######## design 1 ########
**Design 1: clock wiring as the flow saved it**

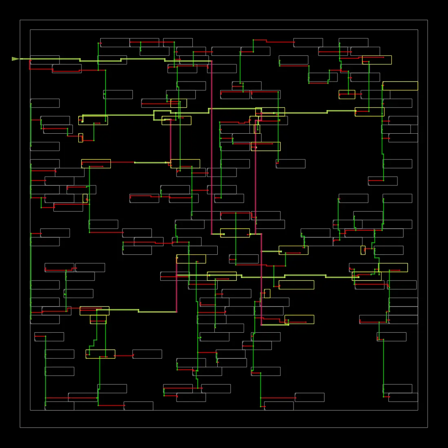

==> src/rtl/linear_pkg.sv <==
// Shared types and arithmetic helpers for the linear-layer datapath blocks.
// sat_add is only called by lane_accumulator when VECTOR_ACC_SAT_EN is defined.
`timescale 1ns/1ps
package linear_pkg;

    typedef enum logic [0:0] {
        ACCUM = 1'b0,
        STALL = 1'b1
    } acc_state_e;

    localparam int SAT_CALC_W = 64;

    // Operands must already be sign-extended values inside the signed range of 'width'.
    function automatic logic signed [SAT_CALC_W-1:0] sat_add(
        input logic signed [SAT_CALC_W-1:0] a,
        input logic signed [SAT_CALC_W-1:0] b,
        input int unsigned                  width
    );
        logic signed [SAT_CALC_W-1:0] sum;
        logic signed [SAT_CALC_W-1:0] max_v;
        logic signed [SAT_CALC_W-1:0] min_v;
        sum   = a + b;
        max_v = (64'sd1 <<< (width - 1)) - 64'sd1;
        min_v = -(64'sd1 <<< (width - 1));
        if (sum > max_v) begin
            return max_v;
        end else if (sum < min_v) begin
            return min_v;
        end
        return sum;
    endfunction

endpackage

==> src/rtl/lane_accumulator.sv <==
// One signed accumulator lane: sign-extends the input and presents acc + din on sum_out.
// With VECTOR_ACC_SAT_EN the add saturates and a sticky flag is reported on sat_out.
`timescale 1ns/1ps
module lane_accumulator
    import linear_pkg::*;
#(
    parameter int PRECISION = 4,
    parameter int ACC_WIDTH = 16
) (
    input  logic                 clk,
    input  logic                 rst_n,
    input  logic [PRECISION-1:0] din,
    input  logic                 add_en,
    input  logic                 clr,
    input  logic                 load_out,
    output logic [ACC_WIDTH-1:0] sum_out
`ifdef VECTOR_ACC_SAT_EN
    ,
    output logic                 sat_out
`endif
);

    logic signed [ACC_WIDTH-1:0] acc_reg;
    logic signed [ACC_WIDTH-1:0] din_ext;
    logic signed [ACC_WIDTH-1:0] sum_next;

    assign din_ext = ACC_WIDTH'($signed(din));

`ifdef VECTOR_ACC_SAT_EN
    logic signed [SAT_CALC_W-1:0] wide_sum;
    logic signed [SAT_CALC_W-1:0] sat_sum;
    logic                         ovf;
    logic                         sat_reg;

    always_comb begin
        wide_sum = SAT_CALC_W'(acc_reg) + SAT_CALC_W'(din_ext);
        sat_sum  = sat_add(SAT_CALC_W'(acc_reg), SAT_CALC_W'(din_ext), ACC_WIDTH);
        ovf      = (sat_sum != wide_sum);
        sum_next = sat_sum[ACC_WIDTH-1:0];
    end

    // The flag handed to the output includes an overflow on the final beat itself.
    assign sat_out = sat_reg | ovf;

    always_ff @(posedge clk or negedge rst_n) begin
        if (!rst_n) begin
            sat_reg <= 1'b0;
        end else if (clr || load_out) begin
            sat_reg <= 1'b0;
        end else if (add_en) begin
            sat_reg <= sat_reg | ovf;
        end
    end
`else
    assign sum_next = acc_reg + din_ext;
`endif

    assign sum_out = sum_next;

    always_ff @(posedge clk or negedge rst_n) begin
        if (!rst_n) begin
            acc_reg <= '0;
        end else if (clr || load_out) begin
            acc_reg <= '0;
        end else if (add_en) begin
            acc_reg <= sum_next;
        end
    end

endmodule

==> src/rtl/vector_accumulator.sv <==
// Streaming N-lane accumulator: sums LEN input vectors per group and presents each group
// sum on a registered valid/ready output. Define VECTOR_ACC_SAT_EN for saturating lanes + osat.
`timescale 1ns/1ps
module vector_accumulator
    import linear_pkg::*;
#(
    parameter int N         = 4,
    parameter int PRECISION = 4,
    parameter int LEN       = 8,
    parameter int ACC_WIDTH = 16
) (
    input  logic                 clk,
    input  logic                 rst_n,
    input  logic [PRECISION-1:0] idata [N-1:0],
    input  logic                 ivalid,
    output logic                 iready,
    input  logic                 iclear,
    output logic [ACC_WIDTH-1:0] odata [N-1:0],
    output logic                 ovalid,
    input  logic                 oready
`ifdef VECTOR_ACC_SAT_EN
    ,
    output logic [N-1:0]         osat
`endif
);

    localparam int               CNT_W    = (LEN > 1) ? $clog2(LEN) : 1;
    localparam logic [CNT_W-1:0] CNT_LAST = CNT_W'(LEN - 1);

    logic [CNT_W-1:0]     cnt_reg;
    logic [CNT_W-1:0]     cnt_next;
    acc_state_e           state_reg;
    acc_state_e           state_next;
    logic                 ovalid_reg;
    logic [ACC_WIDTH-1:0] odata_reg [N-1:0];
    logic [ACC_WIDTH-1:0] lane_sum  [N-1:0];

    logic final_beat;
    logic stall_cond;
    logic beat_accept;
    logic beat_add;
    logic beat_load;

    assign final_beat  = (cnt_reg == CNT_LAST);
    // Only a final beat with an unconsumed result ahead of it has to wait.
    assign stall_cond  = final_beat && ovalid_reg && !oready;
    assign beat_accept = ivalid && iready && !iclear;
    assign beat_add    = beat_accept && !final_beat;
    assign beat_load   = beat_accept && final_beat;

    always_ff @(posedge clk or negedge rst_n) begin
        if (!rst_n) begin
            state_reg <= ACCUM;
        end else begin
            state_reg <= state_next;
        end
    end

    always_comb begin
        state_next = state_reg;
        case (state_reg)
            ACCUM:   if (ivalid && !iclear && stall_cond) state_next = STALL;
            STALL:   if (!(ivalid && !iclear && stall_cond)) state_next = ACCUM;
            default: state_next = ACCUM;
        endcase
    end

    always_comb begin
        iready = !stall_cond;
        ovalid = ovalid_reg;
    end

    always_comb begin
        cnt_next = cnt_reg;
        if (iclear || beat_load) begin
            cnt_next = '0;
        end else if (beat_add) begin
            cnt_next = cnt_reg + CNT_W'(1);
        end
    end

    always_ff @(posedge clk or negedge rst_n) begin
        if (!rst_n) begin
            cnt_reg <= '0;
        end else begin
            cnt_reg <= cnt_next;
        end
    end

    // A new result may replace the one being consumed in the same cycle.
    always_ff @(posedge clk or negedge rst_n) begin
        if (!rst_n) begin
            ovalid_reg <= 1'b0;
        end else if (beat_load) begin
            ovalid_reg <= 1'b1;
        end else if (oready) begin
            ovalid_reg <= 1'b0;
        end
    end

`ifdef VECTOR_ACC_SAT_EN
    logic [N-1:0] lane_sat;
    logic [N-1:0] osat_reg;

    always_ff @(posedge clk or negedge rst_n) begin
        if (!rst_n) begin
            osat_reg <= '0;
        end else if (beat_load) begin
            osat_reg <= lane_sat;
        end
    end

    assign osat = osat_reg;
`endif

    for (genvar gi = 0; gi < N; gi++) begin : g_lane
        lane_accumulator #(
            .PRECISION (PRECISION),
            .ACC_WIDTH (ACC_WIDTH)
        ) u_lane (
            .clk      (clk),
            .rst_n    (rst_n),
            .din      (idata[gi]),
            .add_en   (beat_add),
            .clr      (iclear),
            .load_out (beat_load),
            .sum_out  (lane_sum[gi])
`ifdef VECTOR_ACC_SAT_EN
            ,
            .sat_out  (lane_sat[gi])
`endif
        );

        always_ff @(posedge clk or negedge rst_n) begin
            if (!rst_n) begin
                odata_reg[gi] <= '0;
            end else if (beat_load) begin
                odata_reg[gi] <= lane_sum[gi];
            end
        end

        assign odata[gi] = odata_reg[gi];
    end

endmodule

==> config.mk <==
export PLATFORM = sky130hd
export DESIGN_NAME = vector_accumulator
export DESIGN_NICKNAME = d
export VERILOG_FILES = /design/src/rtl/linear_pkg.sv /design/src/rtl/lane_accumulator.sv /design/src/rtl/vector_accumulator.sv
export SDC_FILE = /design/constraint.sdc
export NUM_CORES = 1
export LEC_CHECK = 0
export ABC_AREA = 1
export CAP_MARGIN = 5
export CORE_MARGIN = 3
export CORE_UTILIZATION = 58
export DETAILED_ROUTE_END_ITERATION = 8
export HOLD_SLACK_MARGIN = 0.03
export PLACE_DENSITY = 0.83
export SETUP_SLACK_MARGIN = 0.1
export SYNTH_ARGS = -nofsm -noshare
export SYNTH_HDL_FRONTEND = slang
export SYNTH_SLANG_ARGS = --single-unit
==> constraint.sdc <==
create_clock -name clk -period 2 [get_ports clk]
set_input_delay 0.4 -clock clk [delete_from_list [all_inputs] [get_ports clk]]
set_output_delay 0.4 -clock clk [all_outputs]
set_load 0.02 [all_outputs]
######## design 2 ########
**config.mk**
```make
export PLATFORM = sky130hd
export DESIGN_NAME = uart_tx
export DESIGN_NICKNAME = d
export VERILOG_FILES = /design/src/rtl/uart_tx.sv
export SDC_FILE = /design/constraint.sdc
export NUM_CORES = 1
export LEC_CHECK = 0
export ABC_AREA = 0
export ABC_CLOCK_PERIOD_IN_PS = 2400
export CAP_MARGIN = 10
export CORE_ASPECT_RATIO = 2
export CORE_MARGIN = 2
export CORE_UTILIZATION = 25
export CTS_CLUSTER_DIAMETER = 30
export CTS_CLUSTER_SIZE = 10
export DETAILED_ROUTE_END_ITERATION = 8
export MAX_ROUTING_LAYER = met4
export REMOVE_ABC_BUFFERS = 1
export SYNTH_ARGS = -nofsm -noshare
export SYNTH_HDL_FRONTEND = slang
export SYNTH_SLANG_ARGS = --single-unit
```
**constraint.sdc**
```tcl
create_clock -name i_clk -period 2.4 [get_ports i_clk]
set_input_delay 0.6 -clock i_clk [delete_from_list [all_inputs] [get_ports i_clk]]
set_output_delay 0.6 -clock i_clk [all_outputs]
set_load 0.01 [all_outputs]
```
**src/rtl/uart_tx.sv**
```systemverilog
// UART transmitter: pops one word per frame from a FIFO read port and serialises it
// as start bit, LSB-first data, optional parity and 1 or 2 stop bits.
module uart_tx #(
   parameter int DataWidth  = 8,
   parameter int ClksPerBit = 868,
   parameter int Parity     = 0,
   parameter int StopBits   = 1
) (
   input  logic                 i_clk,
   input  logic                 i_rst_n,
   input  logic                 i_en,
   input  logic [DataWidth-1:0] i_fifo_data,
   input  logic                 i_fifo_empty,
   output logic                 o_fifo_rd_en,
   output logic                 o_tx,
   output logic                 o_busy
);

   localparam int CntW = (ClksPerBit > 1) ? $clog2(ClksPerBit) : 1;
   localparam int IdxW = (DataWidth > 1) ? $clog2(DataWidth) : 1;
   localparam logic [CntW-1:0] CntLast = CntW'(ClksPerBit - 1);
   localparam logic [IdxW-1:0] IdxLast = IdxW'(DataWidth - 1);

   typedef enum logic [2:0] {
      S_IDLE,
      S_START,
      S_DATA,
      S_PARITY,
      S_STOP
   } state_e;

   state_e               state_q;
   logic [CntW-1:0]      clk_cnt_q;
   logic [IdxW-1:0]      bit_idx_q;
   logic                 stop_idx_q;
   logic [DataWidth-1:0] shift_q;
   logic                 parity_q;
   logic                 tx_q;
   logic                 busy_q;

   logic bit_done;
   logic last_stop;
   logic pop;
   logic parity_d;

   assign bit_done  = (clk_cnt_q == CntLast);
   assign last_stop = (StopBits < 2) ? 1'b1 : stop_idx_q;
   // A new word is taken either from idle or in the very last cycle of the final stop bit
   assign pop       = i_en && !i_fifo_empty &&
                      ((state_q == S_IDLE) || ((state_q == S_STOP) && bit_done && last_stop));
   assign parity_d  = (^i_fifo_data) ^ (Parity == 2);

   assign o_fifo_rd_en = pop;
   assign o_tx         = tx_q;
   assign o_busy       = busy_q;

   always_ff @(posedge i_clk or negedge i_rst_n) begin
      if (!i_rst_n) begin
         state_q    <= S_IDLE;
         clk_cnt_q  <= '0;
         bit_idx_q  <= '0;
         stop_idx_q <= 1'b0;
         shift_q    <= '0;
         parity_q   <= 1'b0;
         tx_q       <= 1'b1;
         busy_q     <= 1'b0;
      end else begin
         if (state_q != S_IDLE) begin
            clk_cnt_q <= bit_done ? '0 : clk_cnt_q + 1'b1;
         end
         case (state_q)
            S_IDLE: begin
               if (pop) begin
                  state_q   <= S_START;
                  clk_cnt_q <= '0;
                  shift_q   <= i_fifo_data;
                  parity_q  <= parity_d;
                  tx_q      <= 1'b0;
                  busy_q    <= 1'b1;
               end
            end
            S_START: begin
               if (bit_done) begin
                  state_q   <= S_DATA;
                  bit_idx_q <= '0;
                  tx_q      <= shift_q[0];
                  shift_q   <= shift_q >> 1;
               end
            end
            S_DATA: begin
               if (bit_done) begin
                  if (bit_idx_q == IdxLast) begin
                     if (Parity != 0) begin
                        state_q <= S_PARITY;
                        tx_q    <= parity_q;
                     end else begin
                        state_q    <= S_STOP;
                        stop_idx_q <= 1'b0;
                        tx_q       <= 1'b1;
                     end
                  end else begin
                     bit_idx_q <= bit_idx_q + 1'b1;
                     tx_q      <= shift_q[0];
                     shift_q   <= shift_q >> 1;
                  end
               end
            end
            S_PARITY: begin
               if (bit_done) begin
                  state_q    <= S_STOP;
                  stop_idx_q <= 1'b0;
                  tx_q       <= 1'b1;
               end
            end
            S_STOP: begin
               if (bit_done) begin
                  if (!last_stop) begin
                     stop_idx_q <= 1'b1;
                  end else if (pop) begin
                     state_q  <= S_START;
                     shift_q  <= i_fifo_data;
                     parity_q <= parity_d;
                     tx_q     <= 1'b0;
                  end else begin
                     state_q <= S_IDLE;
                     tx_q    <= 1'b1;
                     busy_q  <= 1'b0;
                  end
               end
            end
            default: begin
               state_q <= S_IDLE;
               tx_q    <= 1'b1;
               busy_q  <= 1'b0;
            end
         endcase
      end
   end

endmodule

```
**Design 2: metal layers overlaid**

Scale: 6 px per um.
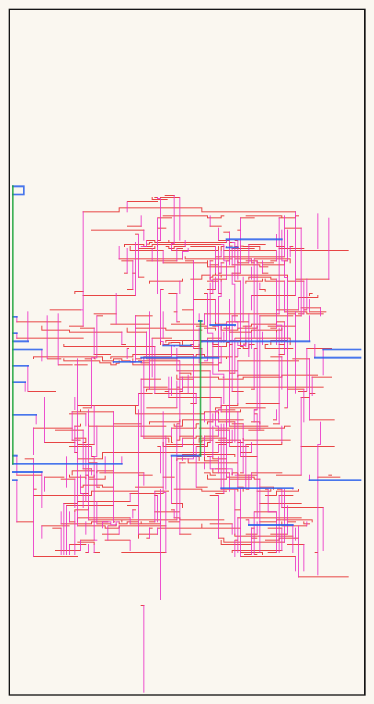
color	layer	wire length
blue	M3	149 um
magenta	M2	1570 um
red	M1	1620 um
green	M4	68.7 um

==> Changelog: implementation, design 2 <==
### Changed

* Non-clk invs at 4
* Global routing usage on met3 at 1.13%
* Core area at 5910 um^2
* Tapcell count at 63
* Placed Area at 1790 um^2
* Worst R2R Setup Slack at 0.32 ns
* Sum Neg Setup Slack at 0 ns
* Post-CTS setup buffer count at 0
* Routability cong. at 0.834
* Vias per cell at 5.39
* R2R Path End: shift_q[6]
* Mux share at 0.661%
* Worst Setup Path Type: in -> out
* Flop pwr share at 50.1%
* CP bufs+invs at 2
* Post-synth ARST share at 100%
* Die Y-Extent at 114 um
* Signal buffers at 28
* Status: finished, final reports clean
* Post-DRT Antenna Nets at 0
* Remaining DRCs at 0
* Hold path depth at 1
* CP delay by family, top: simple AND/OR/NAND/NOR gates
* Fraction of layout cells with a size suffix above 1 at 19.1%
* Slew Limit Fails at 0
* Max-cap violations at 0
* Met3 Wirelength at 148 um
* Gate Area at 806 um^2
* Reg area at 652 um^2
* Crit. path cell count at 4
* Tool warnings at 25
-- design 2: cell usage in the layout, fill, tap and decap left out, types with 4 or more instances in the layout --
| master | n |
|---|---|
| o21ai_0 | 10 |
| o2bb2ai_1 | 4 |
| nand2_1 | 11 |
| buf_4 | 14 |
| clkdlybuf4s50_1 | 11 |
| nor2_1 | 8 |
| a21oi_1 | 8 |
| nand3_1 | 4 |
| o32a_1 | 7 |
| nor2b_1 | 4 |
| dfrtp_1 | 25 |
| a31oi_1 | 6 |
| o22a_1 | 7 |
| inv_1 | 4 |
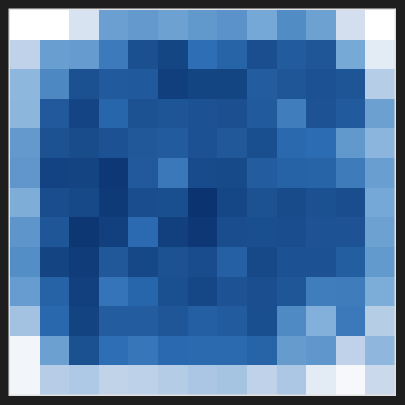
**Above:** design 1 (local utilization).
Scale: 3 px per um. The die is cut into 13 by 13 equal tiles; white is low, dark blue is high, 0 to 100% covered.
fullest tile	99%
nearly empty tiles	1.8%
emptiest ninth of the die	south-east

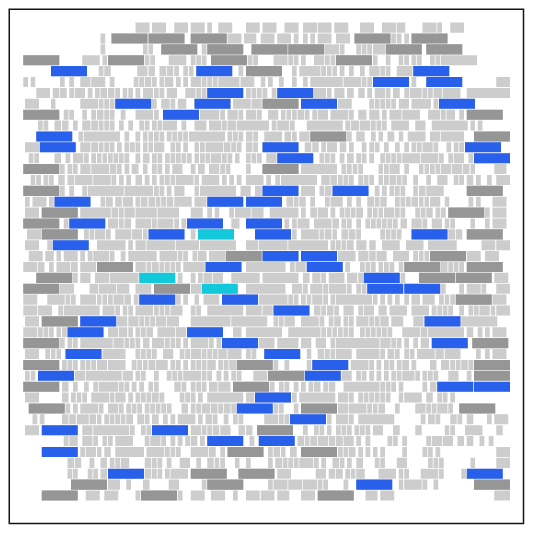
**Above:** design 1 (register map, names as in the netlist).
Scale: 4 px per um. Other sequential cells in the stronger gray, the rest of the logic in the fainter gray.
color	netlist name	placed flops
blue	`g_lane.u_lane.acc_reg`	64
cyan	`cnt_reg`	3
not colored	65

About 'clock wiring as the flow saved it' of design 1:
clkbuf count: 23
Latency at later pin: 0.43 ns
TritonCTS Buffers: 17

==> Changelog: implementation, design 1 <==
### Changed

* Max-cap violations at 0
* Comb gates at 951
* Worst hold start: idata[4]
* Worst slack, placed at -0.456 ns
* Routed WL per cell at 14.8 um
* Layout fillers at 976
* Worst Setup Path Type: reg -> reg
* Signal buffers at 204
* Hold Path Sink: odata[16]
* Critical Path End: g_lane[3].u_lane.acc_reg[4]
* Final Cycle Share at 96.1%
* Power in the clock group at 3020 uW
* Slew Limit Fails at 0
* Post-DRT Antenna Nets at 0
* Non-clock buffer share at 17.7%
* Post-route insts no fill at 1656
* Flop count at 132
* Non-clk invs at 157
* RSZ-0062 raised after global routing: true
* Crit start category: flip-flop
* Post-synth ARST share at 100%
* Switching share of total power at 34.6%
* Gate Area at 4870 um^2
* Unique cell types at 26
* Vias in the first global route at 8312
* HP Class: in -> reg
* Fraction of area in multi-input gates at 41.9%
* Flops after synth at 132
* Synth Seq Share at 38.2%
* Worst clock skew at 0.00911 ns
* Reg2reg start: cnt_reg[1]
* Status: finished, final reports clean
* First-pass detailed-route iteration total at 6
* Chip Area, Yosys at 8660 um^2
* Logic gate share of total power at 36.2%
* Crit-path cells: ha_2 > ha_4 > buf_6 > nand4_4 > nand2_4 > nor2_4 > nor2_4 > buf_12 > buf_6 > clkbuf_16 > nand2_1 > nand2_1
* Switching pwr at 3330 uW
* Die Y-Extent at 128 um
* Leakage at 0.00680 uW
* Area Growth Syn to Fin at 34.1%
* Top cell excl fill/tap: nand2_1
* Pre-Place Util at 59.3%
* P_seq at 3130 uW
## design 1: metal layers
metal | vias to the layer above | global-route usage (%) | share of wire [%]
met3 | 48 | 5.58 | 6.4
met5 | - | 0 | 0
met2 | 283 | 49.1 | 49
li1 | 4287 | - | -
met1 | 3994 | 37.7 | 42
met4 | 0 | 9.93 | 2.2
## design 1: cells by family after synthesis
kind of cell	after synthesis	share of synthesized area, %
AND-OR/OR-AND	25	1.45
XOR/XNOR	28	2.83
flip-flops	132	38.2
AND/OR/NAND/NOR	832	39.0
adder cells (fa/ha/maj)	66	9.89
buffers and inverters	184	8.64

######## design 3 ########
**Design 3: clock wiring as the flow saved it**

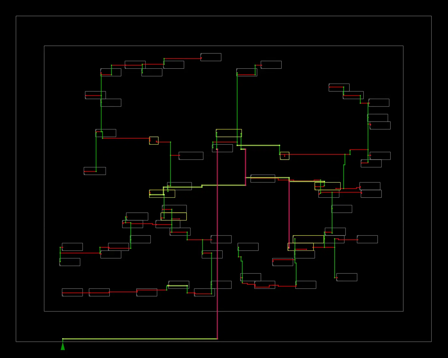

### src/rtl/encrypt_pkg.sv
// Shared definitions for the subset-sum encryption stages.
// Holds the sequencer state encoding, the default LWE parameter set and
// the default LFSR feedback polynomial used by the noise generators.
package encrypt_pkg;

  typedef enum logic [1:0] {
    ST_IDLE = 2'd0,
    ST_RUN  = 2'd1,
    ST_DONE = 2'd2
  } state_e;

  localparam int unsigned DEF_PLAINTEXT_MODULUS  = 64;
  localparam int unsigned DEF_PLAINTEXT_WIDTH    = 6;
  localparam int unsigned DEF_DIMENSION          = 1;
  localparam int unsigned DEF_CIPHERTEXT_MODULUS = 1024;
  localparam int unsigned DEF_CIPHERTEXT_WIDTH   = 10;
  localparam int unsigned DEF_BIG_N              = 30;
  localparam int unsigned DEF_ROW_WIDTH          = 2;

  // Plaintext is scaled by q/p, i.e. shifted left by log2(q) - log2(p).
  localparam int unsigned DEF_ENC_SHIFT = DEF_CIPHERTEXT_WIDTH - DEF_PLAINTEXT_WIDTH;

  // x^30 + x^6 + x^4 + x + 1
  localparam logic [29:0] DEF_LFSR_TAPS = 30'h20000029;
  localparam logic [29:0] DEF_LFSR_SEED = 30'h1;

endpackage

### src/rtl/noise_lfsr.sv
// Fibonacci LFSR that produces a fresh WIDTH-bit word per step.
// Each step applies WIDTH single-bit shifts, so consecutive outputs share
// no bits. A zero seed is replaced by 1 so the register never locks up.
// Ports:
//   clk_i   clock
//   rst_i   synchronous active-high reset, loads the seed
//   step_i  advance by one full word
//   state_o current register contents
module noise_lfsr #(
  parameter int unsigned       WIDTH = 30,
  parameter logic [WIDTH-1:0]  TAPS  = encrypt_pkg::DEF_LFSR_TAPS,
  parameter logic [WIDTH-1:0]  SEED  = encrypt_pkg::DEF_LFSR_SEED
) (
  input  logic             clk_i,
  input  logic             rst_i,
  input  logic             step_i,
  output logic [WIDTH-1:0] state_o
);

  localparam logic [WIDTH-1:0] RESET_VAL =
    (SEED == '0) ? {{(WIDTH-1){1'b0}}, 1'b1} : SEED;

  function automatic logic [WIDTH-1:0] advance_word(input logic [WIDTH-1:0] s);
    logic [WIDTH-1:0] v;
    v = s;
    for (int i = 0; i < WIDTH; i++) begin
      v = {v[WIDTH-2:0], ^(v & TAPS)};
    end
    return v;
  endfunction

  logic [WIDTH-1:0] lfsr_q;
  logic [WIDTH-1:0] lfsr_d;

  always_comb begin
    lfsr_d = lfsr_q;
    if (step_i) begin
      lfsr_d = advance_word(lfsr_q);
    end
  end

  always_ff @(posedge clk_i) begin
    if (rst_i) begin
      lfsr_q <= RESET_VAL;
    end else begin
      lfsr_q <= lfsr_d;
    end
  end

  assign state_o = lfsr_q;

endmodule

### src/rtl/encrypt_sequencer.sv
// Control and collection stage around the combinational subset-sum
// encrypt datapath. On each accepted start it draws a new subset mask,
// walks the public-key rows 0..DIMENSION, captures each row's subset sum
// (adding the encoded plaintext to the last, b, row) and streams the
// DIMENSION+1 ciphertext words over a valid/ready handshake.
// Ports:
//   clk, rst          clock, synchronous active-high reset
//   start/start_ready new-encryption request; ready only in IDLE
//   plaintext         message, captured on start acceptance
//   noise_select      subset mask to the datapath, fixed per encryption
//   row               public-key row index to the datapath
//   psum_in           subset sum mod q for the current row
//   ct_valid/ct_ready output handshake
//   ct_data/ct_index/ct_last  ciphertext word, its index, last-word flag
module encrypt_sequencer
  import encrypt_pkg::*;
#(
  parameter int unsigned       PLAINTEXT_MODULUS  = DEF_PLAINTEXT_MODULUS,
  parameter int unsigned       PLAINTEXT_WIDTH    = DEF_PLAINTEXT_WIDTH,
  parameter int unsigned       DIMENSION          = DEF_DIMENSION,
  parameter int unsigned       CIPHERTEXT_MODULUS = DEF_CIPHERTEXT_MODULUS,
  parameter int unsigned       CIPHERTEXT_WIDTH   = DEF_CIPHERTEXT_WIDTH,
  parameter int unsigned       BIG_N              = DEF_BIG_N,
  parameter int unsigned       ROW_WIDTH          = DEF_ROW_WIDTH,
  parameter logic [BIG_N-1:0]  LFSR_TAPS          = DEF_LFSR_TAPS,
  parameter logic [BIG_N-1:0]  LFSR_SEED          = DEF_LFSR_SEED
) (
  input  logic                        clk,
  input  logic                        rst,
  input  logic                        start,
  output logic                        start_ready,
  input  logic [PLAINTEXT_WIDTH-1:0]  plaintext,
  output logic [BIG_N-1:0]            noise_select,
  output logic [ROW_WIDTH-1:0]        row,
  input  logic [CIPHERTEXT_WIDTH-1:0] psum_in,
  output logic                        ct_valid,
  input  logic                        ct_ready,
  output logic [CIPHERTEXT_WIDTH-1:0] ct_data,
  output logic [ROW_WIDTH-1:0]        ct_index,
  output logic                        ct_last
);

  localparam int unsigned            ENC_SHIFT = CIPHERTEXT_WIDTH - PLAINTEXT_WIDTH;
  localparam logic [ROW_WIDTH-1:0]   LAST_ROW  = ROW_WIDTH'(DIMENSION);

  // Reject parameter sets the arithmetic below cannot represent.
  if ((PLAINTEXT_MODULUS != (1 << PLAINTEXT_WIDTH)) ||
      (CIPHERTEXT_MODULUS != (1 << CIPHERTEXT_WIDTH)) ||
      (CIPHERTEXT_WIDTH <= PLAINTEXT_WIDTH) ||
      ((1 << ROW_WIDTH) <= DIMENSION)) begin : g_bad_params
    $error("encrypt_sequencer: inconsistent LWE parameters");
  end

  state_e                        state_q, state_d;
  logic [ROW_WIDTH-1:0]          row_q, row_d;
  logic [PLAINTEXT_WIDTH-1:0]    pt_q, pt_d;
  logic                          ct_valid_q, ct_valid_d;
  logic [CIPHERTEXT_WIDTH-1:0]   ct_data_q, ct_data_d;
  logic [ROW_WIDTH-1:0]          ct_index_q, ct_index_d;
  logic                          ct_last_q, ct_last_d;

  logic                          lfsr_step;
  logic                          slot_free;
  logic                          is_last_row;
  logic [CIPHERTEXT_WIDTH-1:0]   enc;

  noise_lfsr #(
    .WIDTH (BIG_N),
    .TAPS  (LFSR_TAPS),
    .SEED  (LFSR_SEED)
  ) u_noise_lfsr (
    .clk_i   (clk),
    .rst_i   (rst),
    .step_i  (lfsr_step),
    .state_o (noise_select)
  );

  assign start_ready = (state_q == ST_IDLE);
  assign lfsr_step   = start & start_ready;
  // The output register can take a new word when empty or draining this cycle.
  assign slot_free   = !ct_valid_q | ct_ready;
  assign is_last_row = (row_q == LAST_ROW);
  assign enc         = CIPHERTEXT_WIDTH'(pt_q) << ENC_SHIFT;

  always_comb begin
    state_d    = state_q;
    row_d      = row_q;
    pt_d       = pt_q;
    ct_valid_d = ct_valid_q;
    ct_data_d  = ct_data_q;
    ct_index_d = ct_index_q;
    ct_last_d  = ct_last_q;

    // A word leaving without replacement empties the register.
    if (ct_valid_q && ct_ready) begin
      ct_valid_d = 1'b0;
    end

    unique case (state_q)
      ST_IDLE: begin
        if (start) begin
          pt_d    = plaintext;
          row_d   = '0;
          state_d = ST_RUN;
        end
      end
      ST_RUN: begin
        if (slot_free) begin
          // Sum wraps mod q by truncation to CIPHERTEXT_WIDTH.
          ct_data_d  = psum_in + (is_last_row ? enc : '0);
          ct_index_d = row_q;
          ct_last_d  = is_last_row;
          ct_valid_d = 1'b1;
          if (is_last_row) begin
            state_d = ST_DONE;
          end else begin
            row_d = row_q + 1'b1;
          end
        end
      end
      ST_DONE: begin
        if (ct_valid_q && ct_ready && ct_last_q) begin
          state_d = ST_IDLE;
        end
      end
      default: begin
        state_d = ST_IDLE;
      end
    endcase
  end

  always_ff @(posedge clk) begin
    if (rst) begin
      state_q    <= ST_IDLE;
      row_q      <= '0;
      pt_q       <= '0;
      ct_valid_q <= 1'b0;
      ct_data_q  <= '0;
      ct_index_q <= '0;
      ct_last_q  <= 1'b0;
    end else begin
      state_q    <= state_d;
      row_q      <= row_d;
      pt_q       <= pt_d;
      ct_valid_q <= ct_valid_d;
      ct_data_q  <= ct_data_d;
      ct_index_q <= ct_index_d;
      ct_last_q  <= ct_last_d;
    end
  end

  assign row      = row_q;
  assign ct_valid = ct_valid_q;
  assign ct_data  = ct_data_q;
  assign ct_index = ct_index_q;
  assign ct_last  = ct_last_q;

endmodule

### config.mk
export PLATFORM = sky130hd
export DESIGN_NAME = encrypt_sequencer
export DESIGN_NICKNAME = d
export VERILOG_FILES = /design/src/rtl/encrypt_pkg.sv /design/src/rtl/noise_lfsr.sv /design/src/rtl/encrypt_sequencer.sv
export SDC_FILE = /design/constraint.sdc
export NUM_CORES = 1
export LEC_CHECK = 0
export ABC_AREA = 1
export CORE_ASPECT_RATIO = 0.75
export CORE_MARGIN = 10
export CORE_UTILIZATION = 30
export CTS_CLUSTER_DIAMETER = 60
export DETAILED_ROUTE_END_ITERATION = 6
export PLACE_DENSITY = 0.51
export SLEW_MARGIN = 20
export SYNTH_ARGS = -nofsm -noshare
export SYNTH_HDL_FRONTEND = slang
export SYNTH_SLANG_ARGS = --single-unit
### constraint.sdc
create_clock -name clk -period 4.5 [get_ports clk]
set_input_delay 0.675 -clock clk [delete_from_list [all_inputs] [get_ports clk]]
set_output_delay 0.675 -clock clk [all_outputs]
set_load 0.02 [all_outputs]
######## design 4 ########
### config.mk
export PLATFORM = sky130hd
export DESIGN_NAME = imem_port_arbiter
export DESIGN_NICKNAME = d
export VERILOG_FILES = /design/src/rtl/imem_port_arbiter.sv
export SDC_FILE = /design/constraint.sdc
export NUM_CORES = 1
export LEC_CHECK = 0
export ABC_AREA = 1
export CAP_MARGIN = 20
export CORE_AREA = 2 2 109 111
export DETAILED_ROUTE_END_ITERATION = 6
export DIE_AREA = 0 0 111 113
export GPL_TIMING_DRIVEN = 0
export PLACE_DENSITY = 0.59
export SYNTH_ARGS = -nofsm -noshare
export SYNTH_HDL_FRONTEND = slang
export SYNTH_SLANG_ARGS = --single-unit
### constraint.sdc
create_clock -name clk -period 1.47 [get_ports clk]
set_input_delay 0.147 -clock clk [delete_from_list [all_inputs] [get_ports clk]]
set_output_delay 0.147 -clock clk [all_outputs]
set_load 0.005 [all_outputs]
### src/rtl/imem_port_arbiter.sv
// Shares one single-port memory between instruction fetch and load/store,
// with one transaction outstanding, LS priority and a fetch starvation guard.
module imem_port_arbiter #(
    parameter int unsigned XLEN       = 32,
    parameter int unsigned STARVE_MAX = 4
) (
    input  logic            clk,
    input  logic            reset_n,
    input  logic            if_req_i,
    input  logic [XLEN-1:0] if_adr_i,
    input  logic            if_flush_i,
    output logic            if_gnt_o,
    output logic            if_rsp_v_o,
    output logic [31:0]     if_rdata_o,
    input  logic            ls_req_i,
    input  logic            ls_we_i,
    input  logic [3:0]      ls_be_i,
    input  logic [XLEN-1:0] ls_adr_i,
    input  logic [31:0]     ls_wdata_i,
    output logic            ls_gnt_o,
    output logic            ls_rsp_v_o,
    output logic [31:0]     ls_rdata_o,
    output logic            mem_req_o,
    output logic            mem_we_o,
    output logic [3:0]      mem_be_o,
    output logic [XLEN-1:0] mem_adr_o,
    output logic [31:0]     mem_wdata_o,
    input  logic            mem_gnt_i,
    input  logic            mem_rsp_v_i,
    input  logic [31:0]     mem_rdata_i
);
    typedef enum logic { IDLE, WAIT_RSP } state_e;
    typedef enum logic { OWN_IF, OWN_LS } owner_e;

    localparam logic [3:0] STARVE_LIM = 4'(STARVE_MAX);

    state_e     state_q, state_d;
    owner_e     owner_q, owner_d;
    logic       drop_q, drop_d;
    logic [3:0] starve_cnt_q, starve_cnt_d;

    logic in_idle, in_wait, ls_win, if_win;

    always_comb begin
        in_idle = reset_n && (state_q == IDLE);
        in_wait = reset_n && (state_q == WAIT_RSP);
        ls_win  = ls_req_i && !(if_req_i && (starve_cnt_q == STARVE_LIM));
        if_win  = if_req_i && !ls_win;

        // All outputs are forced low while reset is held, including pass-throughs.
        mem_req_o   = in_idle && (if_req_i || ls_req_i);
        mem_we_o    = reset_n && ls_win && ls_we_i;
        mem_be_o    = !reset_n ? '0 : (ls_win ? ls_be_i : 4'hF);
        mem_adr_o   = !reset_n ? '0 : (ls_win ? ls_adr_i : if_adr_i);
        mem_wdata_o = (reset_n && ls_win) ? ls_wdata_i : '0;

        if_gnt_o    = in_idle && if_win && mem_gnt_i;
        ls_gnt_o    = in_idle && ls_win && mem_gnt_i;

        if_rsp_v_o  = in_wait && mem_rsp_v_i && (owner_q == OWN_IF) && !drop_q && !if_flush_i;
        ls_rsp_v_o  = in_wait && mem_rsp_v_i && (owner_q == OWN_LS);
        if_rdata_o  = reset_n ? mem_rdata_i : '0;
        ls_rdata_o  = reset_n ? mem_rdata_i : '0;
    end

    always_comb begin
        state_d      = state_q;
        owner_d      = owner_q;
        drop_d       = drop_q;
        starve_cnt_d = starve_cnt_q;
        unique case (state_q)
            IDLE: begin
                if (if_gnt_o || ls_gnt_o) begin
                    state_d = WAIT_RSP;
                    owner_d = ls_gnt_o ? OWN_LS : OWN_IF;
                    drop_d  = 1'b0;
                end
                if (if_gnt_o)
                    starve_cnt_d = '0;
                else if (ls_gnt_o && if_req_i && (starve_cnt_q != STARVE_LIM))
                    starve_cnt_d = starve_cnt_q + 4'd1;
            end
            WAIT_RSP: begin
                // The response retires the transaction and clears any pending drop.
                if (mem_rsp_v_i) begin
                    state_d = IDLE;
                    drop_d  = 1'b0;
                end else if (if_flush_i && (owner_q == OWN_IF)) begin
                    drop_d  = 1'b1;
                end
            end
            default: state_d = IDLE;
        endcase
    end

    always_ff @(posedge clk or negedge reset_n) begin
        if (!reset_n) begin
            state_q      <= IDLE;
            owner_q      <= OWN_IF;
            drop_q       <= 1'b0;
            starve_cnt_q <= '0;
        end else begin
            state_q      <= state_d;
            owner_q      <= owner_d;
            drop_q       <= drop_d;
            starve_cnt_q <= starve_cnt_d;
        end
    end
endmodule

######## design 5 ########
==> src/rtl/crc16_frame_appender.sv <==
// Streaming CRC-16 appender: forwards 16-bit payload words and follows each frame
// with its CRC word (non-reflected, MSB-first, no final XOR), marked with m_last.
module crc16_frame_appender #(
    parameter logic [15:0] INIT    = 16'hFFFF,
    parameter logic [15:0] POLY    = 16'h1021,
    parameter int          MAX_LEN = 1024
) (
    input  logic        clk,
    input  logic        reset,
    input  logic [15:0] s_data,
    input  logic        s_valid,
    input  logic        s_last,
    output logic        s_ready,
    output logic [15:0] m_data,
    output logic        m_valid,
    output logic        m_last,
    input  logic        m_ready,
    output logic [15:0] crc_out,
    output logic [15:0] frame_count,
    output logic        trunc_err
);

    localparam logic [15:0] MAX_LEN_W = 16'(MAX_LEN);

    typedef enum logic {
        ST_PAYLOAD,
        ST_APPEND
    } state_t;

    state_t      r_state;
    logic [15:0] r_crc;
    logic [15:0] r_count;
    logic [15:0] r_m_data;
    logic        r_m_valid;
    logic        r_m_last;
    logic [15:0] r_frame_count;
    logic        r_trunc_err;

    logic        w_load_ok;
    logic        w_s_ready;
    logic        w_accept;
    logic        w_at_max;
    logic [15:0] w_count_inc;
    logic [15:0] w_crc_next;

    // Sixteen serial shift steps of the LFSR, one per data bit, MSB first.
    function automatic logic [15:0] crc_step(input logic [15:0] crc_in, input logic [15:0] word);
        logic [15:0] c;
        c = crc_in;
        for (int i = 15; i >= 0; i--) begin
            if (c[15] ^ word[i]) begin
                c = {c[14:0], 1'b0} ^ POLY;
            end else begin
                c = {c[14:0], 1'b0};
            end
        end
        return c;
    endfunction

    assign w_load_ok   = ~r_m_valid | m_ready;
    assign w_s_ready   = (r_state == ST_PAYLOAD) & w_load_ok;
    assign w_accept    = s_valid & w_s_ready;
    assign w_count_inc = r_count + 16'd1;
    assign w_at_max    = (w_count_inc == MAX_LEN_W);
    assign w_crc_next  = crc_step(r_crc, s_data);

    always_ff @(posedge clk or negedge reset) begin
        if (!reset) begin
            r_state       <= ST_PAYLOAD;
            r_crc         <= INIT;
            r_count       <= 16'd0;
            r_m_data      <= 16'd0;
            r_m_valid     <= 1'b0;
            r_m_last      <= 1'b0;
            r_frame_count <= 16'd0;
            r_trunc_err   <= 1'b0;
        end else begin
            r_trunc_err <= 1'b0;
            if (r_m_valid & m_ready & r_m_last) begin
                r_frame_count <= r_frame_count + 16'd1;
            end
            case (r_state)
                ST_PAYLOAD: begin
                    if (w_accept) begin
                        r_m_data  <= s_data;
                        r_m_valid <= 1'b1;
                        r_m_last  <= 1'b0;
                        r_crc     <= w_crc_next;
                        r_count   <= w_count_inc;
                        if (s_last | w_at_max) begin
                            r_state <= ST_APPEND;
                        end
                        // Only a length-forced close is an error; s_last on word MAX_LEN is fine.
                        if (w_at_max & ~s_last) begin
                            r_trunc_err <= 1'b1;
                        end
                    end else if (w_load_ok) begin
                        r_m_valid <= 1'b0;
                        r_m_last  <= 1'b0;
                    end
                end
                ST_APPEND: begin
                    if (w_load_ok) begin
                        r_m_data  <= r_crc;
                        r_m_valid <= 1'b1;
                        r_m_last  <= 1'b1;
                        r_crc     <= INIT;
                        r_count   <= 16'd0;
                        r_state   <= ST_PAYLOAD;
                    end
                end
                default: begin
                    r_state <= ST_PAYLOAD;
                end
            endcase
        end
    end

    assign s_ready     = w_s_ready;
    assign m_data      = r_m_data;
    assign m_valid     = r_m_valid;
    assign m_last      = r_m_last;
    assign crc_out     = r_crc;
    assign frame_count = r_frame_count;
    assign trunc_err   = r_trunc_err;

endmodule

==> config.mk <==
export PLATFORM = sky130hd
export DESIGN_NAME = crc16_frame_appender
export DESIGN_NICKNAME = d
export VERILOG_FILES = /design/src/rtl/crc16_frame_appender.sv
export SDC_FILE = /design/constraint.sdc
export NUM_CORES = 1
export LEC_CHECK = 0
export ABC_AREA = 1
export CAP_MARGIN = 20
export CORE_MARGIN = 4
export CORE_UTILIZATION = 55
export CTS_BUF_LIST = sky130_fd_sc_hd__clkbuf_4
export DETAILED_ROUTE_END_ITERATION = 8
export PLACE_DENSITY = 0.92
export RECOVER_POWER = 50
export SYNTH_ARGS = -nofsm -noshare
export SYNTH_HDL_FRONTEND = slang
export SYNTH_SLANG_ARGS = --single-unit
export TNS_END_PERCENT = 50
==> constraint.sdc <==
create_clock -name clk -period 1.95 [get_ports clk]
set_input_delay 0.39 -clock clk [delete_from_list [all_inputs] [get_ports clk]]
set_output_delay 0.39 -clock clk [all_outputs]
set_load 0.02 [all_outputs]
######## design 6 ########
<file path="src/rtl/exc_pipe_pkg.sv">
// Shared core definitions for the exception-tracking pipeline.
// Latency: none; constants and types only.
// Backpressure: none; constants and types only.
package exc_pipe_pkg;

  // Default widths of the rv6 core.
  localparam int DEF_XLEN    = 64;
  localparam int DEF_CAUSE_W = 6;

  // Exception cause codes.
  localparam logic [DEF_CAUSE_W-1:0] CAUSE_IAF     = 6'd1;
  localparam logic [DEF_CAUSE_W-1:0] CAUSE_II      = 6'd2;
  localparam logic [DEF_CAUSE_W-1:0] CAUSE_BRK     = 6'd3;
  localparam logic [DEF_CAUSE_W-1:0] CAUSE_LMA     = 6'd4;
  localparam logic [DEF_CAUSE_W-1:0] CAUSE_LAF     = 6'd5;
  localparam logic [DEF_CAUSE_W-1:0] CAUSE_SMA     = 6'd6;
  localparam logic [DEF_CAUSE_W-1:0] CAUSE_SAF     = 6'd7;
  localparam logic [DEF_CAUSE_W-1:0] CAUSE_ECALL_U = 6'd8;
  localparam logic [DEF_CAUSE_W-1:0] CAUSE_ECALL_S = 6'd9;
  localparam logic [DEF_CAUSE_W-1:0] CAUSE_ECALL_M = 6'd11;

  // Trap hand-off state.
  typedef enum logic {
    TRAP_IDLE = 1'b0,
    TRAP_PEND = 1'b1
  } trap_state_e;

endpackage

</file>
<file path="src/rtl/exc_pipe_if.sv">
// Bundle of pipeline-control, injection, late-source and trap handshake signals.
// Latency: none; wires only.
// Backpressure: trap_req is held until trap_ack; no other backpressure.
// Ports: master = pipeline/trap controller side, slave = exc_pipe.
interface exc_pipe_if #(
  parameter int STAGES  = 5,
  parameter int XLEN    = 64,
  parameter int CAUSE_W = 6,
  parameter int N_LATE  = 8,
  parameter int CNT_W   = 16
);
  logic [STAGES-1:0]         stall;
  logic [STAGES-1:0]         flush;
  logic [STAGES-1:0]         inj_vld;
  logic [STAGES*CAUSE_W-1:0] inj_cause;
  logic [STAGES*XLEN-1:0]    inj_val;
  logic [N_LATE-1:0]         late_vld;
  logic [N_LATE*CAUSE_W-1:0] late_cause;
  logic [N_LATE*XLEN-1:0]    late_val;
  logic                      commit_en;
  logic                      trap_ack;
  logic                      trap_req;
  logic [XLEN-1:0]           trap_cause;
  logic [XLEN-1:0]           trap_val;
  logic                      flush_req;
  logic [CNT_W-1:0]          trap_cnt;

  modport master (
    output stall, flush, inj_vld, inj_cause, inj_val,
    output late_vld, late_cause, late_val, commit_en, trap_ack,
    input  trap_req, trap_cause, trap_val, flush_req, trap_cnt
  );

  modport slave (
    input  stall, flush, inj_vld, inj_cause, inj_val,
    input  late_vld, late_cause, late_val, commit_en, trap_ack,
    output trap_req, trap_cause, trap_val, flush_req, trap_cnt
  );
endinterface

</file>
<file path="src/rtl/exc_pipe_stage.sv">
// One tracked pipeline register holding at most one exception (valid/cause/val).
// Latency: 1 clk from upstream or injection to this stage.
// Backpressure: stall holds the stage; a valid stalled stage is never overwritten.
// Ports: stall/flush control, up_* from the older neighbour, inj_* local detection, vld/cause/val out.
module exc_stage #(
  parameter int CAUSE_W = 6,
  parameter int XLEN    = 64
) (
  input  logic               clk,
  input  logic               rst_n,
  input  logic               stall,
  input  logic               flush,
  input  logic               up_vld,
  input  logic [CAUSE_W-1:0] up_cause,
  input  logic [XLEN-1:0]    up_val,
  input  logic               inj_vld,
  input  logic [CAUSE_W-1:0] inj_cause,
  input  logic [XLEN-1:0]    inj_val,
  output logic               vld,
  output logic [CAUSE_W-1:0] cause,
  output logic [XLEN-1:0]    val
);

  logic load;     // register updates this cycle
  logic take_up;  // source is the upstream stage rather than the injection

  // Flush beats everything; a moving stage prefers the older upstream exception;
  // a stalled empty stage may still capture its own detection.
  always_comb begin
    load    = 1'b0;
    take_up = 1'b0;
    if (!flush) begin
      if (!stall) begin
        load    = 1'b1;
        take_up = up_vld;
      end else if (inj_vld && !vld) begin
        load = 1'b1;
      end
    end
  end

  always_ff @(posedge clk or negedge rst_n) begin
    if (!rst_n) begin
      vld <= 1'b0;
    end else if (flush) begin
      vld <= 1'b0;
    end else if (load) begin
      vld <= take_up ? 1'b1 : inj_vld;
    end
  end

  // Payload is only meaningful while vld is set, so it carries no reset.
  always_ff @(posedge clk) begin
    if (load) begin
      cause <= take_up ? up_cause : inj_cause;
      val   <= take_up ? up_val   : inj_val;
    end
  end

endmodule

</file>
<file path="src/rtl/exc_pipe.sv">
// Exception-tracking pipeline: STAGES exception registers plus prioritised late sources feeding one trap request.
// Latency: trap_req rises 1 clk after a commit cycle with a candidate.
// Backpressure: trap_req/cause/val held until trap_ack; candidates ignored while pending.
// Ports: clk, rst_n (async active-low), bus (exc_pipe_if slave: stage control, injections, late sources, trap handshake).
module exc_pipe
  import exc_pipe_pkg::*;
#(
  parameter int STAGES  = 5,
  parameter int XLEN    = DEF_XLEN,
  parameter int CAUSE_W = DEF_CAUSE_W,
  parameter int N_LATE  = 8,
  parameter int CNT_W   = 16
) (
  input  logic       clk,
  input  logic       rst_n,
  exc_pipe_if.slave  bus
);

  logic [STAGES-1:0]  s_vld;
  logic [CAUSE_W-1:0] s_cause [STAGES];
  logic [XLEN-1:0]    s_val   [STAGES];

  for (genvar i = 0; i < STAGES; i++) begin : g_stage
    logic               up_vld;
    logic [CAUSE_W-1:0] up_cause;
    logic [XLEN-1:0]    up_val;

    if (i == 0) begin : g_head
      // Youngest stage has no upstream; it only ever loads its own injection.
      assign up_vld   = 1'b0;
      assign up_cause = '0;
      assign up_val   = '0;
    end else begin : g_body
      assign up_vld   = s_vld[i-1];
      assign up_cause = s_cause[i-1];
      assign up_val   = s_val[i-1];
    end

    exc_stage #(
      .CAUSE_W (CAUSE_W),
      .XLEN    (XLEN)
    ) u_stage (
      .clk       (clk),
      .rst_n     (rst_n),
      .stall     (bus.stall[i]),
      .flush     (bus.flush[i]),
      .up_vld    (up_vld),
      .up_cause  (up_cause),
      .up_val    (up_val),
      .inj_vld   (bus.inj_vld[i]),
      .inj_cause (bus.inj_cause[i*CAUSE_W +: CAUSE_W]),
      .inj_val   (bus.inj_val[i*XLEN +: XLEN]),
      .vld       (s_vld[i]),
      .cause     (s_cause[i]),
      .val       (s_val[i])
    );
  end

  // Commit candidate: the oldest pipeline exception outranks every late source;
  // among late sources the lowest index wins (descending scan, last hit kept).
  logic               cand_vld;
  logic [CAUSE_W-1:0] cand_cause;
  logic [XLEN-1:0]    cand_val;

  always_comb begin
    cand_vld   = 1'b0;
    cand_cause = '0;
    cand_val   = '0;
    if (s_vld[STAGES-1]) begin
      cand_vld   = 1'b1;
      cand_cause = s_cause[STAGES-1];
      cand_val   = s_val[STAGES-1];
    end else begin
      for (int j = N_LATE-1; j >= 0; j--) begin
        if (bus.late_vld[j]) begin
          cand_vld   = 1'b1;
          cand_cause = bus.late_cause[j*CAUSE_W +: CAUSE_W];
          cand_val   = bus.late_val[j*XLEN +: XLEN];
        end
      end
    end
  end

  trap_state_e      state_q, state_d;
  logic [XLEN-1:0]  trap_cause_q, trap_cause_d;
  logic [XLEN-1:0]  trap_val_q, trap_val_d;
  logic [CNT_W-1:0] trap_cnt_q, trap_cnt_d;

  always_ff @(posedge clk or negedge rst_n) begin
    if (!rst_n) begin
      state_q      <= TRAP_IDLE;
      trap_cause_q <= '0;
      trap_val_q   <= '0;
      trap_cnt_q   <= '0;
    end else begin
      state_q      <= state_d;
      trap_cause_q <= trap_cause_d;
      trap_val_q   <= trap_val_d;
      trap_cnt_q   <= trap_cnt_d;
    end
  end

  always_comb begin
    state_d      = state_q;
    trap_cause_d = trap_cause_q;
    trap_val_d   = trap_val_q;
    trap_cnt_d   = trap_cnt_q;
    case (state_q)
      TRAP_IDLE: begin
        // trap_ack is deliberately not looked at here.
        if (bus.commit_en && cand_vld) begin
          state_d      = TRAP_PEND;
          trap_cause_d = {{(XLEN-CAUSE_W){1'b0}}, cand_cause};
          trap_val_d   = cand_val;
          trap_cnt_d   = (&trap_cnt_q) ? trap_cnt_q : trap_cnt_q + 1'b1;
        end
      end
      TRAP_PEND: begin
        // Outputs frozen; ack consumed here forces one IDLE cycle before the next trap.
        if (bus.trap_ack) begin
          state_d = TRAP_IDLE;
        end
      end
    endcase
  end

  // trap_req is a decode of the state flop, so it is registered and drops
  // asynchronously with rst_n.
  assign bus.trap_req   = (state_q == TRAP_PEND);
  assign bus.flush_req  = (state_q == TRAP_PEND);
  assign bus.trap_cause = trap_cause_q;
  assign bus.trap_val   = trap_val_q;
  assign bus.trap_cnt   = trap_cnt_q;

endmodule

</file>
<file path="src/flat_wrapper.sv">
// flat-port wrapper written by rule: the top's interface ports become plain ports
module exc_pipe_flat import exc_pipe_pkg::*;
#(
  parameter int STAGES  = 5,
  parameter int XLEN    = DEF_XLEN,
  parameter int CAUSE_W = DEF_CAUSE_W,
  parameter int N_LATE  = 8,
  parameter int CNT_W   = 16
)
  (clk, rst_n, bus_stall, bus_flush, bus_inj_vld, bus_inj_cause, bus_inj_val, bus_late_vld, bus_late_cause, bus_late_val, bus_commit_en, bus_trap_ack, bus_trap_req, bus_trap_cause, bus_trap_val, bus_flush_req, bus_trap_cnt);
  exc_pipe_if #(.STAGES(STAGES), .XLEN(XLEN), .CAUSE_W(CAUSE_W), .N_LATE(N_LATE), .CNT_W(CNT_W)) bus_i ();
  input  logic clk;
  input  logic rst_n;
  input wire logic [$bits(bus_i.stall)-1:0] bus_stall;
  input wire logic [$bits(bus_i.flush)-1:0] bus_flush;
  input wire logic [$bits(bus_i.inj_vld)-1:0] bus_inj_vld;
  input wire logic [$bits(bus_i.inj_cause)-1:0] bus_inj_cause;
  input wire logic [$bits(bus_i.inj_val)-1:0] bus_inj_val;
  input wire logic [$bits(bus_i.late_vld)-1:0] bus_late_vld;
  input wire logic [$bits(bus_i.late_cause)-1:0] bus_late_cause;
  input wire logic [$bits(bus_i.late_val)-1:0] bus_late_val;
  input wire logic [$bits(bus_i.commit_en)-1:0] bus_commit_en;
  input wire logic [$bits(bus_i.trap_ack)-1:0] bus_trap_ack;
  output wire logic [$bits(bus_i.trap_req)-1:0] bus_trap_req;
  output wire logic [$bits(bus_i.trap_cause)-1:0] bus_trap_cause;
  output wire logic [$bits(bus_i.trap_val)-1:0] bus_trap_val;
  output wire logic [$bits(bus_i.flush_req)-1:0] bus_flush_req;
  output wire logic [$bits(bus_i.trap_cnt)-1:0] bus_trap_cnt;
  assign bus_i.stall = bus_stall;
  assign bus_i.flush = bus_flush;
  assign bus_i.inj_vld = bus_inj_vld;
  assign bus_i.inj_cause = bus_inj_cause;
  assign bus_i.inj_val = bus_inj_val;
  assign bus_i.late_vld = bus_late_vld;
  assign bus_i.late_cause = bus_late_cause;
  assign bus_i.late_val = bus_late_val;
  assign bus_i.commit_en = bus_commit_en;
  assign bus_i.trap_ack = bus_trap_ack;
  assign bus_trap_req = bus_i.trap_req;
  assign bus_trap_cause = bus_i.trap_cause;
  assign bus_trap_val = bus_i.trap_val;
  assign bus_flush_req = bus_i.flush_req;
  assign bus_trap_cnt = bus_i.trap_cnt;
  exc_pipe #(.STAGES(STAGES), .XLEN(XLEN), .CAUSE_W(CAUSE_W), .N_LATE(N_LATE), .CNT_W(CNT_W)) u_core (.clk(clk), .rst_n(rst_n), .bus(bus_i));
endmodule
</file>
<file path="config.mk">
export PLATFORM = sky130hd
export DESIGN_NAME = exc_pipe_flat
export DESIGN_NICKNAME = d
export VERILOG_FILES = /design/src/rtl/exc_pipe_pkg.sv /design/src/rtl/exc_pipe_if.sv /design/src/rtl/exc_pipe_stage.sv /design/src/rtl/exc_pipe.sv /design/src/flat_wrapper.sv
export SDC_FILE = /design/constraint.sdc
export NUM_CORES = 1
export LEC_CHECK = 0
export CORE_AREA = 4 4 421 423
export DETAILED_ROUTE_END_ITERATION = 12
export DIE_AREA = 0 0 425 427
export PLACE_DENSITY = 0.35
export SLEW_MARGIN = 20
export SYNTH_ARGS = -nofsm -noshare
export SYNTH_HDL_FRONTEND = slang
export SYNTH_SLANG_ARGS = --single-unit
</file>
<file path="constraint.sdc">
create_clock -name clk -period 6.08 [get_ports clk]
set_input_delay 0.608 -clock clk [delete_from_list [all_inputs] [get_ports clk]]
set_output_delay 0.608 -clock clk [all_outputs]
set_load 0.03 [all_outputs]
</file>
**Design 3: register map, names as in the netlist**

Scale: 3 px per um. Other sequential cells in the stronger gray, the rest of the logic in the fainter gray.
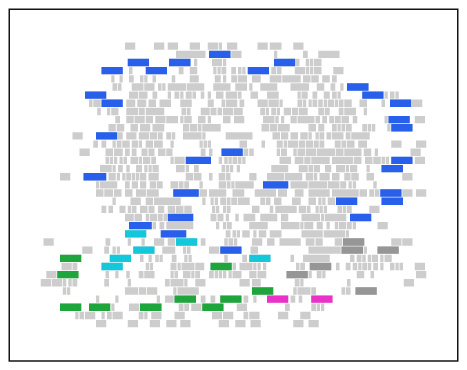
color	netlist name	placed flops
blue	`u_noise_lfsr.state_o`	30
magenta	`ct_index`	2
green	`ct_data`	10
cyan	`pt_q`	6

About 'clock wiring as the flow saved it' of design 3:
Sink Count: 54
flop count: 54
Latency at later pin: 0.30 ns

==> Changelog: implementation, design 3 <==
### Changed

* # rows at 35
* Final WS setup at -0.260 ns
* Clock slew at the register clock pins of the worst setup and hold paths at 0.08 ns
* Status: finished, violations left
* Chip Area, Yosys at 3750 um^2
* Ys Warns at 0
* Remaining DRCs at 0
* Tool warnings at 28
* Worst-Margin Slew at 0.975 ns
* Setup violations, final at 4
* Top class by area: logic gates
* Most frequent cells in the layout: buf_4 (78), inv_1 (77), nand2_1 (77)
* CP Data Required Time at 4.66 ns
* Post-route insts no fill at 871
* EDFF count, synth at 0
* Failing checks: negative setup slack
* Max Freq at 0.210 GHz
* Final Cycle Share at 106%
* CP bufs+invs at 5
* Fraction of area in multi-input gates at 46.3%
* Relative slew slack at 35.0%
* Unique cell types at 34
* Slowest Stage Delay on Critical Path at 0.37 ns
* R2R Path End: u_noise_lfsr.state_o[0]
* Pre-Place Util at 30.6%
* RSZ-0062 raised after global routing: true
* Critical-path maximum fanout at 5
==> design 3: cell families after synthesis <==
family	after synthesis	share of synthesized area, %
AND/OR/NAND/NOR	269	36.0
buffers and inverters	113	11.4
AND-OR/OR-AND	84	12.0
flip-flops	54	28.9
XOR/XNOR	37	9.25
adder cells (fa/ha/maj)	7	2.54
==> design 3: layer usage <==
layer / track usage, % / vias to the layer above / wire, um
li1: - / 2057 / -
met1: 17.5 / 1865 / 5700
met2: 22.9 / 94 / 5910
met3: 3.07 / 7 / 658
met4: 3.72 / 0 / 104
met5: 0 / - / 0
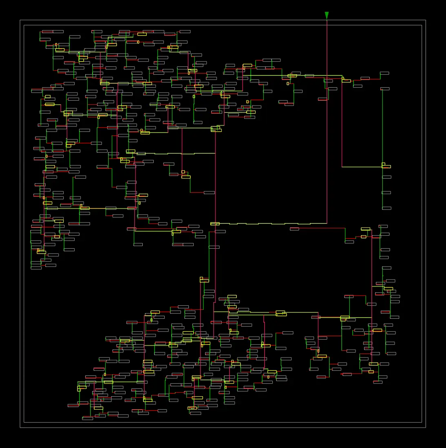
**Above:** design 6 (clock wiring as the flow saved it).
worst clock skew: 0.0929 ns
clkbuf count: 86

==> Changelog: implementation, design 6 <==
### Changed

* Status: finished, final reports clean
* Flop count at 442
* Fraction of area in multi-input gates at 24.1%
* Final WS setup at 3.13 ns
* Met1 global-route usage at 22.3%
* Syn Std Cell Area at 23500 um^2
* Latency at later pin at 0.70 ns
* Simple-Gate Area Share at 7.34%
* Reg2reg start: u_core.g_stage[4].u_stage.vld
* Crit start category: primary input
* Worst-Margin Slew at 1.04 ns
* RSZ-0062 raised after global routing: false
* Cts repair resizes at 0
* Core area at 173000 um^2
* Global route total overflow at 0
* Critical Path End Type: flip-flop
* Gate Area at 9230 um^2
* Slew Limit Fails at 0
* WL met2 at 76500 um
* Most frequent cells in the layout: clkdlybuf4s50_1 (1017), edfxtp_1 (350), mux2_2 (280)
* First-pass GRT wire length at 207000 um
* Setup violations, final at 0
## design 6: cells by family (layout without fill, tap and decap cells)
kind of cell | Yosys count | after routing
compound gates | 578 | 578
xor+xnor | 13 | 13
fa+ha+maj | 1 | 1
buf+inv | 366 | 1323
flops | 442 | 442
mux | 281 | 281
other cells | 1 | 94
simple gates | 347 | 347
## design 6: cells in the mapped netlist, types with 64 or more instances
cell type  number
a221oi_1      206
inv_1         141
a21oi_1       221
mux2_2        280
a21o_1         68
dfrtp_1        92
nor2b_1        81
edfxtp_1      350
clkbuf_1       84
nor2_1         83
o21ai_0        64
nand2_1        79
buf_2          65
nor3_1         73
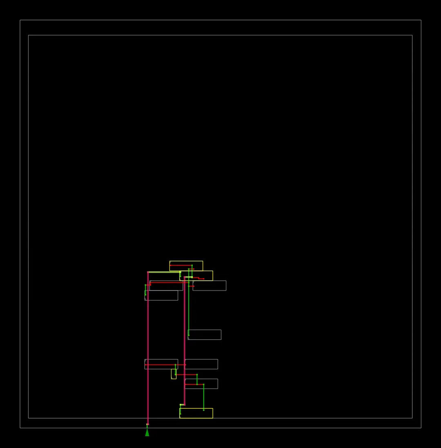
**Above:** design 4 (clock wiring as the flow saved it).
worst clock skew: 0.00124 ns
Latency at later pin: 0.23 ns
clkbuf count: 4
flop count: 7
TritonCTS Buffers: 3

==> Changelog: implementation, design 4 <==
### Changed

* Top class by area: non-clock buffers
* Final Hold Vio Count at 0
* Vias in the first global route at 3586
* Dominant flop cell: dfrtp_1
* Failing checks: negative setup slack
* Setup violations, final at 75
* Fin crit period at 1.88 ns
* Fraction of layout cells with a size suffix above 1 at 32.7%
* Top reg by flops: starve_cnt_q
* Syn Nets at 525
* Final WS setup at -0.415 ns
* Pre-Place Util at 17.0%
* EDFF count, synth at 0
* Clock buffer depth at 2
* Worst Path Arrival at 1.74 ns
* Adder-Cell Fraction of Synth Area at 1.30%
* Crit start category: flip-flop
* Worst slack, placed at -1.12 ns
* Sink Count at 7
* CP delay by family, top: simple AND/OR/NAND/NOR gates
* Tot GR Track Use at 17.6%
* WHS at 0.340 ns
* Reg area at 175 um^2
* Layout fillers at 1145
* Status: finished, violations left
* Unique cell types at 22
* CTS tree: done
* Initial antenna violation count at 0
* First-pass detailed-route iteration total at 4
* CP Data Required Time at 1.32 ns
* Flop share of the area at 3.29%
* Syn_area_per_cell at 5.02 um^2
* First-pass GRT wire length at 18000 um
* Max-cap violations at 0
design 4: layer usage:
metal  routed length [um]  track usage, %
met1                 4470            19.4
met2                 6100            34.0
met3                 1000            4.07
met4                  172            4.33
met5                    0               0
design 4: final timing paths:
path / from / endpoint / slack, ns / cells past startpoint
min reg2reg: owner_q / owner_q / 0.51 / 2
max reg2reg: starve_cnt_q[0] / starve_cnt_q[3] / -0.11 / 11
max in group asynchronous: reset_n / starve_cnt_q[2] / 0.88 / 2
min in group clk: ls_req_i / owner_q / 0.35 / 3
min: reset_n / state_q / 0.34 / 2
max: starve_cnt_q[0] / mem_adr_o[3] / -0.41 / 10
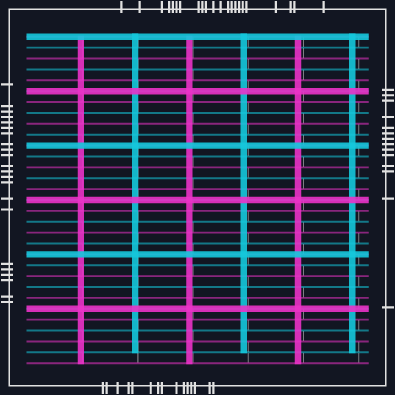
**Above:** design 5 (PDN straps and rails).
Scale: 4 px per um. Pins as bars on the die edge. Tap cells in gray.
color	net
cyan	VDD
magenta	VSS
tap cells	96
met4 straps	6
met1 rails	31
rows	30
met5 straps	6

==> Changelog: implementation, design 5 <==
### Changed

* Cts repair resizes at 22
* Slew Limit Fails at 21
* Signal buffers at 110
* Tool warnings at 28
* Tot GR Track Use at 26.4%
* Reg2reg start: crc_out[15]
* Failing checks: max-capacitance violations, max-slew violations
* Worst clock skew at 0.0106 ns
* Num ports at 73
* Top class by area: logic gates
* Status: finished, violations left
* Sum Neg Setup Slack at 0 ns
* Hold path depth at 1
* Max-cap violations at 1
* CP bufs+invs at 1
* Post-route insts no fill at 747
## design 5: sequential cells by signal (all words and copies together) (netlist names)
name and cells:
m_last 1, frame_count 16, m_data 16, r_state 1
r_count 16, crc_out 16, trunc_err 1, m_valid 1
## design 5: worst max-delay path by stage
stage	endpoint	startpoint	cells after the start	slack, ns
final	frame_count[1]	frame_count[1]	1	0.04
after global routing	s_ready	m_valid	4	-0.03
after CTS	frame_count[6]	frame_count[6]	1	0.002
after detailed placement	crc_out[14]	s_data[13]	11	-0.18
after global placement	s_ready	m_ready	4	-0.10
after floorplan	crc_out[15]	crc_out[15]	15	0.30

######## design 7 ########
**Design 7: local utilization**

Scale: 2 px per um. The die is cut into 17 by 18 equal tiles; white is low, dark blue is high, 0 to 100% covered.
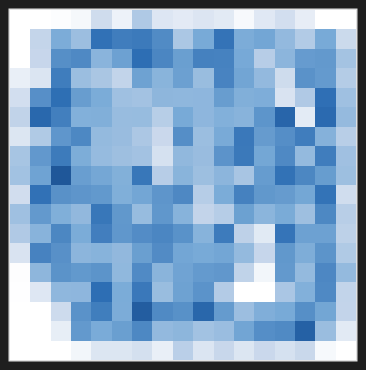

## config.mk

```make
export PLATFORM = sky130hd
export DESIGN_NAME = fetch_unit
export DESIGN_NICKNAME = d
export VERILOG_FILES = /design/src/rtl/fetch_unit.sv
export SDC_FILE = /design/constraint.sdc
export NUM_CORES = 1
export LEC_CHECK = 0
export CAP_MARGIN = 20
export CELL_PAD_IN_SITES_DETAIL_PLACEMENT = 1
export CELL_PAD_IN_SITES_GLOBAL_PLACEMENT = 1
export CORE_AREA = 4 4 169 171
export DETAILED_ROUTE_END_ITERATION = 10
export DIE_AREA = 0 0 173 175
export PLACE_DENSITY = 0.7
export REMOVE_ABC_BUFFERS = 1
export SETUP_SLACK_MARGIN = 0.3
export SLEW_MARGIN = 20
export SYNTH_ARGS = -nofsm -noshare
export SYNTH_HDL_FRONTEND = slang
export SYNTH_SLANG_ARGS = --single-unit
```

## constraint.sdc

```tcl
create_clock -name clk -period 6.35 [get_ports clk]
set_input_delay 1.5875 -clock clk [delete_from_list [all_inputs] [get_ports clk]]
set_output_delay 1.5875 -clock clk [all_outputs]
set_load 0.02 [all_outputs]
```

## src/rtl/fetch_unit.sv

```systemverilog
// Instruction fetch stage: owns the PC, issues credit-limited word fetches and
// queues returned words for decode; taken branches redirect and flush the wrong path.
module fetch_unit #(
  parameter int                         ADDRESS_WIDTH = 32,
  parameter int                         DATA_WIDTH    = 32,
  parameter logic [ADDRESS_WIDTH-1:0]   RESET_PC      = '0,
  parameter int                         BUF_DEPTH     = 2
) (
  input  logic                     clk,
  input  logic                     rst,
  output logic                     imem_req,
  output logic [ADDRESS_WIDTH-1:0] imem_addr,
  input  logic                     imem_ready,
  input  logic                     imem_rvalid,
  input  logic [DATA_WIDTH-1:0]    imem_rdata,
  output logic [DATA_WIDTH-1:0]    instr,
  output logic [ADDRESS_WIDTH-1:0] instr_pc,
  output logic                     instr_valid,
  input  logic                     instr_ready,
  input  logic                     PCsrc,
  input  logic [ADDRESS_WIDTH-1:0] ImmOp
);

  localparam int PW = (BUF_DEPTH > 1) ? $clog2(BUF_DEPTH) : 1;
  localparam int CW = $clog2(BUF_DEPTH + 1);

  logic [ADDRESS_WIDTH-1:0] fetch_pc;
  logic [CW-1:0]            count;
  logic [CW-1:0]            outstanding;
  logic [CW-1:0]            drop_cnt;
  logic [PW-1:0]            head;
  logic [PW-1:0]            tail;
  logic [PW-1:0]            sq_head;
  logic [PW-1:0]            sq_tail;

  logic [ADDRESS_WIDTH-1:0] buf_pc   [BUF_DEPTH];
  logic [DATA_WIDTH-1:0]    buf_word [BUF_DEPTH];
  logic [ADDRESS_WIDTH-1:0] sq_pc    [BUF_DEPTH];

  logic                     credit_ok;
  logic                     accept;
  logic                     resp;
  logic                     drop;
  logic                     push;
  logic                     pop;
  logic                     redirect;
  logic [ADDRESS_WIDTH-1:0] head_pc;
  logic [ADDRESS_WIDTH-1:0] target;
  logic [CW-1:0]            outstanding_n;

  function automatic logic [PW-1:0] next_ptr(input logic [PW-1:0] p);
    return (p == PW'(BUF_DEPTH - 1)) ? '0 : p + PW'(1);
  endfunction

  // Credit counts buffered words plus in-flight requests, so a push always has room.
  assign credit_ok = ({1'b0, count} + {1'b0, outstanding}) < (CW + 1)'(BUF_DEPTH);
  assign imem_req  = !rst && credit_ok;
  assign imem_addr = fetch_pc;

  assign accept   = imem_req && imem_ready;
  assign resp     = imem_rvalid && (outstanding != '0);
  assign drop     = resp && (drop_cnt != '0);
  assign pop      = instr_valid && instr_ready;
  assign redirect = pop && PCsrc;
  assign push     = resp && !drop && !redirect;

  assign head_pc       = buf_pc[head];
  assign target        = (head_pc + ImmOp) & ~ADDRESS_WIDTH'(3);
  assign outstanding_n = outstanding + CW'(accept) - CW'(resp);

  assign instr_valid = !rst && (count != '0);
  assign instr       = rst ? '0 : buf_word[head];
  assign instr_pc    = rst ? '0 : head_pc;

  always_ff @(posedge clk) begin
    if (rst) begin
      fetch_pc    <= RESET_PC;
      count       <= '0;
      outstanding <= '0;
      drop_cnt    <= '0;
      head        <= '0;
      tail        <= '0;
      sq_head     <= '0;
      sq_tail     <= '0;
    end else begin
      outstanding <= outstanding_n;
      if (accept) sq_tail <= next_ptr(sq_tail);
      if (resp)   sq_head <= next_ptr(sq_head);
      if (redirect) begin
        // Everything still in flight after this edge belongs to the wrong path.
        fetch_pc <= target;
        count    <= '0;
        head     <= '0;
        tail     <= '0;
        drop_cnt <= outstanding_n;
      end else begin
        if (accept) fetch_pc <= fetch_pc + ADDRESS_WIDTH'(4);
        if (drop)   drop_cnt <= drop_cnt - CW'(1);
        if (push)   tail     <= next_ptr(tail);
        if (pop)    head     <= next_ptr(head);
        count <= count + CW'(push) - CW'(pop);
      end
    end
  end

  // Data storage carries no reset; validity is tracked by the control state above.
  always_ff @(posedge clk) begin
    if (accept) sq_pc[sq_tail] <= fetch_pc;
    if (push) begin
      buf_pc[tail]   <= sq_pc[sq_head];
      buf_word[tail] <= imem_rdata;
    end
  end

  always_ff @(posedge clk) begin
    if (!rst) begin
      assert (!(push && !pop && (count == CW'(BUF_DEPTH))))
        else $error("fetch_unit: instruction buffer overflow");
    end
  end

endmodule
```

######## design 8 ########
==> src/rtl/data_route.sv <==
// data_route: routes each input word into one of two independent 2-entry output queues (A/B); define DATA_ROUTE_BROADCAST_EN to add a broadcast input that pushes into both.

module data_route_q #(
  parameter int WIDTH = 32,
  parameter int DEPTH = 2
) (
  input  logic           clk,
  input  logic           rst_n,
  input  logic           push,
  input  logic           ready,
  input  logic [WIDTH:1] din,
  output logic           valid,
  output logic           full,
  output logic [WIDTH:1] dout
);
  logic [1:0]     cnt;
  logic [WIDTH:1] head;
  logic [WIDTH:1] tail;
  logic           pop;
  // queue status flags and head presentation
  always_comb begin
    valid = cnt != 2'd0;
    full  = cnt == 2'(DEPTH);
    pop   = valid && ready;
    dout  = head;
  end
  // head/tail storage; head is cleared when the queue drains so dout reads 0 while empty
  always_ff @(posedge clk or negedge rst_n) begin
    if (!rst_n) begin
      cnt  <= 2'd0;
      head <= '0;
      tail <= '0;
    end else if (push && !pop) begin
      cnt <= cnt + 2'd1;
      if (cnt == 2'd0) head <= din;
      else tail <= din;
    end else if (pop && !push) begin
      cnt  <= cnt - 2'd1;
      head <= (cnt == 2'd2) ? tail : '0;
      tail <= '0;
    end else if (push && pop) begin
      head <= din;
    end
  end
endmodule

module data_route #(
  parameter int WIDTH = 32,
  parameter int DEPTH = 2
) (
  input  logic           clk,
  input  logic           rst_n,
  input  logic           in_valid,
  output logic           in_ready,
  input  logic [WIDTH:1] in_data,
  input  logic           select_code,
`ifdef DATA_ROUTE_BROADCAST_EN
  input  logic           broadcast,
`endif
  output logic           outA_valid,
  input  logic           outA_ready,
  output logic [WIDTH:1] outA_data,
  output logic           outB_valid,
  input  logic           outB_ready,
  output logic [WIDTH:1] outB_data
);
  logic bc;
  logic full_a;
  logic full_b;
  logic push_a;
  logic push_b;
  // acceptance ignores same-cycle pops; broadcast needs room in both queues
  always_comb begin
`ifdef DATA_ROUTE_BROADCAST_EN
    bc = broadcast;
`else
    bc = 1'b0;
`endif
    in_ready = bc ? (!full_a && !full_b) : (select_code ? !full_b : !full_a);
    push_a   = in_valid && in_ready && (bc || !select_code);
    push_b   = in_valid && in_ready && (bc || select_code);
  end

  data_route_q #(.WIDTH(WIDTH), .DEPTH(DEPTH)) u_qa (
    .clk(clk), .rst_n(rst_n), .push(push_a), .ready(outA_ready), .din(in_data),
    .valid(outA_valid), .full(full_a), .dout(outA_data)
  );

  data_route_q #(.WIDTH(WIDTH), .DEPTH(DEPTH)) u_qb (
    .clk(clk), .rst_n(rst_n), .push(push_b), .ready(outB_ready), .din(in_data),
    .valid(outB_valid), .full(full_b), .dout(outB_data)
  );
endmodule

==> config.mk <==
export PLATFORM = sky130hd
export DESIGN_NAME = data_route
export DESIGN_NICKNAME = d
export VERILOG_FILES = /design/src/rtl/data_route.sv
export SDC_FILE = /design/constraint.sdc
export NUM_CORES = 1
export LEC_CHECK = 0
export CAP_MARGIN = 20
export CORE_MARGIN = 3
export CORE_UTILIZATION = 50
export CTS_BUF_LIST = sky130_fd_sc_hd__clkbuf_8
export DETAILED_ROUTE_END_ITERATION = 8
export PLACE_DENSITY = 0.76
export REMOVE_ABC_BUFFERS = 1
export SLEW_MARGIN = 20
export SYNTH_ARGS = -nofsm -noshare
export SYNTH_HDL_FRONTEND = slang
export SYNTH_SLANG_ARGS = --single-unit
==> constraint.sdc <==
create_clock -name clk -period 3 [get_ports clk]
set_input_delay 0.45 -clock clk [delete_from_list [all_inputs] [get_ports clk]]
set_output_delay 0.45 -clock clk [all_outputs]
set_load 0.02 [all_outputs]
**Design 8: local utilization**

Scale: 3 px per um. The die is cut into 12 by 12 equal tiles; white is low, dark blue is high, 0 to 100% covered.
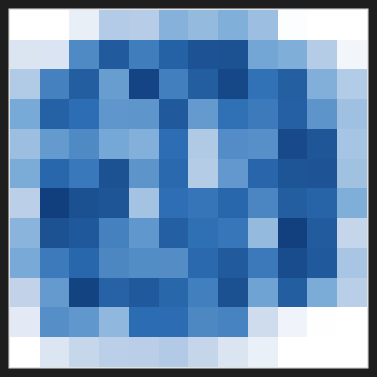
fullest tile	94%
mean over tiles	55%
emptiest ninth of the die	south-east

==> Changelog: implementation, design 8 <==
### Changed

* Status: finished, final reports clean
* # rows at 40
* Critical Path End Type: flip-flop
* Flop share of the area at 41.5%
* Die X at 119 um
* Post-detail-place hpwl at 9050 um
* Crit start category: flip-flop
* Latency at later pin at 0.43 ns
* Clock buf/inv share at 4.50%
* Fraction of area in multi-input gates at 33.0%
* Synth top cell by count: dfrtp_1
* Worst Path Arrival at 2.86 ns
* Sum Neg Setup Slack at 0 ns
* Yosys cell count at 524
* CP delay by family, top: simple AND/OR/NAND/NOR gates
* Reg2reg start: u_qb.cnt[0]
* Mux share at 23.2%
* Global routing usage on met3 at 5.65%
* Comb gates at 292
* IO Port Bufs at 104
* WL met2 at 7130 um
## design 8: state kept, by name (all words and copies together), names as in the netlist
| name | count |
|---|---|
| u_qa.cnt | 2 |
| u_qa.dout | 32 |
| u_qa.tail | 32 |
| u_qb.cnt | 2 |
| u_qb.dout | 32 |
| u_qb.tail | 32 |
## design 8: power by group
group          total, uW  internal, uW  leakage (uW)  switching, uW
sequential          2880          2440       0.00171            437
clock               1350           706      0.000199            641
combinational       3720          1930       0.00180           1790
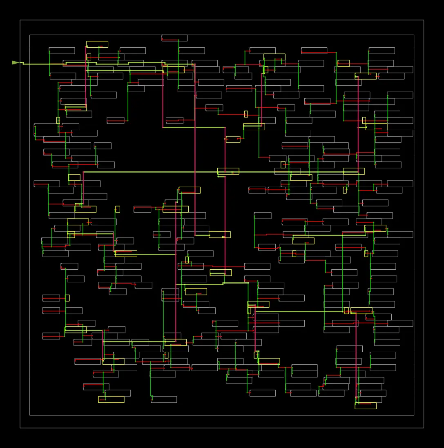
**Above:** design 7 (clock wiring as the flow saved it).
Sink Count: 226
Latency at later pin: 0.54 ns
TritonCTS Buffers: 26

## Picture notes: 'local utilization' of design 7
nearly empty tiles	6.2%
tiles over 75% full	2.9%
mean over tiles	43%
emptiest ninth of the die	south-west

==> Changelog: implementation, design 7 <==
### Changed

* Status: finished, final reports clean
* Final WS setup at 1.67 ns
* Routability cong. at 0.786
* Syn_area_per_cell at 12.8 um^2
* Clock buffer depth at 3
* Initial antenna violation count at 0
* Fin crit period at 4.68 ns
* Slowest Stage Delay on Critical Path at 0.65 ns
* Max IR drop VDD at 170 uV
* Design Area, Final at 13500 um^2
* Die Y-Extent at 175 um
* Fraction of area in multi-input gates at 30.2%
* CP Data Required Time at 4.76 ns
* Largest net degree at the start of global routing at 75
* P_seq at 2020 uW
* Post-CTS setup buffer count at 0
* Leading area contributor after synthesis: edfxtp_1
* Switching share of total power at 31.1%
* First-pass detailed-route iteration total at 4
* Layout fillers at 2764
* Yosys cell count at 831
* Top reg by flops: buf_word
* Post-route insts no fill at 1346
* Clock buf/inv share at 6.17%
* Pwr top: sequential cells
* Chip Area, Yosys at 10700 um^2
* Synth top cell by count: edfxtp_1
* Worst hold start: sq_head
* Final Util at 50.1%
* Power in the clock group at 1450 uW
* Unique cell types at 66
* Synth Seq Share at 59.7%
* Top-area cell share at 51.8%
* Reg2reg path depth at 11
* Worst Setup Path Type: in -> out
* Setup violations, final at 0
* Global routing usage on met3 at 2.75%
* Comb gates at 545
* R2R Path End: imem_addr[31]
* Critical-path maximum fanout at 74
* Gate Area at 4070 um^2
* Flop pwr share at 41.0%
* Top class by area: registers
[design 7: logic make-up (layout without fill, tap and decap cells)]
logic type,Yosys count,after routing,synth area share [%]
AND-OR/OR-AND,127,127,8.37
XOR/XNOR,59,59,4.84
adder cells (fa/ha/maj),37,37,4.48
buffers and inverters,63,234,2.42
flip-flops,226,226,59.7
multiplexers,92,92,9.32
other,1,4,0.0352
AND/OR/NAND/NOR,226,226,10.8
[design 7: critical path: cells and delay by family]
family        cells  cell delay [ns]
buf+inv           2             1.24
simple gates      1             0.18

==> notes/layouts.md <==
Pictures saved along the way, in no particular order.

Register map, names as in the netlist.
image #1
Scale: 4 px per um. Other sequential cells in the stronger gray, the rest of the logic in the fainter gray.
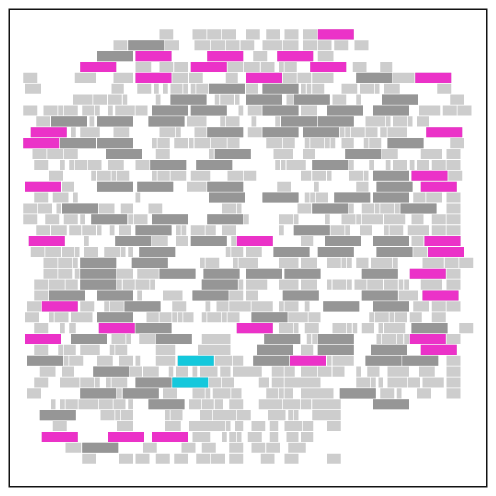
image #2
Scale: 3 px per um. Other sequential cells in the stronger gray, the rest of the logic in the fainter gray.
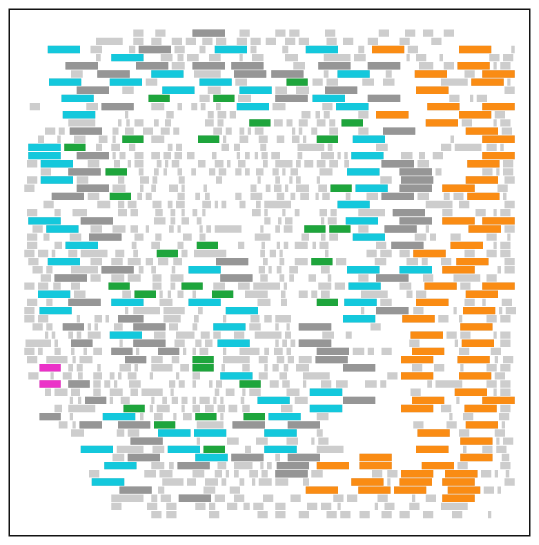
image #1: design 8
image #2: design 7
The one with the most sequential cells is image #2.
The one with the most cells is image #2.


######## design 9 ########
**Design 9: metal 4**

Scale: 6 px per um. Supply wires on this layer in gray. Cells faint in the background.
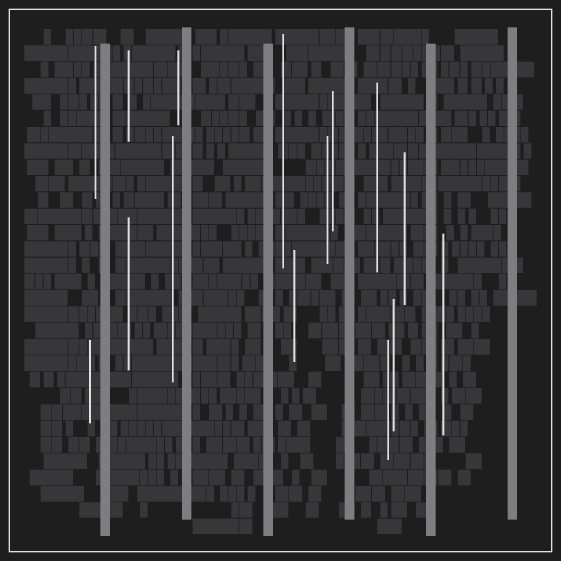

==> src/rtl/ps2_kbd_rx.sv <==
// PS/2 keyboard receiver: synchronises and filters the raw PS/2 lines, frames
// 11-bit packets, decodes scan code set 2 into ASCII and issues key strobes.
module ps2_kbd_rx #(
  parameter int unsigned TIMEOUT_CYC = 50000,
  parameter int unsigned STRB_CYC    = 4
) (
  input  logic       CLK,
  input  logic       RST,
  input  logic       ps2_clk,
  input  logic       ps2_data,
  output logic [7:0] kB,
  output logic       kclk,
  output logic       perr
);

  localparam int unsigned TW = $clog2(TIMEOUT_CYC + 1);

  typedef enum logic [1:0] {S_IDLE, S_DATA, S_PARITY, S_STOP} state_t;

  logic [1:0]    clk_sync, dat_sync, clk_hist;
  logic          filt, filt_d, fall, sdata;
  state_t        state, state_n;
  logic [7:0]    sr, rx_byte;
  logic [2:0]    bitcnt;
  logic          par, byte_vld, vld_n, perr_n, tmo;
  logic [TW-1:0] tcnt;
  logic          brk, ext, shift;
  logic          key_vld;
  logic [7:0]    key_code;
  logic [8:0]    mapped;
  logic [3:0]    scnt;
  logic          pend;
  logic [7:0]    pend_code;

  // Synchronise both lines; the clock level only flips after 3 equal samples.
  always_ff @(posedge CLK) begin
    if (RST) begin
      clk_sync <= '1;
      dat_sync <= '1;
      clk_hist <= '1;
      filt     <= 1'b1;
      filt_d   <= 1'b1;
    end else begin
      clk_sync <= {clk_sync[0], ps2_clk};
      dat_sync <= {dat_sync[0], ps2_data};
      clk_hist <= {clk_hist[0], clk_sync[1]};
      if ({clk_hist, clk_sync[1]} == 3'b000)      filt <= 1'b0;
      else if ({clk_hist, clk_sync[1]} == 3'b111) filt <= 1'b1;
      filt_d   <= filt;
    end
  end

  assign fall  = filt_d & ~filt;
  assign sdata = dat_sync[1];
  // tcnt holds the number of cycles since the last fall while a frame is open
  assign tmo   = (state != S_IDLE) && !fall && (tcnt == TW'(TIMEOUT_CYC - 1));

  // Frame FSM state register and receive datapath
  always_ff @(posedge CLK) begin
    if (RST) begin
      state    <= S_IDLE;
      sr       <= '0;
      rx_byte  <= '0;
      bitcnt   <= '0;
      par      <= 1'b0;
      byte_vld <= 1'b0;
      perr     <= 1'b0;
      tcnt     <= '0;
    end else begin
      state    <= state_n;
      byte_vld <= vld_n;
      perr     <= perr_n;
      if (vld_n) rx_byte <= sr;
      if (fall) begin
        case (state)
          S_IDLE:   bitcnt <= '0;
          S_DATA: begin
            sr     <= {sdata, sr[7:1]};
            bitcnt <= bitcnt + 3'd1;
          end
          S_PARITY: par <= sdata;
          default:  ;
        endcase
      end
      if (state_n == S_IDLE) tcnt <= '0;
      else if (fall)         tcnt <= TW'(1);
      else                   tcnt <= tcnt + TW'(1);
    end
  end

  // Frame FSM next-state, byte-valid and error decisions
  always_comb begin
    state_n = state;
    vld_n   = 1'b0;
    perr_n  = 1'b0;
    case (state)
      S_IDLE:   if (fall && !sdata) state_n = S_DATA;
      S_DATA:   if (fall && bitcnt == 3'd7) state_n = S_PARITY;
      S_PARITY: if (fall) state_n = S_STOP;
      S_STOP: begin
        if (fall) begin
          state_n = S_IDLE;
          if (sdata && (^{sr, par})) vld_n  = 1'b1;
          else                       perr_n = 1'b1;
        end
      end
      default:  state_n = S_IDLE;
    endcase
    if (tmo) begin
      state_n = S_IDLE;
      perr_n  = 1'b1;
    end
  end

  // Non-extended scan code to ASCII; bit 8 flags a mapped code
  function automatic logic [8:0] map_key(input logic [7:0] sc, input logic sh);
    logic [7:0] c;
    logic       v, letter;
    c      = '0;
    v      = 1'b1;
    letter = 1'b0;
    case (sc)
      8'h45: c = 8'h30;  8'h16: c = 8'h31;  8'h1E: c = 8'h32;  8'h26: c = 8'h33;
      8'h25: c = 8'h34;  8'h2E: c = 8'h35;  8'h36: c = 8'h36;  8'h3D: c = 8'h37;
      8'h3E: c = 8'h38;  8'h46: c = 8'h39;
      8'h29: c = 8'h20;  8'h5A: c = 8'h0D;  8'h66: c = 8'h08;
      8'h1C: begin c = 8'h61; letter = 1'b1; end
      8'h32: begin c = 8'h62; letter = 1'b1; end
      8'h21: begin c = 8'h63; letter = 1'b1; end
      8'h23: begin c = 8'h64; letter = 1'b1; end
      8'h24: begin c = 8'h65; letter = 1'b1; end
      8'h2B: begin c = 8'h66; letter = 1'b1; end
      8'h34: begin c = 8'h67; letter = 1'b1; end
      8'h33: begin c = 8'h68; letter = 1'b1; end
      8'h43: begin c = 8'h69; letter = 1'b1; end
      8'h3B: begin c = 8'h6A; letter = 1'b1; end
      8'h42: begin c = 8'h6B; letter = 1'b1; end
      8'h4B: begin c = 8'h6C; letter = 1'b1; end
      8'h3A: begin c = 8'h6D; letter = 1'b1; end
      8'h31: begin c = 8'h6E; letter = 1'b1; end
      8'h44: begin c = 8'h6F; letter = 1'b1; end
      8'h4D: begin c = 8'h70; letter = 1'b1; end
      8'h15: begin c = 8'h71; letter = 1'b1; end
      8'h2D: begin c = 8'h72; letter = 1'b1; end
      8'h1B: begin c = 8'h73; letter = 1'b1; end
      8'h2C: begin c = 8'h74; letter = 1'b1; end
      8'h3C: begin c = 8'h75; letter = 1'b1; end
      8'h2A: begin c = 8'h76; letter = 1'b1; end
      8'h1D: begin c = 8'h77; letter = 1'b1; end
      8'h22: begin c = 8'h78; letter = 1'b1; end
      8'h35: begin c = 8'h79; letter = 1'b1; end
      8'h1A: begin c = 8'h7A; letter = 1'b1; end
      default: v = 1'b0;
    endcase
    if (letter && sh) c = c - 8'h20;
    return {v, c};
  endfunction

  // Decode a received byte into a key event using the prefix/shift flags
  always_comb begin
    key_vld  = 1'b0;
    key_code = '0;
    mapped   = map_key(rx_byte, shift);
    if (byte_vld && !brk && rx_byte != 8'hF0 && rx_byte != 8'hE0) begin
      if (ext) begin
        if (rx_byte == 8'h5A) begin
          key_vld  = 1'b1;
          key_code = 8'h0D;
        end
      end else begin
        key_vld  = mapped[8];
        key_code = mapped[7:0];
      end
    end
  end

  // Prefix and shift flag tracking
  always_ff @(posedge CLK) begin
    if (RST) begin
      brk   <= 1'b0;
      ext   <= 1'b0;
      shift <= 1'b0;
    end else if (byte_vld) begin
      if (rx_byte == 8'hF0)      brk <= 1'b1;
      else if (rx_byte == 8'hE0) ext <= 1'b1;
      else begin
        if (rx_byte == 8'h12 || rx_byte == 8'h59) shift <= ~brk;
        brk <= 1'b0;
        ext <= 1'b0;
      end
    end
  end

  // Strobe generator with a one-deep pending slot; a pending key issues after
  // exactly one low cycle because kclk drops on the last high cycle's edge
  always_ff @(posedge CLK) begin
    if (RST) begin
      kB        <= '0;
      kclk      <= 1'b0;
      scnt      <= '0;
      pend      <= 1'b0;
      pend_code <= '0;
    end else if (kclk) begin
      if (scnt == 4'd1) kclk <= 1'b0;
      scnt <= scnt - 4'd1;
      if (key_vld) begin
        pend      <= 1'b1;
        pend_code <= key_code;
      end
    end else if (pend) begin
      kB   <= pend_code;
      kclk <= 1'b1;
      scnt <= 4'(STRB_CYC);
      pend <= key_vld;
      if (key_vld) pend_code <= key_code;
    end else if (key_vld) begin
      kB   <= key_code;
      kclk <= 1'b1;
      scnt <= 4'(STRB_CYC);
    end
  end

endmodule
==> config.mk <==
export PLATFORM = sky130hd
export DESIGN_NAME = ps2_kbd_rx
export DESIGN_NICKNAME = d
export VERILOG_FILES = /design/src/rtl/ps2_kbd_rx.sv
export SDC_FILE = /design/constraint.sdc
export NUM_CORES = 1
export LEC_CHECK = 0
export ABC_AREA = 1
export CORE_MARGIN = 2
export CORE_UTILIZATION = 55
export DETAILED_ROUTE_END_ITERATION = 10
export MAX_ROUTING_LAYER = met4
export PLACE_DENSITY = 0.83
export SYNTH_ARGS = -nofsm -noshare
export SYNTH_HDL_FRONTEND = slang
export SYNTH_SLANG_ARGS = --single-unit
export TNS_END_PERCENT = 10
==> constraint.sdc <==
create_clock -name CLK -period 1.95 [get_ports CLK]
set_input_delay 0.39 -clock CLK [delete_from_list [all_inputs] [get_ports CLK]]
set_output_delay 0.39 -clock CLK [all_outputs]
set_load 0.01 [all_outputs]
######## design 10 ########
<file path="src/rtl/tdm_demux4_pkg.sv">
// tdm_demux4 shared definitions: alignment states and slot geometry.
// Imported by tdm_align_fsm and tdm_demux4.
package tdm_demux4_pkg;

    typedef enum logic {
        TDM_HUNT = 1'b0,
        TDM_LOCK = 1'b1
    } tdm_state_e;

    localparam int NUM_SLOTS      = 4;
    localparam int SLOT_W         = 2;
    localparam int MISS_W         = 3;
    localparam int MISS_LIMIT_DEF = 2;

endpackage

</file>
<file path="src/rtl/tdm_demux4_align_fsm.sv">
// tdm_align_fsm: HUNT/LOCK frame alignment, slot counter, sync-miss counter.
// Tells the datapath which slot (if any) the current beat lands in.
module tdm_align_fsm
    import tdm_demux4_pkg::*;
#(
    parameter int MISS_LIMIT = MISS_LIMIT_DEF
) (
    input  logic              clk,
    input  logic              rst_n,
    input  logic              valid_i,
    input  logic              fs_i,
    output logic              acc_o,
    output logic [SLOT_W-1:0] slot_o,
    output logic              locked_o,
    output logic              err_frame_o
);

    tdm_state_e        state_q;
    logic [SLOT_W-1:0] slot_q;
    logic [MISS_W-1:0] miss_q;
    logic              err_q;

    logic              at_slot0;
    logic              err_d;
    logic              lim_hit;

    assign at_slot0 = (slot_q == '0);
    assign lim_hit  = (miss_q >= MISS_W'(MISS_LIMIT - 1));
    // Sync missing on slot 0, or present anywhere else.
    assign err_d    = valid_i && (state_q == TDM_LOCK) && (at_slot0 ^ fs_i);

    always_comb begin
        acc_o  = 1'b0;
        slot_o = slot_q;
        if (valid_i) begin
            unique case (state_q)
                TDM_HUNT: begin
                    acc_o  = fs_i;
                    slot_o = '0;
                end
                TDM_LOCK: begin
                    if (err_d) begin
                        acc_o  = !lim_hit;
                        slot_o = '0;
                    end else begin
                        acc_o  = 1'b1;
                    end
                end
            endcase
        end
    end

    always_ff @(posedge clk or negedge rst_n) begin
        if (!rst_n) begin
            state_q <= TDM_HUNT;
            slot_q  <= '0;
            miss_q  <= '0;
            err_q   <= 1'b0;
        end else begin
            err_q <= err_d;
            if (valid_i) begin
                unique case (state_q)
                    TDM_HUNT: begin
                        if (fs_i) begin
                            state_q <= TDM_LOCK;
                            slot_q  <= SLOT_W'(1);
                            miss_q  <= '0;
                        end
                    end
                    TDM_LOCK: begin
                        if (err_d && lim_hit) begin
                            state_q <= TDM_HUNT;
                            slot_q  <= '0;
                            miss_q  <= '0;
                        end else if (err_d) begin
                            slot_q  <= SLOT_W'(1);
                            miss_q  <= miss_q + MISS_W'(1);
                        end else begin
                            slot_q  <= slot_q + SLOT_W'(1);
                            if (at_slot0) miss_q <= '0;
                        end
                    end
                endcase
            end
        end
    end

    assign locked_o    = (state_q == TDM_LOCK);
    assign err_frame_o = err_q;

endmodule

</file>
<file path="src/rtl/tdm_demux4.sv">
// tdm_demux4: 4-slot TDM demultiplexer with frame alignment.
// Optional TDM_PARITY_EN adds per-beat parity check (in_par/err_parity).
module tdm_demux4
    import tdm_demux4_pkg::*;
#(
    parameter int DW         = 8,
    parameter int MISS_LIMIT = MISS_LIMIT_DEF
) (
    input  logic          clk,
    input  logic          rst_n,
    input  logic          in_valid,
    input  logic [DW-1:0] in_data,
    input  logic          in_fs,
`ifdef TDM_PARITY_EN
    input  logic          in_par,
    output logic          err_parity,
`endif
    output logic [DW-1:0] out_d0,
    output logic [DW-1:0] out_d1,
    output logic [DW-1:0] out_d2,
    output logic [DW-1:0] out_d3,
    output logic          out_valid,
    output logic          locked,
    output logic          err_frame
);

    logic              acc;
    logic [SLOT_W-1:0] slot;
    logic              bad_now;

    logic [DW-1:0] cap0_q, cap1_q, cap2_q;
    logic [DW-1:0] d0_q, d1_q, d2_q, d3_q;
    logic          valid_q;

    tdm_align_fsm #(
        .MISS_LIMIT (MISS_LIMIT)
    ) u_align (
        .clk         (clk),
        .rst_n       (rst_n),
        .valid_i     (in_valid),
        .fs_i        (in_fs),
        .acc_o       (acc),
        .slot_o      (slot),
        .locked_o    (locked),
        .err_frame_o (err_frame)
    );

`ifdef TDM_PARITY_EN
    logic par_err;
    logic bad_q;
    logic perr_q;

    assign par_err = in_valid && (in_par != ^in_data);
    // A slot-0 beat starts a fresh frame, so history is dropped there.
    assign bad_now = par_err || (bad_q && (slot != '0));

    always_ff @(posedge clk or negedge rst_n) begin
        if (!rst_n) begin
            bad_q  <= 1'b0;
            perr_q <= 1'b0;
        end else begin
            perr_q <= par_err;
            if (acc) bad_q <= bad_now;
        end
    end

    assign err_parity = perr_q;
`else
    assign bad_now = 1'b0;
`endif

    always_ff @(posedge clk or negedge rst_n) begin
        if (!rst_n) begin
            cap0_q  <= '0;
            cap1_q  <= '0;
            cap2_q  <= '0;
            d0_q    <= '0;
            d1_q    <= '0;
            d2_q    <= '0;
            d3_q    <= '0;
            valid_q <= 1'b0;
        end else begin
            valid_q <= 1'b0;
            if (acc) begin
                unique case (slot)
                    2'd0: cap0_q <= in_data;
                    2'd1: cap1_q <= in_data;
                    2'd2: cap2_q <= in_data;
                    2'd3: begin
                        if (!bad_now) begin
                            d0_q    <= cap0_q;
                            d1_q    <= cap1_q;
                            d2_q    <= cap2_q;
                            d3_q    <= in_data;
                            valid_q <= 1'b1;
                        end
                    end
                endcase
            end
        end
    end

    assign out_d0    = d0_q;
    assign out_d1    = d1_q;
    assign out_d2    = d2_q;
    assign out_d3    = d3_q;
    assign out_valid = valid_q;

endmodule

</file>
<file path="config.mk">
export PLATFORM = sky130hd
export DESIGN_NAME = tdm_demux4
export DESIGN_NICKNAME = d
export VERILOG_FILES = /design/src/rtl/tdm_demux4_pkg.sv /design/src/rtl/tdm_demux4_align_fsm.sv /design/src/rtl/tdm_demux4.sv
export SDC_FILE = /design/constraint.sdc
export NUM_CORES = 1
export LEC_CHECK = 0
export CAP_MARGIN = 40
export CORE_ASPECT_RATIO = 0.9
export CORE_UTILIZATION = 47
export CTS_CLUSTER_DIAMETER = 50
export DETAILED_ROUTE_END_ITERATION = 12
export PLACE_DENSITY_LB_ADDON = 0.3
export SETUP_SLACK_MARGIN = 0.1
export SLEW_MARGIN = 20
export SYNTH_ARGS = -nofsm -noshare
export SYNTH_HDL_FRONTEND = slang
export SYNTH_SLANG_ARGS = --single-unit
</file>
<file path="constraint.sdc">
create_clock -name clk -period 2.45 [get_ports clk]
set_input_delay 0.49 -clock clk [delete_from_list [all_inputs] [get_ports clk]]
set_output_delay 0.49 -clock clk [all_outputs]
set_load 0.005 [all_outputs]
</file>
######## design 11 ########
==> config.mk <==
export PLATFORM = sky130hd
export DESIGN_NAME = eight_bit_compressor_mul
export DESIGN_NICKNAME = d
export VERILOG_FILES = /design/src/rtl/eight_bit_compressor_mul.sv
export SDC_FILE = /design/constraint.sdc
export NUM_CORES = 1
export LEC_CHECK = 0
export ABC_AREA = 0
export CAP_MARGIN = 5
export CORE_ASPECT_RATIO = 0.75
export CORE_MARGIN = 5
export CORE_UTILIZATION = 33
export DETAILED_ROUTE_END_ITERATION = 8
export PLACE_DENSITY_LB_ADDON = 0.08
export SETUP_SLACK_MARGIN = 0.4
export SLEW_MARGIN = 5
export SYNTH_ARGS = -nofsm -noshare
export SYNTH_HDL_FRONTEND = slang
export SYNTH_HIERARCHICAL = 1
export SYNTH_SLANG_ARGS = --single-unit
==> constraint.sdc <==
create_clock -name clk -period 6.9 [get_ports clk]
set_clock_uncertainty 0.05 [all_clocks]
set_input_delay 2.07 -clock clk [delete_from_list [all_inputs] [get_ports clk]]
set_output_delay 2.07 -clock clk [all_outputs]
set_load 0.02 [all_outputs]
==> src/rtl/eight_bit_compressor_mul.sv <==
// ---------------------------------------------------------------------------
// eight_bit_compressor_mul
//   Unsigned 8x8 -> 16-bit multiplier. The 64 AND partial products are laid
//   out as eight shifted 16-bit rows and reduced to two rows by a two-level
//   tree of 4:2 compressor rows (8 rows -> 4 -> 2), followed by a 16-bit
//   carry-propagate add into the registered product.
//
//   Build option: define CMP_PIPE_EN to insert a register after the reduction
//   tree (latency 2). Without it, reduction and CPA form one combinational
//   path into mult (latency 1). Both builds produce identical results.
//
// Ports
//   clk        rising-edge clock
//   rst_n      synchronous active-low reset; clears pipeline, mult, out_valid
//   in_valid   qualifies a/b this cycle
//   a, b       unsigned operands (W bits)
//   out_valid  mult holds a new product this cycle
//   mult       a*b (PW bits); holds its previous value while no product lands
// ---------------------------------------------------------------------------

// One row of 4:2 compressors across PW columns. Column k takes x1..x4 plus
// the lateral cin from column k-1 and emits sum (weight 2^k) plus carry and
// cout (both weight 2^(k+1)). cout depends only on x1..x3, so there is no
// ripple along the row. Carries leaving the top column are dropped: the row
// pair is only ever needed modulo 2^PW.
module cmp42_row #(
    parameter int PW = 16
) (
    input  logic [PW-1:0] x1,
    input  logic [PW-1:0] x2,
    input  logic [PW-1:0] x3,
    input  logic [PW-1:0] x4,
    output logic [PW-1:0] sum,
    output logic [PW-1:0] carry
);
    logic [PW-1:0] cin;    // cin[k] = cout of column k-1
    logic [PW-1:0] x123;

    assign cin[0]   = 1'b0;
    assign carry[0] = 1'b0;

    for (genvar k = 0; k < PW; k++) begin : g_col
        assign x123[k] = x1[k] ^ x2[k] ^ x3[k];
        assign sum[k]  = x123[k] ^ x4[k] ^ cin[k];
        if (k < PW-1) begin : g_up
            assign cin[k+1]   = (x1[k] & x2[k]) | (x1[k] & x3[k]) | (x2[k] & x3[k]);
            assign carry[k+1] = (x123[k] & x4[k]) | (x123[k] & cin[k]) | (x4[k] & cin[k]);
        end
    end
endmodule

module eight_bit_compressor_mul #(
    parameter int W  = 8,
    parameter int PW = 2*W
) (
    input  logic          clk,
    input  logic          rst_n,
    input  logic          in_valid,
    input  logic [W-1:0]  a,
    input  logic [W-1:0]  b,
    output logic          out_valid,
    output logic [PW-1:0] mult
);
`ifdef CMP_PIPE_EN
    localparam int STAGES = 2;
`else
    localparam int STAGES = 1;
`endif

    // Partial-product rows: row i holds pp[i][j] = a[j] & b[i] at bit i+j.
    // The zero padding at the row edges turns the corresponding compressor
    // cells into full/half adders (or wires) once constants propagate, which
    // is how the short columns at either end of the diagram get reduced.
    logic [W-1:0][PW-1:0] pp_row;
    for (genvar i = 0; i < W; i++) begin : g_pp
        assign pp_row[i] = PW'(a & {W{b[i]}}) << i;
    end

    // Level 1: rows 0-3 and rows 4-7 each compress to a sum/carry pair.
    logic [1:0][PW-1:0] l1_s, l1_c;
    for (genvar g = 0; g < 2; g++) begin : g_l1
        cmp42_row #(.PW(PW)) u_cmp (
            .x1    (pp_row[4*g]),
            .x2    (pp_row[4*g+1]),
            .x3    (pp_row[4*g+2]),
            .x4    (pp_row[4*g+3]),
            .sum   (l1_s[g]),
            .carry (l1_c[g])
        );
    end

    // Level 2: the four level-1 rows compress to the final two rows.
    logic [PW-1:0] row_s, row_c;
    cmp42_row #(.PW(PW)) u_l2 (
        .x1    (l1_s[0]),
        .x2    (l1_c[0]),
        .x3    (l1_s[1]),
        .x4    (l1_c[1]),
        .sum   (row_s),
        .carry (row_c)
    );

    // vld_pipe[s] is the valid bit s clocks after sampling in_valid.
    logic [STAGES:1] vld_pipe;
    always_ff @(posedge clk) begin
        if (!rst_n) begin
            vld_pipe <= '0;
        end else begin
            vld_pipe[1] <= in_valid;
            for (int s = 2; s <= STAGES; s++) vld_pipe[s] <= vld_pipe[s-1];
        end
    end

    logic [PW-1:0] cpa_s, cpa_c;
    logic          cpa_vld;

`ifdef CMP_PIPE_EN
    // Stage-1 register: loaded every clock, no stall.
    logic [PW-1:0] s_q, c_q;
    always_ff @(posedge clk) begin
        if (!rst_n) begin
            s_q <= '0;
            c_q <= '0;
        end else begin
            s_q <= row_s;
            c_q <= row_c;
        end
    end
    assign cpa_s   = s_q;
    assign cpa_c   = c_q;
    assign cpa_vld = vld_pipe[1];
`else
    assign cpa_s   = row_s;
    assign cpa_c   = row_c;
    assign cpa_vld = in_valid;
`endif

    // Final CPA; the carry out of the top bit is always 0 for W x W unsigned.
    logic [PW-1:0] product;
    assign product = cpa_s + cpa_c;

    always_ff @(posedge clk) begin
        if (!rst_n)       mult <= '0;
        else if (cpa_vld) mult <= product;
    end

    assign out_valid = vld_pipe[STAGES];
endmodule

######## design 12 ########
File: config.mk
export PLATFORM = sky130hd
export DESIGN_NAME = mem_arbiter
export DESIGN_NICKNAME = d
export VERILOG_FILES = /design/src/rtl/mem_arbiter_pkg.sv /design/src/rtl/mem_arb_pick.sv /design/src/rtl/mem_arbiter.sv
export SDC_FILE = /design/constraint.sdc
export NUM_CORES = 1
export LEC_CHECK = 0
export ABC_AREA = 1
export CORE_MARGIN = 2
export CORE_UTILIZATION = 42
export DETAILED_ROUTE_END_ITERATION = 12
export HOLD_SLACK_MARGIN = 0.1
export PLACE_DENSITY = 0.86
export SYNTH_ARGS = -nofsm -noshare
export SYNTH_HDL_FRONTEND = slang
export SYNTH_SLANG_ARGS = --single-unit
File: constraint.sdc
create_clock -name clk -period 7.9 [get_ports clk]
set_input_delay 1.58 -clock clk [delete_from_list [all_inputs] [get_ports clk]]
set_output_delay 1.58 -clock clk [all_outputs]
set_load 0.1 [all_outputs]
File: src/rtl/mem_arbiter_pkg.sv
// Shared types and bus widths for the IFU/LSU memory arbiter.
// The FSM state, owner encoding and grant bit positions live here so every block agrees on them.
package mem_arbiter_pkg;

  localparam int unsigned ADDR_W   = 32;
  localparam int unsigned DATA_W   = 32;
  localparam int unsigned MASK_W   = 4;
  localparam int unsigned STREAK_W = 4;
  localparam int unsigned CNT_W    = 8;

  // Bit positions inside the one-hot grant vector.
  localparam int unsigned GNT_IFU = 0;
  localparam int unsigned GNT_LSU = 1;

  typedef enum logic [1:0] {
    IDLE,
    REQ,
    RESP,
    DONE
  } arb_state_t;

  typedef enum logic {
    OWN_IFU,
    OWN_LSU
  } owner_t;

endpackage

File: src/rtl/mem_arb_pick.sv
// Combinational grant selection between IFU and LSU.
// LSU has fixed priority unless its contested streak is full, then the IFU wins once.
module mem_arb_pick
  import mem_arbiter_pkg::*;
(
  input  logic       ifu_req,
  input  logic       lsu_req,
  input  logic       streak_full,
  output logic [1:0] grant
);

  always_comb begin
    grant = '0;
    if (ifu_req && lsu_req) begin
      if (streak_full) begin
        grant[GNT_IFU] = 1'b1;
      end else begin
        grant[GNT_LSU] = 1'b1;
      end
    end else if (ifu_req) begin
      grant[GNT_IFU] = 1'b1;
    end else if (lsu_req) begin
      grant[GNT_LSU] = 1'b1;
    end
  end

endmodule

File: src/rtl/mem_arbiter.sv
// Two-master / one-slave SimpleBus arbiter: one transaction at a time, LSU priority with an
// IFU anti-starvation streak limit, and a response watchdog that completes with an error.
module mem_arbiter
  import mem_arbiter_pkg::*;
#(
  parameter int unsigned MAX_LSU_STREAK = 4,
  parameter int unsigned TIMEOUT        = 255
) (
  input  logic              clk,
  input  logic              rst,

  input  logic              ifu_req_valid,
  output logic              ifu_req_ready,
  input  logic [ADDR_W-1:0] ifu_addr,
  output logic              ifu_resp_valid,
  output logic [DATA_W-1:0] ifu_rdata,

  input  logic              lsu_req_valid,
  output logic              lsu_req_ready,
  input  logic [ADDR_W-1:0] lsu_addr,
  input  logic              lsu_wen,
  input  logic [DATA_W-1:0] lsu_wdata,
  input  logic [MASK_W-1:0] lsu_wmask,
  output logic              lsu_resp_valid,
  output logic [DATA_W-1:0] lsu_rdata,

  output logic              resp_err,

  output logic              mem_req_valid,
  input  logic              mem_req_ready,
  output logic [ADDR_W-1:0] mem_addr,
  output logic              mem_wen,
  output logic [DATA_W-1:0] mem_wdata,
  output logic [MASK_W-1:0] mem_wmask,
  input  logic              mem_resp_valid,
  input  logic [DATA_W-1:0] mem_rdata
);

  arb_state_t          state;
  owner_t              owner;
  logic [STREAK_W-1:0] streak;
  logic [CNT_W-1:0]    cnt;
  logic                streak_full;
  logic [1:0]          grant;
  logic                timed_out;

  assign streak_full = (streak == STREAK_W'(MAX_LSU_STREAK));
  assign timed_out   = (cnt == CNT_W'(TIMEOUT - 1));

  mem_arb_pick u_pick (
    .ifu_req     (ifu_req_valid),
    .lsu_req     (lsu_req_valid),
    .streak_full (streak_full),
    .grant       (grant)
  );

  // Readies are forced low during reset so nothing can be accepted while the FSM is held.
  always_comb begin
    ifu_req_ready = !rst && (state == IDLE) && grant[GNT_IFU];
    lsu_req_ready = !rst && (state == IDLE) && grant[GNT_LSU];
  end

  always_ff @(posedge clk or posedge rst) begin
    if (rst) begin
      state          <= IDLE;
      owner          <= OWN_IFU;
      streak         <= '0;
      cnt            <= '0;
      mem_req_valid  <= 1'b0;
      mem_addr       <= '0;
      mem_wen        <= 1'b0;
      mem_wdata      <= '0;
      mem_wmask      <= '0;
      ifu_resp_valid <= 1'b0;
      ifu_rdata      <= '0;
      lsu_resp_valid <= 1'b0;
      lsu_rdata      <= '0;
      resp_err       <= 1'b0;
    end else begin
      // Response outputs are only non-zero for the single DONE cycle.
      ifu_resp_valid <= 1'b0;
      ifu_rdata      <= '0;
      lsu_resp_valid <= 1'b0;
      lsu_rdata      <= '0;
      resp_err       <= 1'b0;

      unique case (state)
        IDLE: begin
          if (grant[GNT_IFU]) begin
            state         <= REQ;
            owner         <= OWN_IFU;
            mem_req_valid <= 1'b1;
            mem_addr      <= ifu_addr;
            mem_wen       <= 1'b0;
            mem_wdata     <= '0;
            mem_wmask     <= '0;
            streak        <= '0;
          end else if (grant[GNT_LSU]) begin
            state         <= REQ;
            owner         <= OWN_LSU;
            mem_req_valid <= 1'b1;
            mem_addr      <= lsu_addr;
            mem_wen       <= lsu_wen;
            mem_wdata     <= lsu_wdata;
            mem_wmask     <= lsu_wmask;
            if (ifu_req_valid && !streak_full) begin
              streak <= streak + STREAK_W'(1);
            end
          end
        end

        REQ: begin
          if (mem_req_ready) begin
            state         <= RESP;
            mem_req_valid <= 1'b0;
            cnt           <= '0;
          end
        end

        RESP: begin
          if (mem_resp_valid || timed_out) begin
            state    <= DONE;
            resp_err <= !mem_resp_valid;
            if (owner == OWN_IFU) begin
              ifu_resp_valid <= 1'b1;
              ifu_rdata      <= mem_resp_valid ? mem_rdata : '0;
            end else begin
              lsu_resp_valid <= 1'b1;
              lsu_rdata      <= (mem_resp_valid && !mem_wen) ? mem_rdata : '0;
            end
          end else begin
            cnt <= cnt + CNT_W'(1);
          end
        end

        DONE: begin
          state <= IDLE;
        end

        default: begin
          state <= IDLE;
        end
      endcase
    end
  end

endmodule

**Design 10: metal layers overlaid**

Scale: 6 px per um.
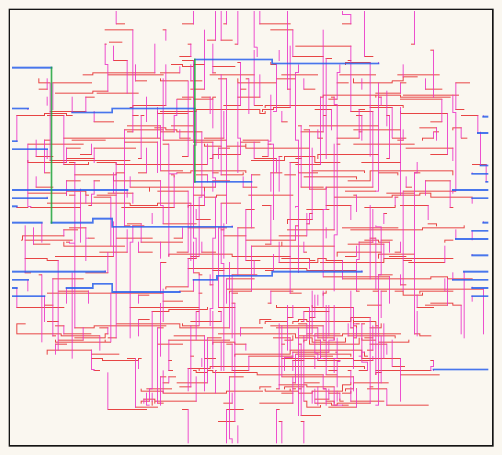
color	layer	wire length
blue	M3	263 um
green	M4	46.2 um
magenta	M2	2060 um
red	M1	2140 um

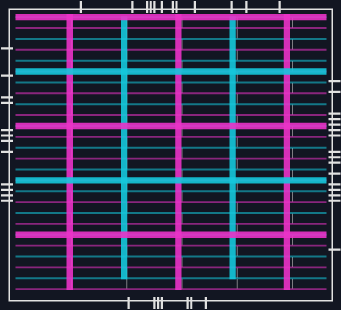
**Above:** design 10 (PDN straps and rails).
Scale: 4 px per um. Pins as bars on the die edge. Tap cells in gray.
color	net
magenta	VSS
cyan	VDD
met5 straps	5
rows	25
tap cells	67

==> Changelog: implementation, design 10 <==
### Changed

* Status: finished, final reports clean
* Non-clock buffer share at 16.9%
* Chip Area, Yosys at 2600 um^2
* Die X at 80.3 um
* Initial drt markers at 91
* WL met2 at 2060 um
* Main logic family: multiplexers
* CP delay by family, top: buffers and inverters
* Remaining DRCs at 0
* First-pass GRT wire length at 7490 um
* Critical-path maximum fanout at 8
* Synth top cell by count: dfrtp_1
* Reg area at 1600 um^2
* GR peak layer: met2
* Top sig layer: met4
* Crit-path slowest cell: clkdlybuf4s50_1
* Top cell excl fill/tap: dfrtp_1
* CTS tree: done
* CTS Hold Bufs at 0
* Final Cycle Share at 88.5%
* Die Size at 5830 um^2
* Crit start category: primary input
* Post-DRT Antenna Nets at 0
* Mux share at 24.3%
* Total power at 4280 uW
* H-tree levels at 3
* Post-CTS setup buffer count at 0
* Final Hold Vio Count at 0
* Adder-Cell Fraction of Synth Area at 1.45%
* Critical Path End Type: flip-flop
* Simple-Gate Area Share at 3.47%
* Worst slack, placed at -0.0568 ns
* Unique cell types at 29
* Crit. path cell count at 6
* Top cells by count: dfrtp_1 (64), mux2_2 (56), o21ai_0 (6)
* Clkbuf count at 12
* Slowest Stage Delay on Critical Path at 0.57 ns
* Clock buffer depth at 2
* Routability cong. at 0.803
==> design 10: report_power, final <==
| group | total, uW | internal (uW) | switching, uW | leakage, uW |
|---|---|---|---|---|
| sequential | 1830 | 1560 | 265 | 0.000788 |
| combinational | 1670 | 1100 | 572 | 0.000626 |
| clock | 779 | 413 | 366 | 0.0000882 |
==> design 10: what timing repair did <==
item	CTS	global route
hold endpoints to repair	0	0
gates resized	0	1
setup endpoints to repair	0	1
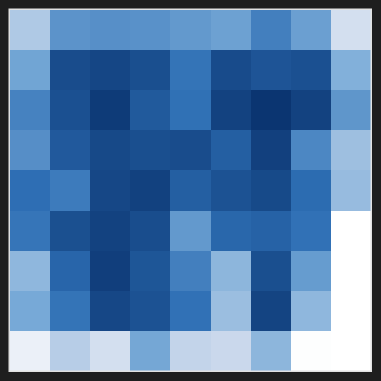
**Above:** design 9 (local utilization).
Scale: 4 px per um. The die is cut into 9 by 9 equal tiles; white is low, dark blue is high, 0 to 100% covered.
tiles over 75% full	44%
fullest tile	98%
mean over tiles	65%
nearly empty tiles	6.2%
emptiest ninth of the die	south-east

Notes on 'metal 4' of design 9 above:
share of all routed wire	3.4%
nets with wire on the layer	14

==> Changelog: implementation, design 9 <==
### Changed

* Status: finished, violations left
* Failing checks: negative setup slack
* Final Cycle Share at 107%
* Placed Area at 4820 um^2
* Worst clock skew at 0.0133 ns
* Die Size at 8130 um^2
* Final WS setup at -0.135 ns
* Switching share of total power at 21.4%
* Nets at 731
* Hold Path Sink: clk_sync[1]
* Top area cell types: dfxtp_1 (36%), nand2_1 (15%), nor2_1 (9.2%), inv_1 (5.6%), a21oi_1 (3.9%)
* Top reg by flops: tcnt
* P_seq at 1490 uW
* Setup violations, final at 6
* Worst Setup Path Type: reg -> reg
* EDFF count, synth at 0
* Top sig layer: met4
* Max FFs per register at 16
* Ant. Diodes at 0
* Comb gates at 467
* Leakage at 0.00265 uW
[design 9: cells by family (layout without fill, tap and decap cells)]
| kind of cell | count (synthesis) | after routing | synth area share [%] |
|---|---|---|---|
| fa+ha+maj | 6 | 6 | 1.84 |
| compound gates | 60 | 60 | 8.06 |
| buf+inv | 85 | 185 | 8.46 |
| xor+xnor | 17 | 17 | 3.65 |
| flops | 73 | 73 | 35.8 |
| simple gates | 384 | 384 | 42.2 |
[design 9: what timing repair did]
item                                    CTS  global route
endpoints found under the setup margin   20            44
gates resized                            56            32
setup buffers                            12             4
pin swaps                                26            19
hold buffers                              0             0
endpoints found under the hold margin     0             0
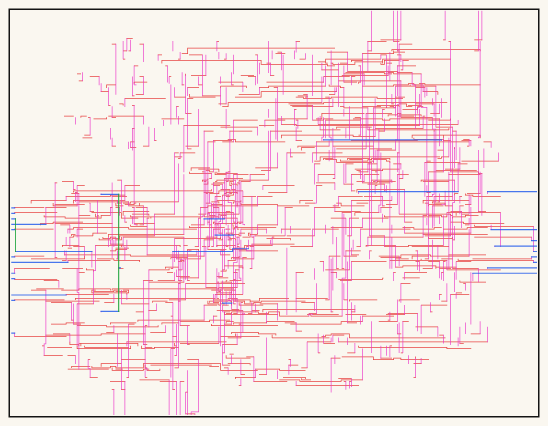
**Above:** design 11 (metal layers overlaid).
Scale: 4 px per um.
color	layer	wire length
magenta	M2	3060 um
green	M4	37.4 um
blue	M3	222 um
red	M1	4210 um

==> Changelog: implementation, design 11 <==
### Changed

* Status: finished, final reports clean
* Post-synth ARST share at 0%
* Critical Path End: mult[15]
* Power in the clock group at 118 uW
* Num ports at 36
* Crit path top cell by count: fa_1
* Setup violations, final at 0
* Final Cycle Share at 90.8%
* Flop pwr share at 7.6%
* Clock share of power at 6.1%
* Logic gate share of total power at 86.3%
* Crit-path cells: clkdlybuf4s50_1 > and2_1 > fa_1 > fa_1 > fa_1 > fa_1 > ha_1 > a21oi_1 > o211ai_1 > a221oi_2 > o41ai_2 > a311o_1 > nand3_1
* Top reg by flops: mult
* Sum Neg Setup Slack at 0 ns
* R2R Path End: mult[10]
* Ant. Diodes at 0
* Synth Seq Share at 9.24%
* Die Size at 13400 um^2
* TritonCTS Buffers at 3
* Fraction of layout cells with a size suffix above 1 at 3.13%
* Die Y-Extent at 102 um
* Crit. Startpoint: b[4]
[design 11: layer usage]
layer / up-vias / track usage, % / share of wire (%)
met3: 5 / 1.24 / 2.9
met2: 36 / 17.8 / 41
met1: 1215 / 20.6 / 56
met4: 0 / 1.74 / 0.49
met5: - / 0 / 0
li1: 1194 / - / -
[design 11: layout make-up]
class	count	share of cell area, %
clock buffer	3	1.67
clock inverter	1	0.167
inverter	2	0.167
multi-input combinational	357	78.4
sequential	17	7.59
tap	140	3.91
timing repair buffer	35	8.15
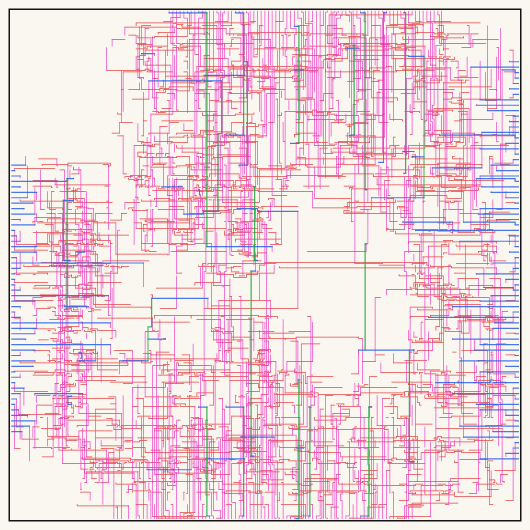
**Above:** design 12 (metal layers overlaid).
Scale: 4 px per um.
color	layer	wire length
blue	M3	1080 um
magenta	M2	9350 um
green	M4	684 um
red	M1	6990 um

==> Changelog: implementation, design 12 <==
### Changed

* Main logic family: simple AND/OR/NAND/NOR gates
* Flop count at 152
* Cts repair resizes at 0
* PwrDens at 449 nW/um^2
* Gate Area at 2000 um^2
* Routability cong. at 0.900
* Power in the clock group at 795 uW
* Initial antenna violation count at 0
* Top cell excl fill/tap: clkdlybuf4s50_1
* Signal buffers at 282
* Reg2reg path depth at 7
* Leakage at 0.00500 uW
* Top-area cell share at 59.4%
* P_seq at 1120 uW
* Ys Warns at 0
* Remaining DRCs at 0
* Status: finished, final reports clean
* Critical-path maximum fanout at 37
* IO Port Bufs at 277
* Crit path top cell by count: clkdlybuf4s50_1
* Design Area, Final at 9880 um^2
* Layout fillers at 1183
* Reg2reg start: state[0]
* Worst hold start: mem_addr[19]
* Max-cap violations at 0
* WHS at 0.474 ns
* Final Cycle Share at 77.6%
* Area Growth Syn to Fin at 54.2%
* Worst Setup Path Type: in -> out
* Non-clk invs at 119
* Most frequent cells in the layout: clkdlybuf4s50_1 (277), nand2_1 (257), dfrtp_1 (152)
* HP Class: reg -> reg
* Switching share of total power at 54.4%
## design 12: registers in the layout, summed over array words and instances, names as in the netlist
signal / cells
ifu_rdata: 32
lsu_rdata: 32
mem_addr: 32
mem_wdata: 32
cnt: 8
mem_wmask: 4
streak: 4
state: 2
ifu_resp_valid: 1
lsu_resp_valid: 1
mem_req_valid: 1
mem_wen: 1
owner: 1
resp_err: 1
## design 12: layer usage
layer | vias to the layer above | GRT usage (%) | routed length [um]
met3 | 46 | 4.65 | 1080
met5 | - | 0 | 0
met1 | 2764 | 25.8 | 6990
met4 | 0 | 11.6 | 683
li1 | 2841 | - | -
met2 | 221 | 39.4 | 9350


==> screenshots <==
Local utilization.
shot_01.png
Scale: 3 px per um. The die is cut into 13 by 10 equal tiles; white is low, dark blue is high, 0 to 100% covered.
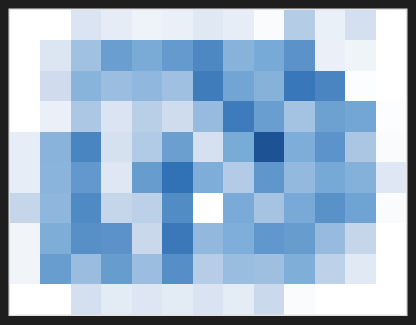
shot_02.png
Scale: 3 px per um. The die is cut into 13 by 13 equal tiles; white is low, dark blue is high, 0 to 100% covered.
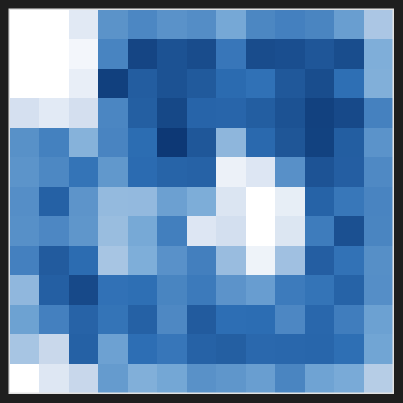
shot_03.png
Scale: 4 px per um. The die is cut into 8 by 7 equal tiles; white is low, dark blue is high, 0 to 100% covered.
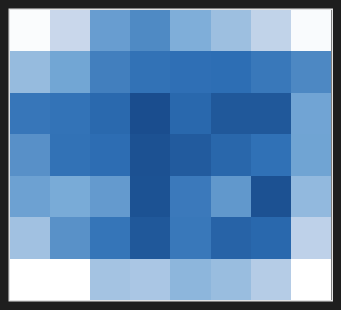
shot_04.png
Scale: 1 px per um. The die is cut into 21 by 21 equal tiles; white is low, dark blue is high, 0 to 100% covered.
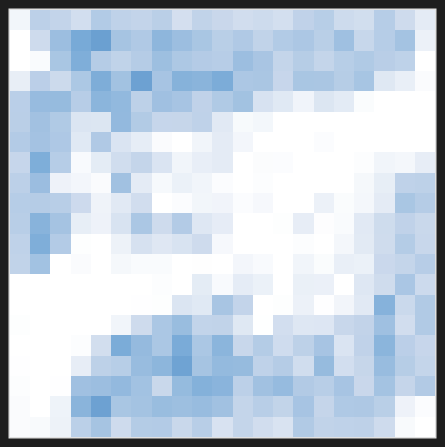
shot_05.png
Scale: 4 px per um. The die is cut into 9 by 9 equal tiles; white is low, dark blue is high, 0 to 100% covered.
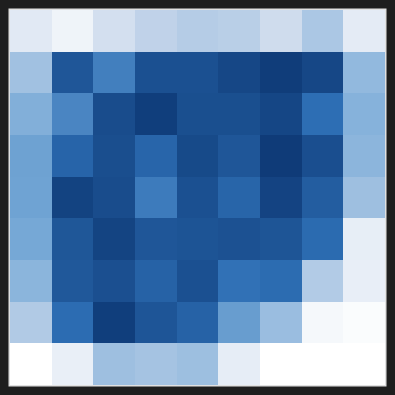
shot_06.png
Scale: 3 px per um. The die is cut into 11 by 11 equal tiles; white is low, dark blue is high, 0 to 100% covered.
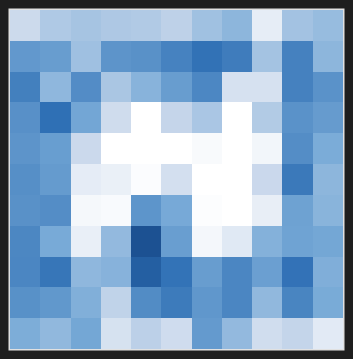
- lowest utilization: shot_04.png
- highest utilization: shot_05.png
- design 4 = shot_06.png
- design 12 = shot_02.png
- design 10 = shot_03.png
- design 11 = shot_01.png
- design 6 = shot_04.png
- design 5 = shot_05.png

Key to shot_03.png:
nearly empty tiles	5.4%
densest ninth of the die	center
fullest tile	88%
emptiest ninth of the die	south-west
mean over tiles	57%
tiles over 75% full	27%


==> screenshots <==
Drive-strength map.
picture 1
Scale: 3 px per um.
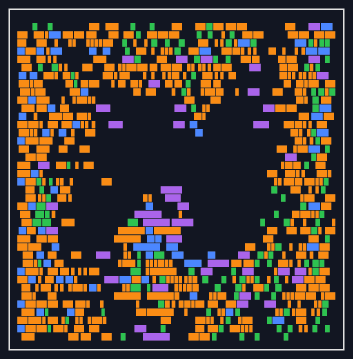
picture 2
Scale: 3 px per um.
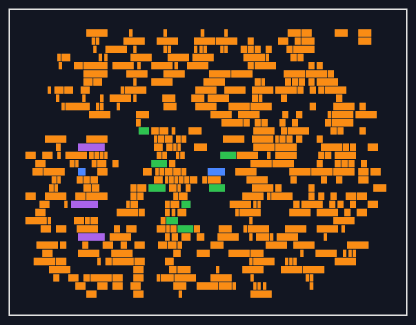
picture 3
Scale: 4 px per um.
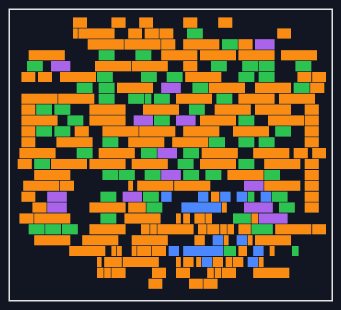
The one with the most cells is picture 1.
The one with the smallest die is picture 3.
picture 2 -> design 11
picture 1 -> design 4
picture 3 -> design 10

Power and IR drop assume default switching activity.
